# ---- alu_multicycle ----
alu_multicycle/final_clocks.png
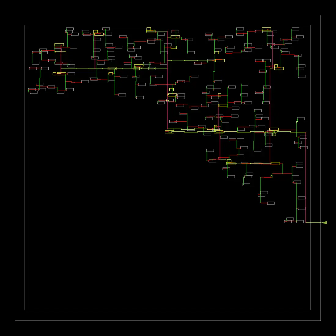

===== src/rtl/alu_multicycle.sv =====
// Multi-cycle ALU: single-cycle logic/arith/compare/shift ops, an early-terminating
// CLZ/CLO bit scan and a shift-add MULTU, with a valid/ready handshake on both sides.
// The result and flags are registered and held until the consumer takes them.
module alu_multicycle #(
    parameter int WIDTH = 32
) (
    input  logic             clk,
    input  logic             reset,
    input  logic             in_valid,
    output logic             in_ready,
    input  logic [3:0]       op,
    input  logic [WIDTH-1:0] a,
    input  logic [WIDTH-1:0] b,
    output logic             out_valid,
    input  logic             out_ready,
    output logic [WIDTH-1:0] result,
    output logic [WIDTH-1:0] result_hi,
    output logic             zeroFlag,
    output logic             negativeFlag,
    output logic             carryFlag,
    output logic             overFlowFlag
);

    localparam int SHW = $clog2(WIDTH);

    typedef enum logic [1:0] {S_IDLE, S_EXEC, S_DONE} state_t;

    typedef enum logic [3:0] {
        OP_ADD  = 4'h0, OP_ADDU = 4'h1, OP_SUB  = 4'h2, OP_SUBU = 4'h3,
        OP_AND  = 4'h4, OP_OR   = 4'h5, OP_XOR  = 4'h6, OP_NOR  = 4'h7,
        OP_SLT  = 4'h8, OP_SLTU = 4'h9, OP_SLLV = 4'hA, OP_SRLV = 4'hB,
        OP_SRAV = 4'hC, OP_CLZ  = 4'hD, OP_CLO  = 4'hE, OP_MULTU = 4'hF
    } op_t;

    state_t               state_q, state_d;
    op_t                  op_q, op_d;
    logic [WIDTH-1:0]     opa_q, opa_d;
    logic [2*WIDTH-1:0]   prod_q, prod_d;
    logic [SHW:0]         cnt_q, cnt_d;
    logic [WIDTH-1:0]     result_q, result_d;
    logic [WIDTH-1:0]     result_hi_q, result_hi_d;
    logic                 zero_q, zero_d;
    logic                 neg_q, neg_d;
    logic                 carry_q, carry_d;
    logic                 ovf_q, ovf_d;

    logic [WIDTH-1:0]     alu_res;
    logic                 alu_c;
    logic                 alu_v;
    logic [WIDTH:0]       sum_ext;
    logic [WIDTH:0]       diff_ext;
    logic [SHW-1:0]       amt;
    logic [WIDTH:0]       mul_sum;
    logic                 scan_done;
    logic                 scan_target;

    assign amt = b[SHW-1:0];

    // Single-cycle function of the live operands, used on the accept cycle
    always_comb begin
        alu_res  = '0;
        alu_c    = 1'b0;
        alu_v    = 1'b0;
        sum_ext  = {1'b0, a} + {1'b0, b};
        diff_ext = {1'b0, a} - {1'b0, b};
        case (op_t'(op))
            OP_ADD: begin
                alu_res = sum_ext[WIDTH-1:0];
                alu_v   = (a[WIDTH-1] == b[WIDTH-1]) && (alu_res[WIDTH-1] != a[WIDTH-1]);
            end
            OP_ADDU: begin
                alu_res = sum_ext[WIDTH-1:0];
                alu_c   = sum_ext[WIDTH];
            end
            OP_SUB: begin
                alu_res = diff_ext[WIDTH-1:0];
                alu_v   = (a[WIDTH-1] != b[WIDTH-1]) && (alu_res[WIDTH-1] != a[WIDTH-1]);
            end
            OP_SUBU: begin
                alu_res = diff_ext[WIDTH-1:0];
                alu_c   = diff_ext[WIDTH];
            end
            OP_AND:  alu_res = a & b;
            OP_OR:   alu_res = a | b;
            OP_XOR:  alu_res = a ^ b;
            OP_NOR:  alu_res = ~(a | b);
            OP_SLT:  alu_res = {{(WIDTH-1){1'b0}}, ($signed(a) < $signed(b))};
            OP_SLTU: alu_res = {{(WIDTH-1){1'b0}}, (a < b)};
            OP_SLLV: alu_res = a << amt;
            OP_SRLV: alu_res = a >> amt;
            OP_SRAV: alu_res = $unsigned($signed(a) >>> amt);
            default: ;
        endcase
    end

    // Handshake FSM, CLZ/CLO scan and shift-add multiply next-state logic
    always_comb begin
        state_d     = state_q;
        op_d        = op_q;
        opa_d       = opa_q;
        prod_d      = prod_q;
        cnt_d       = cnt_q;
        result_d    = result_q;
        result_hi_d = result_hi_q;
        zero_d      = zero_q;
        neg_d       = neg_q;
        carry_d     = carry_q;
        ovf_d       = ovf_q;
        mul_sum     = '0;
        scan_done   = 1'b0;
        scan_target = (op_q == OP_CLO);

        case (state_q)
            S_IDLE: begin
                if (in_valid) begin
                    op_d = op_t'(op);
                    if (op < OP_CLZ) begin
                        result_d    = alu_res;
                        result_hi_d = '0;
                        zero_d      = (alu_res == '0);
                        neg_d       = alu_res[WIDTH-1];
                        carry_d     = alu_c;
                        ovf_d       = alu_v;
                        state_d     = S_DONE;
                    end else begin
                        opa_d   = a;
                        prod_d  = {{WIDTH{1'b0}}, b};
                        cnt_d   = '0;
                        state_d = S_EXEC;
                    end
                end
            end
            S_EXEC: begin
                if (op_q == OP_MULTU) begin
                    mul_sum = {1'b0, prod_q[2*WIDTH-1:WIDTH]} + (prod_q[0] ? {1'b0, opa_q} : '0);
                    prod_d  = {mul_sum, prod_q[WIDTH-1:1]};
                    cnt_d   = cnt_q + 1'b1;
                    if (cnt_q == (SHW+1)'(WIDTH - 1)) begin
                        result_d    = prod_d[WIDTH-1:0];
                        result_hi_d = prod_d[2*WIDTH-1:WIDTH];
                        zero_d      = (prod_d == '0);
                        neg_d       = prod_d[WIDTH-1];
                        carry_d     = 1'b0;
                        ovf_d       = 1'b0;
                        state_d     = S_DONE;
                    end
                end else begin
                    if (opa_q[WIDTH-1] == scan_target) begin
                        cnt_d = cnt_q + 1'b1;
                        opa_d = opa_q << 1;
                        scan_done = (cnt_d == (SHW+1)'(WIDTH));
                    end else begin
                        scan_done = 1'b1;
                    end
                    if (scan_done) begin
                        result_d          = '0;
                        result_d[SHW:0]   = cnt_d;
                        result_hi_d       = '0;
                        zero_d            = (cnt_d == '0);
                        neg_d             = result_d[WIDTH-1];
                        carry_d           = 1'b0;
                        ovf_d             = 1'b0;
                        state_d           = S_DONE;
                    end
                end
            end
            S_DONE: begin
                if (out_ready) state_d = S_IDLE;
            end
            default: state_d = S_IDLE;
        endcase
    end

    // State and datapath registers with synchronous reset
    always_ff @(posedge clk) begin
        if (reset) begin
            state_q     <= S_IDLE;
            op_q        <= OP_ADD;
            opa_q       <= '0;
            prod_q      <= '0;
            cnt_q       <= '0;
            result_q    <= '0;
            result_hi_q <= '0;
            zero_q      <= 1'b0;
            neg_q       <= 1'b0;
            carry_q     <= 1'b0;
            ovf_q       <= 1'b0;
        end else begin
            state_q     <= state_d;
            op_q        <= op_d;
            opa_q       <= opa_d;
            prod_q      <= prod_d;
            cnt_q       <= cnt_d;
            result_q    <= result_d;
            result_hi_q <= result_hi_d;
            zero_q      <= zero_d;
            neg_q       <= neg_d;
            carry_q     <= carry_d;
            ovf_q       <= ovf_d;
        end
    end

    assign in_ready     = (state_q == S_IDLE);
    assign out_valid    = (state_q == S_DONE);
    assign result       = result_q;
    assign result_hi    = result_hi_q;
    assign zeroFlag     = zero_q;
    assign negativeFlag = neg_q;
    assign carryFlag    = carry_q;
    assign overFlowFlag = ovf_q;

endmodule


===== config.mk =====
export PLATFORM = sky130hd
export DESIGN_NAME = alu_multicycle
export DESIGN_NICKNAME = d
export VERILOG_FILES = /design/src/rtl/alu_multicycle.sv
export SDC_FILE = /design/constraint.sdc
export NUM_CORES = 1
export LEC_CHECK = 0
export ABC_AREA = 0
export CELL_PAD_IN_SITES_DETAIL_PLACEMENT = 1
export CELL_PAD_IN_SITES_GLOBAL_PLACEMENT = 1
export CORE_MARGIN = 10
export CORE_UTILIZATION = 23
export CTS_CLUSTER_DIAMETER = 120
export CTS_CLUSTER_SIZE = 24
export DETAILED_ROUTE_END_ITERATION = 12
export GPL_TIMING_DRIVEN = 0
export PLACE_DENSITY = 0.46
export SYNTH_ARGS = -nofsm -noshare
export SYNTH_HDL_FRONTEND = slang
export SYNTH_SLANG_ARGS = --single-unit

===== constraint.sdc =====
create_clock -name clk -period 10.45 [get_ports clk]
set_input_delay 3.135 -clock clk [delete_from_list [all_inputs] [get_ports clk]]
set_output_delay 3.135 -clock clk [all_outputs]
set_load 0.01 [all_outputs]

# ---- led_pattern_ctrl ----
<file path="src/rtl/led_pattern_ctrl.sv">
// LED pattern controller: synchronised/debounced buttons drive an OFF/SOLID/BLINK/SHIFT FSM.
// Define LED_PATTERN_BOUNCE_EN to make SHIFT ping-pong instead of wrapping.
module led_pattern_ctrl #(
  parameter int LED_W      = 4,
  parameter int DEB_CYCLES = 50000,
  parameter int TICK_DIV   = 12500000
) (
  input  logic             clk,
  input  logic             rst_n,
  input  logic [1:0]       pb,
  input  logic             dip,
  output logic [LED_W-1:0] LED,
  output logic [1:0]       mode
);

  localparam logic [1:0] ST_OFF   = 2'd0;
  localparam logic [1:0] ST_SOLID = 2'd1;
  localparam logic [1:0] ST_BLINK = 2'd2;
  localparam logic [1:0] ST_SHIFT = 2'd3;

  localparam int DEB_W  = (DEB_CYCLES > 1) ? $clog2(DEB_CYCLES) : 1;
  localparam int TICK_W = $clog2(TICK_DIV);
  localparam logic [DEB_W-1:0]  DEB_LAST  = DEB_W'(DEB_CYCLES - 1);
  localparam logic [TICK_W-1:0] TICK_LAST = TICK_W'(TICK_DIV - 1);
  localparam logic [LED_W-1:0]  LED_ONE   = LED_W'(1);

  // bit 2 = dip, bits 1:0 = pb
  logic [2:0] r_sync1;
  logic [2:0] r_sync2;
  logic       w_dip;
  logic [1:0] w_press;

  always_ff @(posedge clk or negedge rst_n) begin
    if (!rst_n) begin
      r_sync1 <= '0;
      r_sync2 <= '0;
    end else begin
      r_sync1 <= {dip, pb};
      r_sync2 <= r_sync1;
    end
  end

  assign w_dip = r_sync2[2];

  genvar gi;
  generate
    for (gi = 0; gi < 2; gi++) begin : g_deb
      logic [DEB_W-1:0] r_cnt;
      logic             r_lvl;
      logic             r_press;

      // r_press marks the cycle right after the debounced level rises
      always_ff @(posedge clk or negedge rst_n) begin
        if (!rst_n) begin
          r_cnt   <= '0;
          r_lvl   <= 1'b0;
          r_press <= 1'b0;
        end else begin
          r_press <= 1'b0;
          if (r_sync2[gi] == r_lvl) begin
            r_cnt <= '0;
          end else if (r_cnt == DEB_LAST) begin
            r_cnt   <= '0;
            r_lvl   <= ~r_lvl;
            r_press <= ~r_lvl;
          end else begin
            r_cnt <= r_cnt + 1'b1;
          end
        end
      end

      assign w_press[gi] = r_press;
    end
  endgenerate

  logic [1:0]        r_state;
  logic [1:0]        w_state_next;
  logic [TICK_W-1:0] r_tick_cnt;
  logic              w_tick;

  always_comb begin
    w_state_next = r_state;
    if (!w_dip) begin
      w_state_next = ST_OFF;
    end else if (r_state == ST_OFF) begin
      w_state_next = ST_SOLID;
    end else if (w_press[1]) begin
      w_state_next = ST_SOLID;
    end else if (w_press[0]) begin
      case (r_state)
        ST_SOLID: w_state_next = ST_BLINK;
        ST_BLINK: w_state_next = ST_SHIFT;
        default:  w_state_next = ST_SOLID;
      endcase
    end
  end

  always_ff @(posedge clk or negedge rst_n) begin
    if (!rst_n) begin
      r_state <= ST_OFF;
    end else begin
      r_state <= w_state_next;
    end
  end

  assign w_tick = (r_tick_cnt == TICK_LAST) && (r_state != ST_OFF);

  always_ff @(posedge clk or negedge rst_n) begin
    if (!rst_n) begin
      r_tick_cnt <= '0;
    end else if ((w_state_next != r_state) || (r_state == ST_OFF) || (r_tick_cnt == TICK_LAST)) begin
      r_tick_cnt <= '0;
    end else begin
      r_tick_cnt <= r_tick_cnt + 1'b1;
    end
  end

  // r_led_state is the state the LEDs last reflected; a mismatch means a fresh entry
  logic [1:0]       r_led_state;
  logic [LED_W-1:0] r_led;
  logic             w_entry;

  assign w_entry = (r_state != r_led_state);

`ifdef LED_PATTERN_BOUNCE_EN
  logic r_dir_right;

  always_ff @(posedge clk or negedge rst_n) begin
    if (!rst_n) begin
      r_led_state <= ST_OFF;
      r_led       <= '0;
      r_dir_right <= 1'b0;
    end else begin
      r_led_state <= r_state;
      case (r_state)
        ST_SOLID: r_led <= '1;
        ST_BLINK: begin
          if (w_entry)     r_led <= '1;
          else if (w_tick) r_led <= ~r_led;
        end
        ST_SHIFT: begin
          if (w_entry) begin
            r_led       <= LED_ONE;
            r_dir_right <= 1'b0;
          end else if (w_tick) begin
            if (!r_dir_right) begin
              if (r_led[LED_W-1]) begin
                r_dir_right <= 1'b1;
                r_led       <= r_led >> 1;
              end else begin
                r_led <= r_led << 1;
              end
            end else begin
              if (r_led[0]) begin
                r_dir_right <= 1'b0;
                r_led       <= r_led << 1;
              end else begin
                r_led <= r_led >> 1;
              end
            end
          end
        end
        default: r_led <= '0;
      endcase
    end
  end
`else
  always_ff @(posedge clk or negedge rst_n) begin
    if (!rst_n) begin
      r_led_state <= ST_OFF;
      r_led       <= '0;
    end else begin
      r_led_state <= r_state;
      case (r_state)
        ST_SOLID: r_led <= '1;
        ST_BLINK: begin
          if (w_entry)     r_led <= '1;
          else if (w_tick) r_led <= ~r_led;
        end
        ST_SHIFT: begin
          if (w_entry)     r_led <= LED_ONE;
          else if (w_tick) r_led <= {r_led[LED_W-2:0], r_led[LED_W-1]};
        end
        default: r_led <= '0;
      endcase
    end
  end
`endif

  assign LED  = r_led;
  assign mode = r_state;

endmodule

</file>
<file path="config.mk">
export PLATFORM = sky130hd
export DESIGN_NAME = led_pattern_ctrl
export DESIGN_NICKNAME = d
export VERILOG_FILES = /design/src/rtl/led_pattern_ctrl.sv
export SDC_FILE = /design/constraint.sdc
export NUM_CORES = 1
export LEC_CHECK = 0
export ABC_AREA = 1
export CAP_MARGIN = 0
export CORE_UTILIZATION = 53
export CTS_CLUSTER_DIAMETER = 150
export DETAILED_ROUTE_END_ITERATION = 8
export GPL_ROUTABILITY_DRIVEN = 0
export PLACE_DENSITY = 0.69
export SYNTH_ARGS = -nofsm -noshare
export SYNTH_HDL_FRONTEND = slang
export SYNTH_SLANG_ARGS = --single-unit
</file>
<file path="constraint.sdc">
create_clock -name clk -period 3.19 [get_ports clk]
set_input_delay 0.4785 -clock clk [delete_from_list [all_inputs] [get_ports clk]]
set_output_delay 0.4785 -clock clk [all_outputs]
set_load 0.1 [all_outputs]
</file>
# ---- pipeline_ctrl ----
File: src/rtl/ctrl_pkg.sv
// Shared definitions for the pipeline stall/flush sequencer.
// The state enum is shared with anything that needs to decode the sequencer state.
package ctrl_pkg;

    typedef enum logic [1:0] {
        RUN       = 2'd0,
        FPU_WAIT  = 2'd1,
        UART_WAIT = 2'd2
    } ctrl_state_e;

    localparam logic [31:0] NOP_INST = 32'h0;
    localparam logic [4:0]  ZERO_REG = 5'd0;

endpackage

File: src/rtl/hazard_detect.sv
// Load-use comparison between the load in EX and the sources decoded in ID.
// Kept standalone so the same register compare can serve forwarding later.
module hazard_detect
    import ctrl_pkg::*;
(
    input  logic       id_valid_i,
    input  logic [4:0] id_rs_i,
    input  logic [4:0] id_rt_i,
    input  logic       ex_valid_i,
    input  logic       ex_MemRead_i,
    input  logic       ex_RegWrite_i,
    input  logic [4:0] ex_rd_i,
    output logic       lu_o
);

    logic rd_match;

    // r0 is hard-wired to zero, so a load targeting it never creates a dependency
    assign rd_match = (ex_rd_i != ZERO_REG) &&
                      ((ex_rd_i == id_rs_i) || (ex_rd_i == id_rt_i));

    assign lu_o = id_valid_i & ex_valid_i & ex_MemRead_i & ex_RegWrite_i & rd_match;

endmodule

File: src/rtl/pipeline_ctrl.sv
// Stall/flush sequencer: drives PC, IF/ID and ID/EX enables/bubbles, and
// freezes EX while a multi-cycle FPU op or a UART transfer is in flight.
module pipeline_ctrl
    import ctrl_pkg::*;
#(
    parameter int FPU_LATENCY = 3,
    parameter int CNT_WIDTH   = 32
) (
    input  logic                 CLK,
    input  logic                 reset,
    input  logic                 id_valid,
    input  logic [4:0]           id_rs,
    input  logic [4:0]           id_rt,
    input  logic                 ex_valid,
    input  logic                 ex_MemRead,
    input  logic                 ex_RegWrite,
    input  logic [4:0]           ex_rd,
    input  logic                 ex_fpu_multi,
    input  logic                 ex_uart,
    input  logic                 branch_taken,
    input  logic                 uart_ack,
    output logic                 pc_enable,
    output logic                 inst_enable,
    output logic                 if_flush,
    output logic                 id_bubble,
    output logic                 ex_hold,
    output logic                 uart_req,
    output logic [CNT_WIDTH-1:0] stall_count
);

    localparam int CW = $clog2(FPU_LATENCY + 1);

    ctrl_state_e          state_q, state_d;
    logic [CW-1:0]        cnt_q, cnt_d;
    logic [CNT_WIDTH-1:0] stall_count_q;
    logic                 lu;

    hazard_detect u_hazard (
        .id_valid_i    (id_valid),
        .id_rs_i       (id_rs),
        .id_rt_i       (id_rt),
        .ex_valid_i    (ex_valid),
        .ex_MemRead_i  (ex_MemRead),
        .ex_RegWrite_i (ex_RegWrite),
        .ex_rd_i       (ex_rd),
        .lu_o          (lu)
    );

    always_comb begin
        pc_enable   = 1'b1;
        inst_enable = 1'b1;
        if_flush    = 1'b0;
        id_bubble   = 1'b0;
        ex_hold     = 1'b0;
        uart_req    = 1'b0;
        state_d     = state_q;
        cnt_d       = cnt_q;

        if (reset) begin
            pc_enable   = 1'b0;
            inst_enable = 1'b0;
            id_bubble   = 1'b1;
        end else begin
            unique case (state_q)
                RUN: begin
                    // Branch outranks everything: the ID instruction is wrong-path anyway
                    if (branch_taken) begin
                        if_flush  = 1'b1;
                        id_bubble = 1'b1;
                    end else if (ex_valid && ex_fpu_multi && (FPU_LATENCY > 1)) begin
                        pc_enable   = 1'b0;
                        inst_enable = 1'b0;
                        ex_hold     = 1'b1;
                        state_d     = FPU_WAIT;
                        cnt_d       = CW'(FPU_LATENCY - 2);
                    end else if (ex_valid && ex_uart) begin
                        uart_req = 1'b1;
                        if (!uart_ack) begin
                            pc_enable   = 1'b0;
                            inst_enable = 1'b0;
                            ex_hold     = 1'b1;
                            state_d     = UART_WAIT;
                        end
                    end else if (lu) begin
                        pc_enable   = 1'b0;
                        inst_enable = 1'b0;
                        id_bubble   = 1'b1;
                    end
                end
                FPU_WAIT: begin
                    if (cnt_q != '0) begin
                        pc_enable   = 1'b0;
                        inst_enable = 1'b0;
                        ex_hold     = 1'b1;
                        cnt_d       = cnt_q - 1'b1;
                    end else begin
                        state_d = RUN;
                    end
                end
                UART_WAIT: begin
                    uart_req = 1'b1;
                    if (uart_ack) begin
                        state_d = RUN;
                    end else begin
                        pc_enable   = 1'b0;
                        inst_enable = 1'b0;
                        ex_hold     = 1'b1;
                    end
                end
                default: state_d = RUN;
            endcase
        end
    end

    always_ff @(posedge CLK) begin
        if (reset) begin
            state_q       <= RUN;
            cnt_q         <= '0;
            stall_count_q <= '0;
        end else begin
            state_q <= state_d;
            cnt_q   <= cnt_d;
            if (!pc_enable) stall_count_q <= stall_count_q + 1'b1;
        end
    end

    assign stall_count = stall_count_q;

endmodule

File: config.mk
export PLATFORM = sky130hd
export DESIGN_NAME = pipeline_ctrl
export DESIGN_NICKNAME = d
export VERILOG_FILES = /design/src/rtl/ctrl_pkg.sv /design/src/rtl/hazard_detect.sv /design/src/rtl/pipeline_ctrl.sv
export SDC_FILE = /design/constraint.sdc
export NUM_CORES = 1
export LEC_CHECK = 0
export CAP_MARGIN = 10
export CELL_PAD_IN_SITES_DETAIL_PLACEMENT = 0
export CELL_PAD_IN_SITES_GLOBAL_PLACEMENT = 1
export CORE_MARGIN = 2
export CORE_UTILIZATION = 31
export DETAILED_ROUTE_END_ITERATION = 10
export PLACE_DENSITY = 0.77
export SLEW_MARGIN = 20
export SYNTH_ARGS = -nofsm -noshare
export SYNTH_HDL_FRONTEND = slang
export SYNTH_HIERARCHICAL = 1
export SYNTH_SLANG_ARGS = --single-unit
export TNS_END_PERCENT = 50
File: constraint.sdc
create_clock -name CLK -period 2.8 [get_ports CLK]
set_clock_uncertainty 0.05 [all_clocks]
set_input_delay 0.56 -clock CLK [delete_from_list [all_inputs] [get_ports CLK]]
set_output_delay 0.56 -clock CLK [all_outputs]
set_load 0.01 [all_outputs]
pipeline_ctrl/met3.png
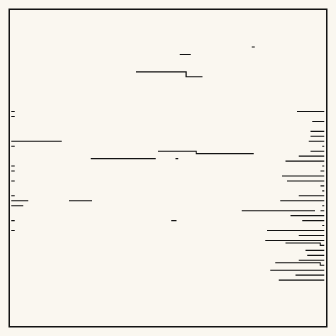
share of all routed wire	5.7%
wire length on this layer	333 um

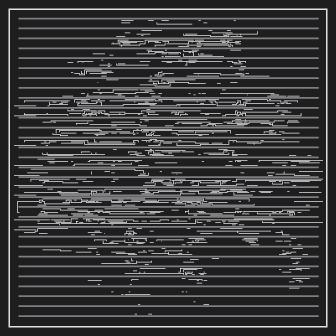
pipeline_ctrl/met1.png
Supply wires on this layer in grey.
main direction	horizontal
nets with wire on the layer	314
longest straight run	28.5 um

==> summary.txt, pipeline_ctrl <==
status - completed
TritonRoute pass-1 iters - 4
boundary pin count - 63
Wirelength per Cell - 14.1 um
Seq cells post-synth - 36
layout clock buffer count - 5
cts repair resizes - 39
WL met1 - 2.83 mm
row count - 30
first-pass GRT wire length - 9.29 mm
grt met3 use - 3.62%
CP max stage cell - a221oi_2
Reg2Reg Depth - 7
gr usage total - 15.4%
mapped cell area - 0.00212 mm^2
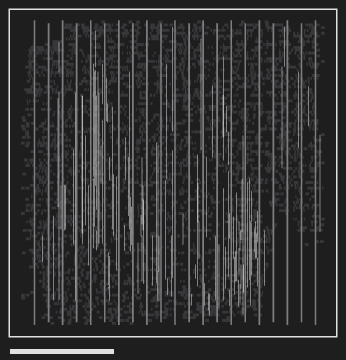
alu_multicycle/met4.png
Bar = 100 um. Supply wires on this layer in grey.
main direction	vertical
longest straight run	201 um
share of all routed wire	5.0%
nets with wire on the layer	80

## Picture notes: alu_multicycle/final_clocks.png
Clk power: 684 uW
FFs & Latches: 175

==> summary.txt, alu_multicycle <==
EDFF count, synth - 0
Die Size - 0.0991 mm^2
Wirelength per Cell - 34.8 um
sw power - 1110 uW
status - completed
grt met3 use - 4.01%
Reg2Reg Depth - 12
hold_buf cts - 0
clk latency of the worst-skew pair - 0.50 ns
Worst EP required - 10.88 ns
dominant logic cell type in the layout - nand2_1
total power - 2480 uW
crit path time final - 9.89 ns
CP peak stage delay - 0.94 ns
depth of the worst hold-timing path - 2
Top cells excl fill/tap - 375 x nand2_1, 305 x nor2_1, 212 x a21oi_1
maximum VDD drop - 135 uV
IO buf count - 138
sequential cell area fraction in the yosys report - 17.5%
buffer-and-inverter tally for the worst setup path - 5
Pre-Place Util - 23.1%
CP max stage cell - a2111oi_1
top-area cell type share of the netlist area - 17.5%
setup TNS - 0 ns
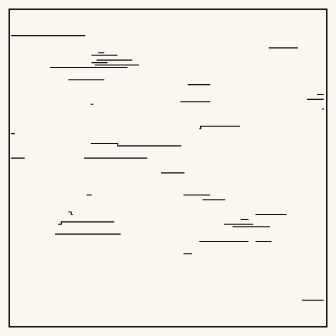
led_pattern_ctrl/met3.png
share of all routed wire	3.7%
nets with wire on the layer	27
main direction	horizontal
longest straight run	21.2 um

==> summary.txt, led_pattern_ctrl <==
status - completed
DRC - 0
top layer in use - met4
MUX share of area - 0%
Biggest consumer - registers
DR iter-0 viols - 150
Adder Share, Synth - 2.25%
Logic inverters - 52
TritonRoute pass-1 iters - 5
Final HPWL DP - 5.34 mm
final tally of setup violations - 0
CP max stage cell - dfrtp_1
layout clock buffer count - 11
Top logic family - simple AND/OR/NAND/NOR gates
dominant cell type by area after synthesis - dfrtp_1
hold_buf cts - 0

# ---- hbridge_deadtime_drv ----
## config.mk

```make
export PLATFORM = sky130hd
export DESIGN_NAME = hbridge_deadtime_drv
export DESIGN_NICKNAME = d
export VERILOG_FILES = /design/src/rtl/hbridge_deadtime_drv.sv
export SDC_FILE = /design/constraint.sdc
export NUM_CORES = 1
export LEC_CHECK = 0
export CORE_MARGIN = 2
export CORE_UTILIZATION = 30
export DETAILED_ROUTE_END_ITERATION = 6
export SKIP_CTS_REPAIR_TIMING = 1
export SLEW_MARGIN = 20
export SYNTH_ARGS = -nofsm -noshare
export SYNTH_HDL_FRONTEND = slang
export SYNTH_SLANG_ARGS = --single-unit
```

## constraint.sdc

```tcl
create_clock -name clock -period 2.4 [get_ports clock]
set_input_delay 0.48 -clock clock [delete_from_list [all_inputs] [get_ports clock]]
set_output_delay 0.48 -clock clock [all_outputs]
set_load 0.02 [all_outputs]
```

## src/rtl/hbridge_deadtime_drv.sv

```systemverilog
// hbridge_deadtime_drv
//   Output stage of the delta-sigma modulator. Registers the ternary modulator
//   code and drives the four H-bridge gates. Every level change passes through
//   an all-off dead interval of DEAD_CYC cycles, and an ON level is held for at
//   least MIN_ON cycles before it may be left. Adds fault shutdown with a latched
//   fault flag, sticky illegal-code detection and a saturating count of ON
//   entries.
//
// Ports
//   clock, reset      system clock, synchronous active-high reset
//   pwm_i[1:0]        code: 00 zero, 01 positive, 10 negative, 11 illegal
//   enable_i          bridge enable, low forces OFF
//   fault_i           synchronous level-sensitive fault
//   fault_clr_i       clears the latched fault (only while fault_i is low)
//   hs_a_o, ls_a_o    leg A high/low-side gates
//   hs_b_o, ls_b_o    leg B high/low-side gates
//   state_o[1:0]      0 OFF, 1 DEAD, 2 ON, 3 FAULT
//   level_o[1:0]      level driven while ON, 00 otherwise
//   fault_o           latched fault
//   illegal_o         sticky: code 11 seen since reset
//   trans_cnt_o       saturating count of ON entries
module hbridge_deadtime_drv #(
  parameter int DEAD_CYC = 3,
  parameter int MIN_ON   = 2,
  parameter int CNT_W    = 16
) (
  input  logic             clock,
  input  logic             reset,
  input  logic [1:0]       pwm_i,
  input  logic             enable_i,
  input  logic             fault_i,
  input  logic             fault_clr_i,
  output logic             hs_a_o,
  output logic             ls_a_o,
  output logic             hs_b_o,
  output logic             ls_b_o,
  output logic [1:0]       state_o,
  output logic [1:0]       level_o,
  output logic             fault_o,
  output logic             illegal_o,
  output logic [CNT_W-1:0] trans_cnt_o
);

  localparam int DW = (DEAD_CYC < 1) ? 1 : $clog2(DEAD_CYC + 1);
  localparam int OW = (MIN_ON < 1) ? 1 : $clog2(MIN_ON + 1);
  localparam logic [DW-1:0] DEAD_LAST = DW'(DEAD_CYC);
  localparam logic [OW-1:0] ON_MIN    = OW'(MIN_ON);

  typedef enum logic [1:0] {
    S_OFF   = 2'd0,
    S_DEAD  = 2'd1,
    S_ON    = 2'd2,
    S_FAULT = 2'd3
  } state_t;

  typedef struct packed {
    logic hs_a;
    logic ls_a;
    logic hs_b;
    logic ls_b;
  } gates_t;

  state_t           state_q, state_d;
  logic [1:0]       cmd_q;
  // Target level while DEAD, driven level while ON.
  logic [1:0]       lvl_q, lvl_d;
  logic [DW-1:0]    dcnt_q, dcnt_d;
  logic [OW-1:0]    ocnt_q, ocnt_d;
  logic [CNT_W-1:0] cnt_d;
  logic             fault_d;
  gates_t           gates_d;

  // Gates are derived from the next state so they leave the register on the
  // same edge as the state, keeping every output registered.
  function automatic gates_t gate_map(input state_t s, input logic [1:0] l);
    gates_t g;
    g = '0;
    if (s == S_ON) begin
      case (l)
        2'b00:   begin g.ls_a = 1'b1; g.ls_b = 1'b1; end
        2'b01:   begin g.hs_a = 1'b1; g.ls_b = 1'b1; end
        2'b10:   begin g.hs_b = 1'b1; g.ls_a = 1'b1; end
        default: g = '0;
      endcase
    end
    return g;
  endfunction

  always_comb begin
    state_d = state_q;
    lvl_d   = lvl_q;
    dcnt_d  = dcnt_q;
    ocnt_d  = ocnt_q;
    cnt_d   = trans_cnt_o;
    fault_d = fault_o;
    if (fault_i) begin
      state_d = S_FAULT;
      fault_d = 1'b1;
    end else if (state_q == S_FAULT) begin
      if (fault_clr_i) begin
        state_d = S_OFF;
        fault_d = 1'b0;
      end
    end else if (!enable_i) begin
      state_d = S_OFF;
    end else begin
      case (state_q)
        S_OFF: begin
          state_d = S_DEAD;
          lvl_d   = cmd_q;
          dcnt_d  = DW'(1);
        end
        S_DEAD: begin
          if (dcnt_q >= DEAD_LAST) begin
            state_d = S_ON;
            ocnt_d  = OW'(1);
            if (trans_cnt_o != {CNT_W{1'b1}}) cnt_d = trans_cnt_o + 1'b1;
          end else begin
            dcnt_d = dcnt_q + 1'b1;
          end
        end
        S_ON: begin
          // Only the code present at the decision edge is taken; anything
          // that came and went during MIN_ON is dropped.
          if (ocnt_q >= ON_MIN && cmd_q != lvl_q) begin
            state_d = S_DEAD;
            lvl_d   = cmd_q;
            dcnt_d  = DW'(1);
          end else if (ocnt_q < ON_MIN) begin
            ocnt_d = ocnt_q + 1'b1;
          end
        end
        default: state_d = S_OFF;
      endcase
    end
    gates_d = gate_map(state_d, lvl_d);
  end

  always_ff @(posedge clock) begin
    if (reset) begin
      state_q     <= S_OFF;
      cmd_q       <= 2'b00;
      lvl_q       <= 2'b00;
      dcnt_q      <= '0;
      ocnt_q      <= '0;
      trans_cnt_o <= '0;
      fault_o     <= 1'b0;
      illegal_o   <= 1'b0;
      level_o     <= 2'b00;
      hs_a_o      <= 1'b0;
      ls_a_o      <= 1'b0;
      hs_b_o      <= 1'b0;
      ls_b_o      <= 1'b0;
    end else begin
      // Illegal code is neutralised to zero before it can reach the FSM.
      cmd_q       <= (&pwm_i) ? 2'b00 : pwm_i;
      illegal_o   <= illegal_o | (&pwm_i);
      state_q     <= state_d;
      lvl_q       <= lvl_d;
      dcnt_q      <= dcnt_d;
      ocnt_q      <= ocnt_d;
      trans_cnt_o <= cnt_d;
      fault_o     <= fault_d;
      level_o     <= (state_d == S_ON) ? lvl_d : 2'b00;
      hs_a_o      <= gates_d.hs_a;
      ls_a_o      <= gates_d.ls_a;
      hs_b_o      <= gates_d.hs_b;
      ls_b_o      <= gates_d.ls_b;
    end
  end

  assign state_o = state_q;

endmodule

```

# ---- bconv_stream_engine_flat ----
<file path="src/rtl/bconv_stream_engine_if.sv">
// Bus bundle for bconv_stream_engine.
//   dut_run                 start request from the host
//   dut_busy                job in progress
//   dut_sram_read_address   input row address   / sram_dut_read_data (1-cycle latency)
//   dut_wmem_read_address   kernel word address / wmem_dut_read_data (1-cycle latency)
//   dut_sram_write_*        output row write port
// Modport slave is the engine's view; master is the host/memory side.
interface bconv_stream_engine_if #(
  parameter int ADDR_W = 12
);
  logic              dut_run;
  logic              dut_busy;
  logic [ADDR_W-1:0] dut_sram_read_address;
  logic [15:0]       sram_dut_read_data;
  logic [ADDR_W-1:0] dut_wmem_read_address;
  logic [15:0]       wmem_dut_read_data;
  logic [ADDR_W-1:0] dut_sram_write_address;
  logic              dut_sram_write_enable;
  logic [15:0]       dut_sram_write_data;

  modport slave (
    input  dut_run, sram_dut_read_data, wmem_dut_read_data,
    output dut_busy, dut_sram_read_address, dut_wmem_read_address,
           dut_sram_write_address, dut_sram_write_enable, dut_sram_write_data
  );

  modport master (
    output dut_run, sram_dut_read_data, wmem_dut_read_data,
    input  dut_busy, dut_sram_read_address, dut_wmem_read_address,
           dut_sram_write_address, dut_sram_write_enable, dut_sram_write_data
  );
endinterface

</file>
<file path="src/rtl/bconv_stream_engine.sv">
// Streaming 3x3 binary convolution engine.
// On dut_run (sampled in IDLE) it fetches DIM input rows from SRAM, one row per
// word, and the 9-bit kernel from WMEM. Each 3x3 window is XNOR-popcounted
// against the kernel and thresholded; one (DIM-2)-bit output row is written per
// SRAM word at OUT_BASE + r, in row order.
// Ports:
//   clk    rising-edge clock
//   reset  synchronous, active-high; abandons any job and clears all state
//   bus    bconv_stream_engine_if.slave (run/busy, SRAM/WMEM read, SRAM write)
module bconv_stream_engine #(
  parameter int DIM      = 16,
  parameter int THRESH   = 5,
  parameter int ADDR_W   = 12,
  parameter int IN_BASE  = 0,
  parameter int OUT_BASE = 256,
  parameter int W_ADDR   = 0
) (
  input  logic                 clk,
  input  logic                 reset,
  bconv_stream_engine_if.slave bus
);

  localparam logic [4:0]        DIM_C      = 5'(DIM);
  localparam logic [15:0]       COL_MASK   = 16'((32'd1 << DIM) - 32'd1);
  localparam logic [ADDR_W-1:0] IN_BASE_A  = ADDR_W'(IN_BASE);
  localparam logic [ADDR_W-1:0] OUT_BASE_A = ADDR_W'(OUT_BASE);
  localparam logic [ADDR_W-1:0] W_ADDR_A   = ADDR_W'(W_ADDR);

  typedef enum logic [1:0] {S_IDLE, S_FETCH, S_DRAIN} state_t;

  function automatic logic [3:0] popcount9(input logic [8:0] v);
    logic [3:0] n;
    n = '0;
    for (int b = 0; b < 9; b++) n = n + {3'b000, v[b]};
    return n;
  endfunction

  function automatic logic thresh_bit(input logic [3:0] cnt);
    return (int'(cnt) >= THRESH);
  endfunction

  // Window bit 3*i+k = row i (0 = oldest) at column j+k, matching kernel layout.
  function automatic logic [8:0] window3x3(input logic [15:0] top,
                                           input logic [15:0] mid,
                                           input logic [15:0] bot,
                                           input int          j);
    return {bot[j+:3], mid[j+:3], top[j+:3]};
  endfunction

  state_t            state_q, state_d;
  logic [4:0]        cnt_q, cnt_d;
  logic [4:0]        rows_q, rows_d;
  logic              rd_vld_q, rd_vld_d;
  logic [15:0]       row0_q, row0_d;
  logic [15:0]       row1_q, row1_d;
  logic [8:0]        kern_q, kern_d;
  logic              busy_q, busy_d;
  logic [ADDR_W-1:0] raddr_q, raddr_d;
  logic [ADDR_W-1:0] wmaddr_q, wmaddr_d;
  logic              we_q, we_d;
  logic [ADDR_W-1:0] waddr_q, waddr_d;
  logic [15:0]       wdata_q, wdata_d;

  logic [15:0]       in_row;
  logic [15:0]       out_row;
  logic              unused_wmem_hi;

  assign in_row         = bus.sram_dut_read_data & COL_MASK;
  assign unused_wmem_hi = ^bus.wmem_dut_read_data[15:9];

  // Stage 0: incoming row (combinational) plus the two buffered rows form the windows
  always_comb begin
    out_row = '0;
    for (int j = 0; j < 14; j++) begin
      if (j < DIM - 2) begin
        out_row[j] = thresh_bit(popcount9(~(window3x3(row0_q, row1_q, in_row, j) ^ kern_q)));
      end
    end
  end

  always_comb begin
    state_d  = state_q;
    cnt_d    = cnt_q;
    rows_d   = rows_q;
    row0_d   = row0_q;
    row1_d   = row1_q;
    kern_d   = kern_q;
    raddr_d  = raddr_q;
    wmaddr_d = wmaddr_q;
    we_d     = 1'b0;
    waddr_d  = waddr_q;
    wdata_d  = wdata_q;
    // Read data is valid exactly one cycle after each FETCH-cycle address.
    rd_vld_d = (state_q == S_FETCH);

    unique case (state_q)
      S_IDLE: begin
        if (bus.dut_run) begin
          state_d  = S_FETCH;
          cnt_d    = 5'd1;
          rows_d   = '0;
          raddr_d  = IN_BASE_A;
          wmaddr_d = W_ADDR_A;
        end
      end
      S_FETCH: begin
        if (cnt_q == DIM_C) begin
          state_d = S_DRAIN;
          cnt_d   = '0;
        end else begin
          cnt_d   = cnt_q + 5'd1;
          raddr_d = raddr_q + ADDR_W'(1);
        end
      end
      S_DRAIN: begin
        // Two cycles: last row arrives, then its output row is on the bus.
        if (cnt_q == 5'd1) state_d = S_IDLE;
        else               cnt_d   = cnt_q + 5'd1;
      end
      default: state_d = S_IDLE;
    endcase

    if (rd_vld_q) begin
      rows_d = rows_q + 5'd1;
      row0_d = row1_q;
      row1_d = in_row;
      // The kernel word lands together with input row 0.
      if (rows_q == 5'd0) kern_d = bus.wmem_dut_read_data[8:0];
      if (rows_q >= 5'd2) begin
        we_d    = 1'b1;
        waddr_d = OUT_BASE_A + ADDR_W'(rows_q - 5'd2);
        wdata_d = out_row;
      end
    end

    busy_d = (state_d != S_IDLE);
  end

  // Stage 1: registered state and outputs
  always_ff @(posedge clk) begin
    if (reset) begin
      state_q  <= S_IDLE;
      cnt_q    <= '0;
      rows_q   <= '0;
      rd_vld_q <= 1'b0;
      row0_q   <= '0;
      row1_q   <= '0;
      kern_q   <= '0;
      busy_q   <= 1'b0;
      raddr_q  <= '0;
      wmaddr_q <= '0;
      we_q     <= 1'b0;
      waddr_q  <= '0;
      wdata_q  <= '0;
    end else begin
      state_q  <= state_d;
      cnt_q    <= cnt_d;
      rows_q   <= rows_d;
      rd_vld_q <= rd_vld_d;
      row0_q   <= row0_d;
      row1_q   <= row1_d;
      kern_q   <= kern_d;
      busy_q   <= busy_d;
      raddr_q  <= raddr_d;
      wmaddr_q <= wmaddr_d;
      we_q     <= we_d;
      waddr_q  <= waddr_d;
      wdata_q  <= wdata_d;
    end
  end

  assign bus.dut_busy               = busy_q;
  assign bus.dut_sram_read_address  = raddr_q;
  assign bus.dut_wmem_read_address  = wmaddr_q;
  assign bus.dut_sram_write_enable  = we_q;
  assign bus.dut_sram_write_address = waddr_q;
  assign bus.dut_sram_write_data    = wdata_q;

endmodule

</file>
<file path="src/flat_wrapper.sv">
// flat-port wrapper written by rule: the top's interface ports become plain ports
module bconv_stream_engine_flat 
#(
  parameter int DIM      = 16,
  parameter int THRESH   = 5,
  parameter int ADDR_W   = 12,
  parameter int IN_BASE  = 0,
  parameter int OUT_BASE = 256,
  parameter int W_ADDR   = 0
)
  (clk, reset, bus_dut_run, bus_sram_dut_read_data, bus_wmem_dut_read_data, bus_dut_busy, bus_dut_sram_read_address, bus_dut_wmem_read_address, bus_dut_sram_write_address, bus_dut_sram_write_enable, bus_dut_sram_write_data);
  bconv_stream_engine_if #(.ADDR_W(ADDR_W)) bus_i ();
  input  logic clk;
  input  logic reset;
  input wire logic [$bits(bus_i.dut_run)-1:0] bus_dut_run;
  input wire logic [$bits(bus_i.sram_dut_read_data)-1:0] bus_sram_dut_read_data;
  input wire logic [$bits(bus_i.wmem_dut_read_data)-1:0] bus_wmem_dut_read_data;
  output wire logic [$bits(bus_i.dut_busy)-1:0] bus_dut_busy;
  output wire logic [$bits(bus_i.dut_sram_read_address)-1:0] bus_dut_sram_read_address;
  output wire logic [$bits(bus_i.dut_wmem_read_address)-1:0] bus_dut_wmem_read_address;
  output wire logic [$bits(bus_i.dut_sram_write_address)-1:0] bus_dut_sram_write_address;
  output wire logic [$bits(bus_i.dut_sram_write_enable)-1:0] bus_dut_sram_write_enable;
  output wire logic [$bits(bus_i.dut_sram_write_data)-1:0] bus_dut_sram_write_data;
  assign bus_i.dut_run = bus_dut_run;
  assign bus_i.sram_dut_read_data = bus_sram_dut_read_data;
  assign bus_i.wmem_dut_read_data = bus_wmem_dut_read_data;
  assign bus_dut_busy = bus_i.dut_busy;
  assign bus_dut_sram_read_address = bus_i.dut_sram_read_address;
  assign bus_dut_wmem_read_address = bus_i.dut_wmem_read_address;
  assign bus_dut_sram_write_address = bus_i.dut_sram_write_address;
  assign bus_dut_sram_write_enable = bus_i.dut_sram_write_enable;
  assign bus_dut_sram_write_data = bus_i.dut_sram_write_data;
  bconv_stream_engine #(.DIM(DIM), .THRESH(THRESH), .ADDR_W(ADDR_W), .IN_BASE(IN_BASE), .OUT_BASE(OUT_BASE), .W_ADDR(W_ADDR)) u_core (.clk(clk), .reset(reset), .bus(bus_i));
endmodule
</file>
<file path="config.mk">
export PLATFORM = sky130hd
export DESIGN_NAME = bconv_stream_engine_flat
export DESIGN_NICKNAME = d
export VERILOG_FILES = /design/src/rtl/bconv_stream_engine_if.sv /design/src/rtl/bconv_stream_engine.sv /design/src/flat_wrapper.sv
export SDC_FILE = /design/constraint.sdc
export NUM_CORES = 1
export LEC_CHECK = 0
export CELL_PAD_IN_SITES_DETAIL_PLACEMENT = 0
export CELL_PAD_IN_SITES_GLOBAL_PLACEMENT = 2
export CORE_MARGIN = 2
export CORE_UTILIZATION = 30
export CTS_CLUSTER_DIAMETER = 80
export CTS_CLUSTER_SIZE = 40
export DETAILED_ROUTE_END_ITERATION = 10
export GPL_TIMING_DRIVEN = 1
export PLACE_DENSITY = 0.66
export SLEW_MARGIN = 20
export SYNTH_ARGS = -nofsm -noshare
export SYNTH_HDL_FRONTEND = slang
export SYNTH_SLANG_ARGS = --single-unit
</file>
<file path="constraint.sdc">
create_clock -name clk -period 11.7 [get_ports clk]
set_input_delay 2.925 -clock clk [delete_from_list [all_inputs] [get_ports clk]]
set_output_delay 2.925 -clock clk [all_outputs]
set_load 0.01 [all_outputs]
</file>
# ---- ntt_stage_scheduler ----
## src/rtl/ntt_stage_scheduler.sv

```systemverilog
// Stage sequencer for the radix-16 NTT index pipeline: issues one butterfly group
// per cycle and drains the delay pipeline at each stage boundary.
module ntt_stage_scheduler #(
    parameter int GRP_W     = 4,
    parameter int STAGE_NUM = 3,
    parameter int INFL_W    = 5
) (
    input  logic                         clk,
    input  logic                         rst,
    input  logic                         start,
    input  logic                         stall,
    input  logic                         retire,
    output logic                         busy,
    output logic                         ntt_issue,
    output logic [GRP_W-1:0]             grp_idx,
    output logic [$clog2(STAGE_NUM)-1:0] stage_idx,
    output logic                         ntt_done,
    output logic                         err
);
    localparam int SW = $clog2(STAGE_NUM);
    localparam logic [SW-1:0]     LAST_STAGE = SW'(STAGE_NUM - 1);
    localparam logic [GRP_W-1:0]  LAST_GRP   = {GRP_W{1'b1}};
    localparam logic [INFL_W-1:0] INFL_MAX   = {INFL_W{1'b1}};
    localparam logic [INFL_W-1:0] INFL_ZERO  = {INFL_W{1'b0}};
    localparam logic [INFL_W-1:0] INFL_ONE   = INFL_W'(1'b1);

    typedef enum logic [1:0] {
        IDLE  = 2'd0,
        ISSUE = 2'd1,
        DRAIN = 2'd2,
        DONE  = 2'd3
    } state_t;

    state_t            state_r, state_nxt_s;
    logic [INFL_W-1:0] infl_r, infl_nxt_s;
    logic [GRP_W-1:0]  grp_r;
    logic [SW-1:0]     stage_r;
    logic              busy_r, done_r, err_r;
    logic              issue_s, err_set_s;
    logic              grp_clr_s, grp_inc_s, stage_clr_s, stage_inc_s;

    // Next-state and issue decode
    always_comb begin
        state_nxt_s = state_r;
        issue_s     = 1'b0;
        grp_clr_s   = 1'b0;
        grp_inc_s   = 1'b0;
        stage_clr_s = 1'b0;
        stage_inc_s = 1'b0;
        case (state_r)
            IDLE: begin
                if (start) begin
                    state_nxt_s = ISSUE;
                    grp_clr_s   = 1'b1;
                    stage_clr_s = 1'b1;
                end else begin
                    state_nxt_s = IDLE;
                end
            end
            ISSUE: begin
                if (!stall) begin
                    issue_s   = 1'b1;
                    grp_inc_s = 1'b1;
                    if (grp_r == LAST_GRP) begin
                        state_nxt_s = DRAIN;
                    end else begin
                        state_nxt_s = ISSUE;
                    end
                end else begin
                    state_nxt_s = ISSUE;
                end
            end
            DRAIN: begin
                // Leave once the in-flight count will be zero after this edge
                if ((infl_r == INFL_ONE && retire) || infl_r == INFL_ZERO) begin
                    if (stage_r == LAST_STAGE) begin
                        state_nxt_s = DONE;
                    end else begin
                        state_nxt_s = ISSUE;
                        stage_inc_s = 1'b1;
                    end
                end else begin
                    state_nxt_s = DRAIN;
                end
            end
            DONE: begin
                state_nxt_s = IDLE;
                stage_clr_s = 1'b1;
            end
            default: begin
                state_nxt_s = IDLE;
            end
        endcase
    end

    // In-flight counter update with underflow/overflow detection
    always_comb begin
        infl_nxt_s = infl_r;
        err_set_s  = 1'b0;
        if (issue_s && !retire) begin
            if (infl_r == INFL_MAX) begin
                err_set_s = 1'b1;
            end else begin
                infl_nxt_s = infl_r + INFL_ONE;
            end
        end else if (retire && !issue_s) begin
            if (infl_r == INFL_ZERO) begin
                err_set_s = 1'b1;
            end else begin
                infl_nxt_s = infl_r - INFL_ONE;
            end
        end else begin
            infl_nxt_s = infl_r;
        end
    end

    // State, counters and registered outputs
    always_ff @(posedge clk or negedge rst) begin
        if (!rst) begin
            state_r <= IDLE;
            infl_r  <= INFL_ZERO;
            grp_r   <= {GRP_W{1'b0}};
            stage_r <= {SW{1'b0}};
            busy_r  <= 1'b0;
            done_r  <= 1'b0;
            err_r   <= 1'b0;
        end else begin
            state_r <= state_nxt_s;
            infl_r  <= infl_nxt_s;
            busy_r  <= (state_nxt_s != IDLE);
            done_r  <= (state_nxt_s == DONE);
            err_r   <= err_r | err_set_s;
            if (grp_clr_s) begin
                grp_r <= {GRP_W{1'b0}};
            end else if (grp_inc_s) begin
                grp_r <= grp_r + GRP_W'(1'b1);
            end
            if (stage_clr_s) begin
                stage_r <= {SW{1'b0}};
            end else if (stage_inc_s) begin
                stage_r <= stage_r + SW'(1'b1);
            end
        end
    end

    assign ntt_issue = issue_s;
    assign grp_idx   = grp_r;
    assign stage_idx = stage_r;
    assign busy      = busy_r;
    assign ntt_done  = done_r;
    assign err       = err_r;
endmodule

```

## config.mk

```make
export PLATFORM = sky130hd
export DESIGN_NAME = ntt_stage_scheduler
export DESIGN_NICKNAME = d
export VERILOG_FILES = /design/src/rtl/ntt_stage_scheduler.sv
export SDC_FILE = /design/constraint.sdc
export NUM_CORES = 1
export LEC_CHECK = 0
export ABC_AREA = 1
export CORE_MARGIN = 8
export CORE_UTILIZATION = 30
export CTS_CLUSTER_SIZE = 12
export DETAILED_ROUTE_END_ITERATION = 8
export GPL_TIMING_DRIVEN = 1
export PLACE_DENSITY = 0.59
export SLEW_MARGIN = 20
export SYNTH_ARGS = -nofsm -noshare
export SYNTH_HDL_FRONTEND = slang
export SYNTH_SLANG_ARGS = --single-unit
```

## constraint.sdc

```tcl
create_clock -name clk -period 1.51 [get_ports clk]
set_clock_uncertainty 0.05 [all_clocks]
set_input_delay 0.3775 -clock clk [delete_from_list [all_inputs] [get_ports clk]]
set_output_delay 0.3775 -clock clk [all_outputs]
set_load 0.02 [all_outputs]
```

# ---- agc_step_gen ----
==> src/rtl/agc_pkg.sv <==
// rtl/agc_pkg.sv - shared state encodings, attack pre-shift and default widths for the AGC step generator
package agc_pkg;

    typedef enum logic [1:0] {
        ST_DECAY = 2'd0,
        ST_HANG  = 2'd1
    } agc_state_e;

    localparam int ATK_PRESHIFT = 7;
    localparam int MW_DEF       = 16;
    localparam int HW_DEF       = 12;
    localparam int SW_DEF       = 24;

endpackage

==> src/rtl/agc_step_gen.sv <==
// rtl/agc_step_gen.sv - AGC attack/hang/decay step generator feeding the gain accumulator
// Optional hold input is built in when AGC_HOLD_EN is defined.
module agc_step_gen
    import agc_pkg::*;
#(
    parameter int MW = MW_DEF,
    parameter int HW = HW_DEF,
    parameter int SW = SW_DEF
) (
    input  logic          clk,
    input  logic          rst,
    input  logic [MW-1:0] mag,
    input  logic          stb,
    input  logic [MW-1:0] thr,
    input  logic [3:0]    atk,
    input  logic [3:0]    dcy,
    input  logic [HW-1:0] hang,
`ifdef AGC_HOLD_EN
    input  logic          hold,
`endif
    output logic [SW-1:0] d,
    output logic          ce,
    output logic [1:0]    st
);

    localparam int PW = MW + 1 + ATK_PRESHIFT;

    logic            w_hold;
    logic            w_take;
    logic [PW-1:0]   w_pre;
    logic [SW-1:0]   w_atk_mag;
    logic [SW-1:0]   w_atk_step;
    logic [SW-1:0]   w_dcy_step;

    logic            r_v1;
    logic [MW:0]     r_err;
    logic            r_over;
    logic [3:0]      r_atk1;
    logic [3:0]      r_dcy1;
    logic [HW-1:0]   r_hang1;

    logic [SW-1:0]   r_d;
    logic            r_ce;
    agc_state_e      r_st;
    logic [HW-1:0]   r_hcnt;

`ifdef AGC_HOLD_EN
    assign w_hold = hold;
`else
    assign w_hold = 1'b0;
`endif

    assign w_take = stb & ~w_hold;

    // Control inputs travel with their sample so changes land on the next strobe.
    always_ff @(posedge clk or negedge rst) begin
        if (!rst) begin
            r_v1    <= 1'b0;
            r_err   <= '0;
            r_over  <= 1'b0;
            r_atk1  <= '0;
            r_dcy1  <= '0;
            r_hang1 <= '0;
        end else begin
            r_v1 <= w_take;
            if (w_take) begin
                r_err   <= {1'b0, mag} - {1'b0, thr};
                r_over  <= (mag > thr);
                r_atk1  <= atk;
                r_dcy1  <= dcy;
                r_hang1 <= hang;
            end
        end
    end

    // err is only consumed when positive, so zero-extension is exact.
    assign w_pre = {r_err, {ATK_PRESHIFT{1'b0}}};

    always_comb begin
        w_atk_mag = SW'(w_pre) >> r_atk1;
    end

    assign w_atk_step = -w_atk_mag;
    assign w_dcy_step = SW'(1) << r_dcy1;

    always_ff @(posedge clk or negedge rst) begin
        if (!rst) begin
            r_d    <= '0;
            r_ce   <= 1'b0;
            r_st   <= ST_DECAY;
            r_hcnt <= '0;
        end else if (w_hold || !r_v1) begin
            r_ce <= 1'b0;
        end else if (r_over) begin
            r_d    <= w_atk_step;
            r_ce   <= 1'b1;
            r_st   <= ST_HANG;
            r_hcnt <= r_hang1;
        end else begin
            case (r_st)
                ST_HANG: begin
                    if (r_hcnt != '0) begin
                        r_hcnt <= r_hcnt - HW'(1);
                        r_ce   <= 1'b0;
                    end else begin
                        r_st <= ST_DECAY;
                        r_d  <= w_dcy_step;
                        r_ce <= 1'b1;
                    end
                end
                default: begin
                    r_st <= ST_DECAY;
                    r_d  <= w_dcy_step;
                    r_ce <= 1'b1;
                end
            endcase
        end
    end

    assign d  = r_d;
    assign ce = r_ce;
    assign st = r_st;

endmodule

==> config.mk <==
export PLATFORM = sky130hd
export DESIGN_NAME = agc_step_gen
export DESIGN_NICKNAME = d
export VERILOG_FILES = /design/src/rtl/agc_pkg.sv /design/src/rtl/agc_step_gen.sv
export SDC_FILE = /design/constraint.sdc
export NUM_CORES = 1
export LEC_CHECK = 0
export CAP_MARGIN = 20
export CORE_ASPECT_RATIO = 0.5
export CORE_MARGIN = 2
export CORE_UTILIZATION = 56
export DETAILED_ROUTE_END_ITERATION = 7
export PLACE_DENSITY = 0.78
export SETUP_SLACK_MARGIN = 0.4
export SKIP_LAST_GASP = 1
export SLEW_MARGIN = 25
export SYNTH_ARGS = -nofsm -noshare
export SYNTH_HDL_FRONTEND = slang
export SYNTH_SLANG_ARGS = --single-unit
==> constraint.sdc <==
create_clock -name clk -period 4.2 [get_ports clk]
set_input_delay 0.42 -clock clk [delete_from_list [all_inputs] [get_ports clk]]
set_output_delay 0.42 -clock clk [all_outputs]
set_load 0.005 [all_outputs]
ntt_stage_scheduler/met3.png
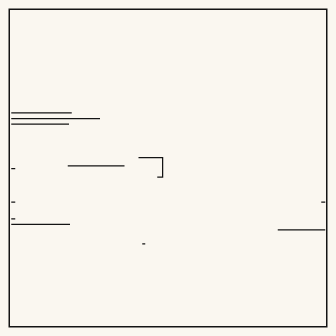
main direction	horizontal
wire length on this layer	103 um
longest straight run	21.4 um
share of all routed wire	3.7%
nets with wire on the layer	10

==> summary.txt, ntt_stage_scheduler <==
status - complete, but fails checks
failing checks - setup timing
CP max stage cell - dfrtp_1
fin area - 0.00171 mm^2
sequential cell area fraction in the yosys report - 35.7%
logic share of the area - 44.5%
top layer in use - met4
row count - 22
final tally of setup violations - 2
top cells by area - dfrtp_1 36%, nand2_1 14%, ha_1 13%
final worst setup slack - -0.0485 ns
Biggest consumer - combinational logic
DRC - 0
first-pass GRT wire length - 4.60 mm
WHS - 0.401 ns
core area - 0.00363 mm^2
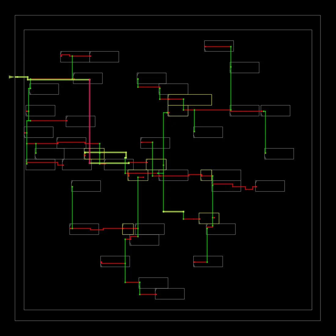
hbridge_deadtime_drv/final_clocks.png
Sink Count: 34
layout clock buffer count: 5
clk latency of the worst-skew pair: 0.28 ns
Clock Skew: 0.00399 ns

==> summary.txt, hbridge_deadtime_drv <==
Top cells excl fill/tap - 34 x dfxtp_1, 32 x clkdlybuf4s50_1, 17 x nor2_1
Int Power - 927 uW
share of flip-flops with an asynchronous set or reset - 0%
relative max-transition margin - 55.3%
Lkg Pwr - 0.000775 uW
TAP cells - 70
PD cells - 536 mW/mm^2
Worst EP required - 2.57 ns
top layer in use - met4
maximum operating frequency - 0.453 GHz
top-area cell type share of the netlist area - 42.4%
most common cell in the synthesized netlist - dfxtp_1
maxcap violations - 0
pre-CTS setup slack - -0.0575 ns
Reg clk slew, reported paths - 0.07 ns
vias in the first global route - 1,304
status - completed
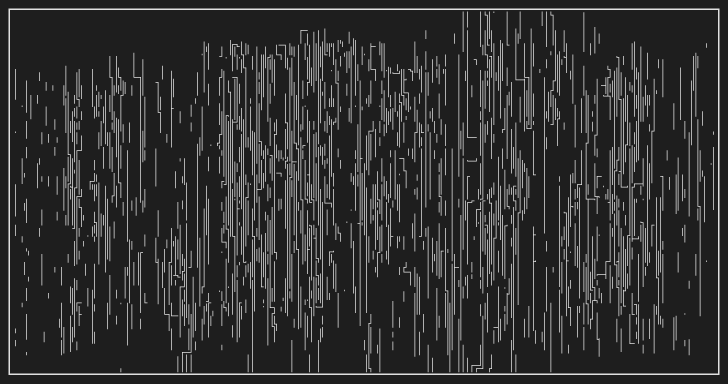
agc_step_gen/met2.png
share of all routed wire	46%
main direction	vertical

==> summary.txt, agc_step_gen <==
status - completed
Comb power - 1210 uW
crit path time final - 3.50 ns
IO buf count - 80
layout clock buffer count - 10
Layout area overhead - 20.8%
fill cell count - 817
Simple-Gate Fraction of Synth Area - 16.5%
reg2reg setup slack - 0.70 ns
synthesized instance count - 637
Adder Share, Synth - 4.41%
core area - 0.0102 mm^2
Core Util, Final - 69.3%
Largest cell class - multi-input combinational cells
top cells by area - dfrtp_1 33%, mux2_2 6.4%, mux4_2 6.2%
Non-Clock Buffer Area Fraction - 12.4%
TAP cells - 140
Biggest consumer - combinational logic
nets - 776
Top cells excl fill/tap - 78 x clkdlybuf4s50_1, 75 x dfrtp_1, 49 x nor2_1, 49 x a21oi_1, 48 x nand2_1
Placed Instances - 829
clk tree area frac - 4.61%
Hold WC Path Type - in -> async
setup TNS - 0 ns
crit path cell chain - mux4_2 > a22oi_1 > a21boi_1 > inv_1 > ha_1 > inv_1 > a2111oi_4 > or4b_4 > nor4_4 > xor2_1 > o21ai_1
pre-CTS setup slack - 0.493 ns
Detail Route met3 WL - 743 um
maximum operating frequency - 0.285 GHz
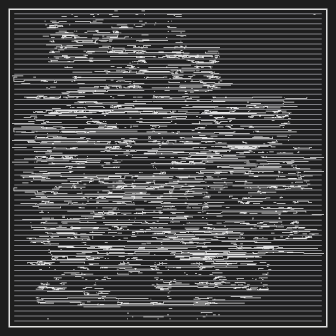
bconv_stream_engine_flat/met1.png
Supply wires on this layer in grey.
longest straight run	74.3 um
wire length on this layer	9,700 um
main direction	horizontal
nets with wire on the layer	1,007

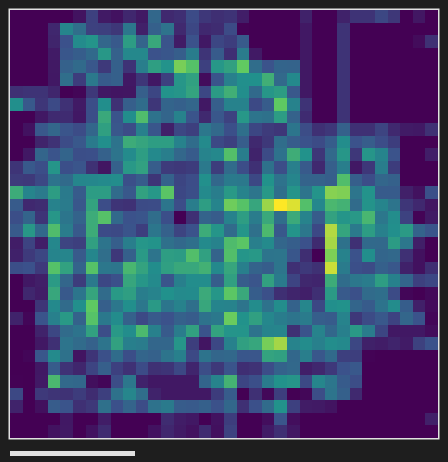
bconv_stream_engine_flat/wire_density.png
Bar = 50 um. 34 x 34 tiles, from dark purple (low) to yellow (high), scaled to the fullest tile. Values are wire area over tile area, all layers added.
mean over tiles	0.10
emptiest ninth of the die	upper right
fullest tile	0.39

==> summary.txt, bconv_stream_engine_flat <==
status - completed
reg2reg setup slack - 7.02 ns
Clk power - 312 uW
Num CTS Buffers - 9
MUX share of area - 5.40%
fill cell count - 2,909
dominant logic cell type in the layout - inv_1
RR Endpoint - u_core.bus.dut_sram_write_data[4]$_SDFFE_PP0P_
grt total ovfl - 0
final worst setup slack - 5.70 ns
maximum operating frequency - 0.167 GHz
setup TNS - 0 ns
Critical Path Source Type - primary input
initial antenna violation count - 0
Register Area - 0.00178 mm^2
Post-synth top cells - 137 x inv_1, 97 x ha_1, 89 x dfxtp_1
Sequential Power Share - 26.7%
Die Size - 0.0291 mm^2
Comb power - 576 uW
top layer in use - met4
Max Slew Vio Count - 0
fin area - 0.00951 mm^2
Top logic family - adder cells
boundary pin count - 89
Crit Path Max Fanout - 4
met2 Usage GRT - 23.6%
relative max-transition margin - 26.3%
crit path cell chain - clkdlybuf4s50_1 > xor2_1 > fa_1 > fa_1 > inv_1 > ha_1 > inv_1 > fa_1 > nand2b_1 > a221oi_1 > or2_2 > a311oi_1
CP peak stage delay - 0.64 ns
Seq/total area - 18.8%

# ---- uart_tx ----
uart_tx/met1.png
Supply wires on this layer in grey.
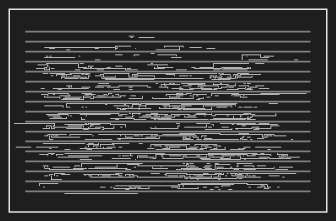

## src/rtl/uart_pkg.sv

```systemverilog
// Shared types and default widths for the UART transmitter.
// The optional parity feature is selected with UART_TX_PARITY_EN; see uart_tx.sv.
package uart_pkg;

    localparam int UART_DATA_WIDTH     = 8;
    localparam int UART_PRESCALE_WIDTH = 6;

    localparam logic PAR_EVEN = 1'b0;
    localparam logic PAR_ODD  = 1'b1;

    typedef enum logic [2:0] {
        IDLE   = 3'd0,
        START  = 3'd1,
        DATA   = 3'd2,
        PARITY = 3'd3,
        STOP   = 3'd4
    } uart_tx_state_t;

endpackage

```

## src/rtl/uart_tx_bit_timer.sv

```systemverilog
// Bit-period timer: counts 0..Prescale-1 and pulses bit_done on the last count.
// A prescale of 0 behaves as 1 so every bit still lasts one cycle.
module uart_tx_bit_timer #(
    parameter int PRESCALE_WIDTH = 6
) (
    input  logic                      CLK,
    input  logic                      RST,
    input  logic                      clear,
    input  logic [PRESCALE_WIDTH-1:0] prescale,
    output logic                      bit_done
);

    logic [PRESCALE_WIDTH-1:0] cnt_q, cnt_d;
    logic [PRESCALE_WIDTH-1:0] last_cnt;

    assign last_cnt = (prescale == '0) ? '0 : prescale - 1'b1;
    assign bit_done = !clear && (cnt_q == last_cnt);

    always_comb begin
        cnt_d = cnt_q + 1'b1;
        if (clear || bit_done) begin
            cnt_d = '0;
        end
    end

    always_ff @(posedge CLK) begin
        if (RST) begin
            cnt_q <= '0;
        end else begin
            cnt_q <= cnt_d;
        end
    end

endmodule

```

## src/rtl/uart_tx.sv

```systemverilog
// UART frame transmitter: start bit, DATA_WIDTH data bits LSB first, optional parity, stop bit.
// Define UART_TX_PARITY_EN to build the parity bit; otherwise PAR_EN/PAR_TYP are ignored.
module uart_tx
    import uart_pkg::*;
#(
    parameter int DATA_WIDTH     = UART_DATA_WIDTH,
    parameter int PRESCALE_WIDTH = UART_PRESCALE_WIDTH
) (
    input  logic                      CLK,
    input  logic                      RST,
    input  logic [DATA_WIDTH-1:0]     P_DATA,
    input  logic                      Data_Valid,
    input  logic                      PAR_EN,
    input  logic                      PAR_TYP,
    input  logic [PRESCALE_WIDTH-1:0] Prescale,
    output logic                      TX_OUT,
    output logic                      busy
);

    localparam int IDX_W = (DATA_WIDTH > 1) ? $clog2(DATA_WIDTH) : 1;

    uart_tx_state_t            state_q, state_d;
    logic [IDX_W-1:0]          idx_q, idx_d;
    logic [DATA_WIDTH-1:0]     data_q, data_d;
    logic [PRESCALE_WIDTH-1:0] psc_q, psc_d;
    logic                      tx_q, tx_d;
    logic                      busy_q, busy_d;
    logic                      timer_clr;
    logic                      bit_done;

`ifdef UART_TX_PARITY_EN
    logic par_en_q, par_en_d;
    logic par_typ_q, par_typ_d;
`else
    logic unused_par;
    assign unused_par = PAR_EN ^ PAR_TYP;
`endif

    assign timer_clr = (state_q == IDLE);

    uart_tx_bit_timer #(
        .PRESCALE_WIDTH(PRESCALE_WIDTH)
    ) u_bit_timer (
        .CLK     (CLK),
        .RST     (RST),
        .clear   (timer_clr),
        .prescale(psc_q),
        .bit_done(bit_done)
    );

    always_comb begin
        state_d = state_q;
        idx_d   = idx_q;
        data_d  = data_q;
        psc_d   = psc_q;
`ifdef UART_TX_PARITY_EN
        par_en_d  = par_en_q;
        par_typ_d = par_typ_q;
`endif
        case (state_q)
            IDLE: begin
                if (Data_Valid) begin
                    data_d  = P_DATA;
                    psc_d   = Prescale;
`ifdef UART_TX_PARITY_EN
                    par_en_d  = PAR_EN;
                    par_typ_d = PAR_TYP;
`endif
                    state_d = START;
                end
            end
            START: begin
                if (bit_done) begin
                    state_d = DATA;
                    idx_d   = '0;
                end
            end
            DATA: begin
                if (bit_done) begin
                    if (idx_q == IDX_W'(DATA_WIDTH - 1)) begin
                        state_d = STOP;
`ifdef UART_TX_PARITY_EN
                        if (par_en_q) state_d = PARITY;
`endif
                    end else begin
                        idx_d = idx_q + 1'b1;
                    end
                end
            end
            PARITY: if (bit_done) state_d = STOP;
            STOP:   if (bit_done) state_d = IDLE;
            default: state_d = IDLE;
        endcase

        // Line and busy are registered from the next state so TX_OUT has no input-to-output path.
        busy_d = (state_d != IDLE);
        tx_d   = 1'b1;
        case (state_d)
            START: tx_d = 1'b0;
            DATA:  tx_d = data_d[idx_d];
`ifdef UART_TX_PARITY_EN
            PARITY: tx_d = (^data_d) ^ par_typ_d;
`endif
            default: tx_d = 1'b1;
        endcase
    end

    always_ff @(posedge CLK) begin
        if (RST) begin
            state_q <= IDLE;
            idx_q   <= '0;
            data_q  <= '0;
            psc_q   <= '0;
            tx_q    <= 1'b1;
            busy_q  <= 1'b0;
`ifdef UART_TX_PARITY_EN
            par_en_q  <= 1'b0;
            par_typ_q <= PAR_EVEN;
`endif
        end else begin
            state_q <= state_d;
            idx_q   <= idx_d;
            data_q  <= data_d;
            psc_q   <= psc_d;
            tx_q    <= tx_d;
            busy_q  <= busy_d;
`ifdef UART_TX_PARITY_EN
            par_en_q  <= par_en_d;
            par_typ_q <= par_typ_d;
`endif
        end
    end

    assign TX_OUT = tx_q;
    assign busy   = busy_q;

endmodule

```

## config.mk

```make
export PLATFORM = sky130hd
export DESIGN_NAME = uart_tx
export DESIGN_NICKNAME = d
export VERILOG_FILES = /design/src/rtl/uart_pkg.sv /design/src/rtl/uart_tx_bit_timer.sv /design/src/rtl/uart_tx.sv
export SDC_FILE = /design/constraint.sdc
export NUM_CORES = 1
export LEC_CHECK = 0
export CORE_ASPECT_RATIO = 0.6
export CORE_MARGIN = 4
export CORE_UTILIZATION = 45
export DETAILED_ROUTE_END_ITERATION = 10
export HOLD_SLACK_MARGIN = 0.06
export PLACE_DENSITY = 0.78
export SYNTH_ARGS = -nofsm -noshare
export SYNTH_HDL_FRONTEND = slang
export SYNTH_HIERARCHICAL = 1
export SYNTH_SLANG_ARGS = --single-unit
export TNS_END_PERCENT = 30
```

## constraint.sdc

```tcl
create_clock -name CLK -period 3.15 [get_ports CLK]
set_clock_uncertainty 0.15 [all_clocks]
set_input_delay 0.945 -clock CLK [delete_from_list [all_inputs] [get_ports CLK]]
set_output_delay 0.945 -clock CLK [all_outputs]
set_load 0.01 [all_outputs]
```

# ---- dmem_store_buffer ----
## config.mk

```make
export PLATFORM = sky130hd
export DESIGN_NAME = dmem_store_buffer
export DESIGN_NICKNAME = d
export VERILOG_FILES = /design/src/rtl/dmem_store_buffer.sv
export SDC_FILE = /design/constraint.sdc
export NUM_CORES = 1
export LEC_CHECK = 0
export CAP_MARGIN = 30
export CORE_MARGIN = 2
export CORE_UTILIZATION = 45
export CTS_BUF_LIST = sky130_fd_sc_hd__clkbuf_8
export DETAILED_ROUTE_END_ITERATION = 8
export PLACE_DENSITY = 0.8
export SYNTH_ARGS = -nofsm -noshare
export SYNTH_HDL_FRONTEND = slang
export SYNTH_SLANG_ARGS = --single-unit
```

## constraint.sdc

```tcl
create_clock -name clk -period 10.57 [get_ports clk]
set_input_delay 3.171 -clock clk [delete_from_list [all_inputs] [get_ports clk]]
set_output_delay 3.171 -clock clk [all_outputs]
set_load 0.005 [all_outputs]
```

## src/rtl/dmem_store_buffer.sv

```systemverilog
// rtl/dmem_store_buffer.sv - Core-side store FIFO with in-order memory drain and youngest-store load forwarding.
module dmem_store_buffer #(
    parameter int DEPTH = 4,
    parameter int AW    = 32,
    parameter int DW    = 32
) (
    input  logic                     clk,
    input  logic                     reset,
    input  logic                     MemWrite,
    input  logic [AW-1:0]            Addr,
    input  logic [DW-1:0]            WriteData,
    output logic [DW-1:0]            ReadData,
    output logic                     Stall,
    output logic                     Empty,
    output logic [$clog2(DEPTH):0]   Count,
    output logic [AW-1:0]            mem_rdaddr,
    input  logic [DW-1:0]            mem_rddata,
    output logic                     mem_wvalid,
    output logic [AW-1:0]            mem_waddr,
    output logic [DW-1:0]            mem_wdata,
    input  logic                     mem_wready
);
    localparam int PW = $clog2(DEPTH);
    localparam int CW = PW + 1;

    logic [AW-1:0]    addr_q [DEPTH];
    logic [DW-1:0]    data_q [DEPTH];
    logic [DEPTH-1:0] valid_q;
    logic [PW-1:0]    head_q;
    logic [PW-1:0]    tail_q;
    logic [CW-1:0]    count_q;
    logic [CW-1:0]    count_d;
    logic [PW-1:0]    fwd_idx;
    logic             full;
    logic             enq;
    logic             deq;

    assign full       = (count_q == CW'(DEPTH));
    assign enq        = MemWrite & ~full;
    assign deq        = (count_q != '0) & mem_wready;
    assign Stall      = MemWrite & full;
    assign Empty      = (count_q == '0);
    assign Count      = count_q;
    assign mem_rdaddr = Addr;
    assign mem_wvalid = (count_q != '0);
    assign mem_waddr  = addr_q[head_q];
    assign mem_wdata  = data_q[head_q];

    // Walk oldest to youngest so the last hit (nearest tail) wins.
    always_comb begin
        ReadData = mem_rddata;
        fwd_idx  = head_q;
        for (int k = 0; k < DEPTH; k++) begin
            fwd_idx = head_q + PW'(k);
            if (valid_q[fwd_idx] && (addr_q[fwd_idx][AW-1:2] == Addr[AW-1:2])) begin
                ReadData = data_q[fwd_idx];
            end
        end
    end

    always_comb begin
        count_d = count_q;
        if (enq && !deq) begin
            count_d = count_q + CW'(1);
        end else if (deq && !enq) begin
            count_d = count_q - CW'(1);
        end
    end

    // Enqueue and dequeue never target the same slot: that needs both empty and full.
    always_ff @(posedge clk or posedge reset) begin
        if (reset) begin
            for (int i = 0; i < DEPTH; i++) begin
                addr_q[i] <= '0;
                data_q[i] <= '0;
            end
            valid_q <= '0;
            head_q  <= '0;
            tail_q  <= '0;
            count_q <= '0;
        end else begin
            if (enq) begin
                addr_q[tail_q]  <= Addr;
                data_q[tail_q]  <= WriteData;
                valid_q[tail_q] <= 1'b1;
                tail_q          <= tail_q + PW'(1);
            end
            if (deq) begin
                addr_q[head_q]  <= '0;
                data_q[head_q]  <= '0;
                valid_q[head_q] <= 1'b0;
                head_q          <= head_q + PW'(1);
            end
            count_q <= count_d;
        end
    end
endmodule

```

dmem_store_buffer/met2.png
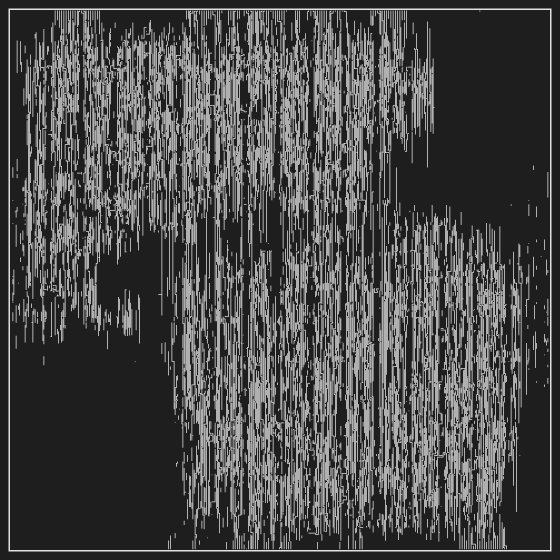
share of all routed wire	46%
wire length on this layer	36.9 mm
main direction	vertical
nets with wire on the layer	2,007

==> summary.txt, dmem_store_buffer <==
top cells by area - dfrtp_1 31%, mux4_2 21%, nand2_1 9.7%
Int Power - 4770 uW
H-tree levels - 2
top-area cell type share of the netlist area - 30.9%
Num CTS Buffers - 51
EDFF count, synth - 0
Comb pwr share - 62.6%
Simple-Gate Fraction of Synth Area - 14.6%
final worst setup slack - 0.518 ns
CP endpoint - ReadData[29]
crit-path leading delay family - AND-OR/OR-AND gates
Layout area overhead - 17.0%
sequential power - 2180 uW
Non-Filler Instances - 2,965
top layer in use - met5
status - completed
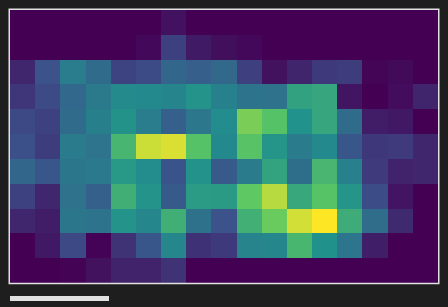
uart_tx/wire_density.png
Bar = 20 um. 17 x 11 tiles, from dark purple (low) to yellow (high), scaled to the fullest tile. Values are wire area over tile area, all layers added.
densest ninth of the die	centre
nearly empty tiles	27%
fullest tile	0.50
emptiest ninth of the die	upper right
mean over tiles	0.13
tiles over half the peak	19%

## Picture notes: uart_tx/met1.png
share of all routed wire	52%
longest straight run	27.6 um
main direction	horizontal
wire length on this layer	2,010 um
nets with wire on the layer	223

==> summary.txt, uart_tx <==
status - complete, but fails checks
failing checks - setup timing
Sequential Power Share - 42.5%
CTS tree - done
sequential cell area fraction in the yosys report - 34.0%
Die Ht - 54.9 um
Lkg Pwr - 0.000837 uW
met1 Use GR - 25.8%
Seq/total area - 25.4%
Logic area - 0.00113 mm^2
Layout area overhead - 36.2%
met2 Usage GRT - 26.3%
MUX share of area - 1.29%
buffer-and-inverter tally for the worst setup path - 3
final worst setup slack - -0.0832 ns
vias in the first global route - 1,387
largest registers - data_q: 8 flops, psc_q: 6 flops, u_bit_timer/cnt_q: 6 flops
first-pass GRT wire length - 6.47 mm
final tally of setup violations - 1
clk tree area frac - 3.18%
core area - 0.00338 mm^2
clock power share - 30.7%
CP endpoint - TX_OUT$_SDFF_PP1_
Seq cells post-synth - 28


==> notes/layouts.md <==
Pictures saved along the way, in no particular order.

Metal 4.
picture 1
Bar = 50 um. Supply wires on this layer in grey.
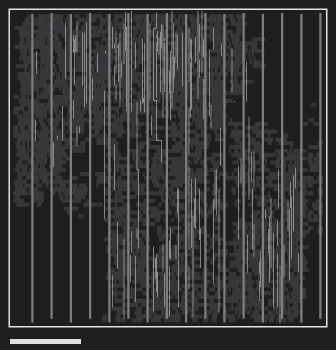
picture 2
Bar = 20 um. Supply wires on this layer in grey.
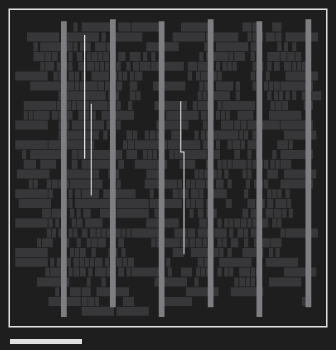
picture 3
Bar = 50 um. Supply wires on this layer in grey.
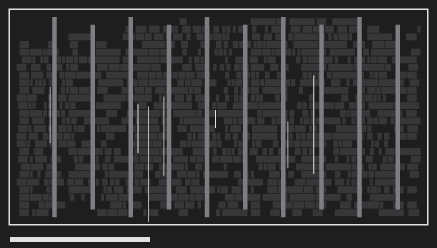
Picture 2 comes from led_pattern_ctrl.
Picture 3 comes from agc_step_gen.
Picture 1 comes from dmem_store_buffer.
- smallest die: picture 2

Key to picture 2:
main direction	vertical
share of all routed wire	1.4%
nets with wire on the layer	2


==> gallery <==
Met3 routing.
panel A
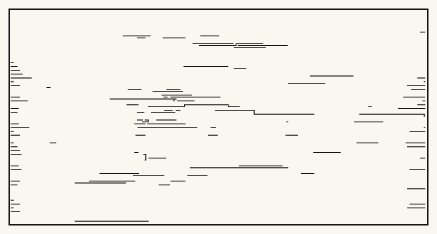
panel B
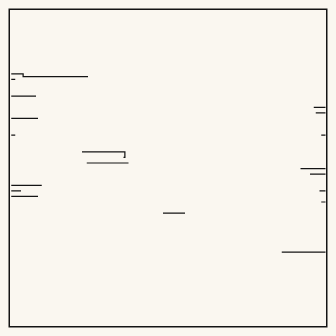
panel C
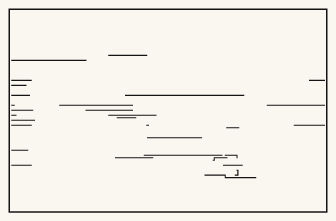
panel D
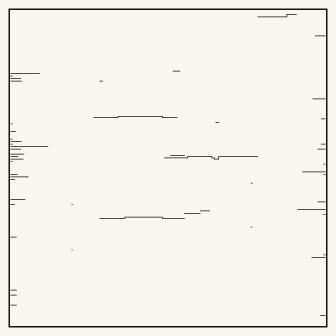
panel E
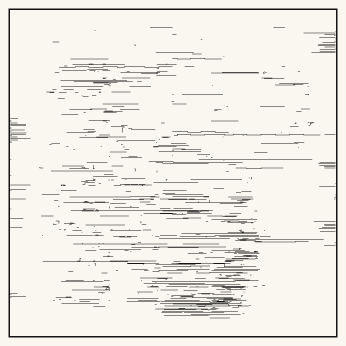
panel F
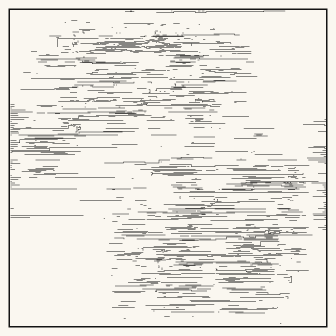
hbridge_deadtime_drv is panel B.
agc_step_gen is panel A.
alu_multicycle is panel E.
bconv_stream_engine_flat is panel D.
uart_tx is panel C.
dmem_store_buffer is panel F.

Power and IR drop assume default switching activity.
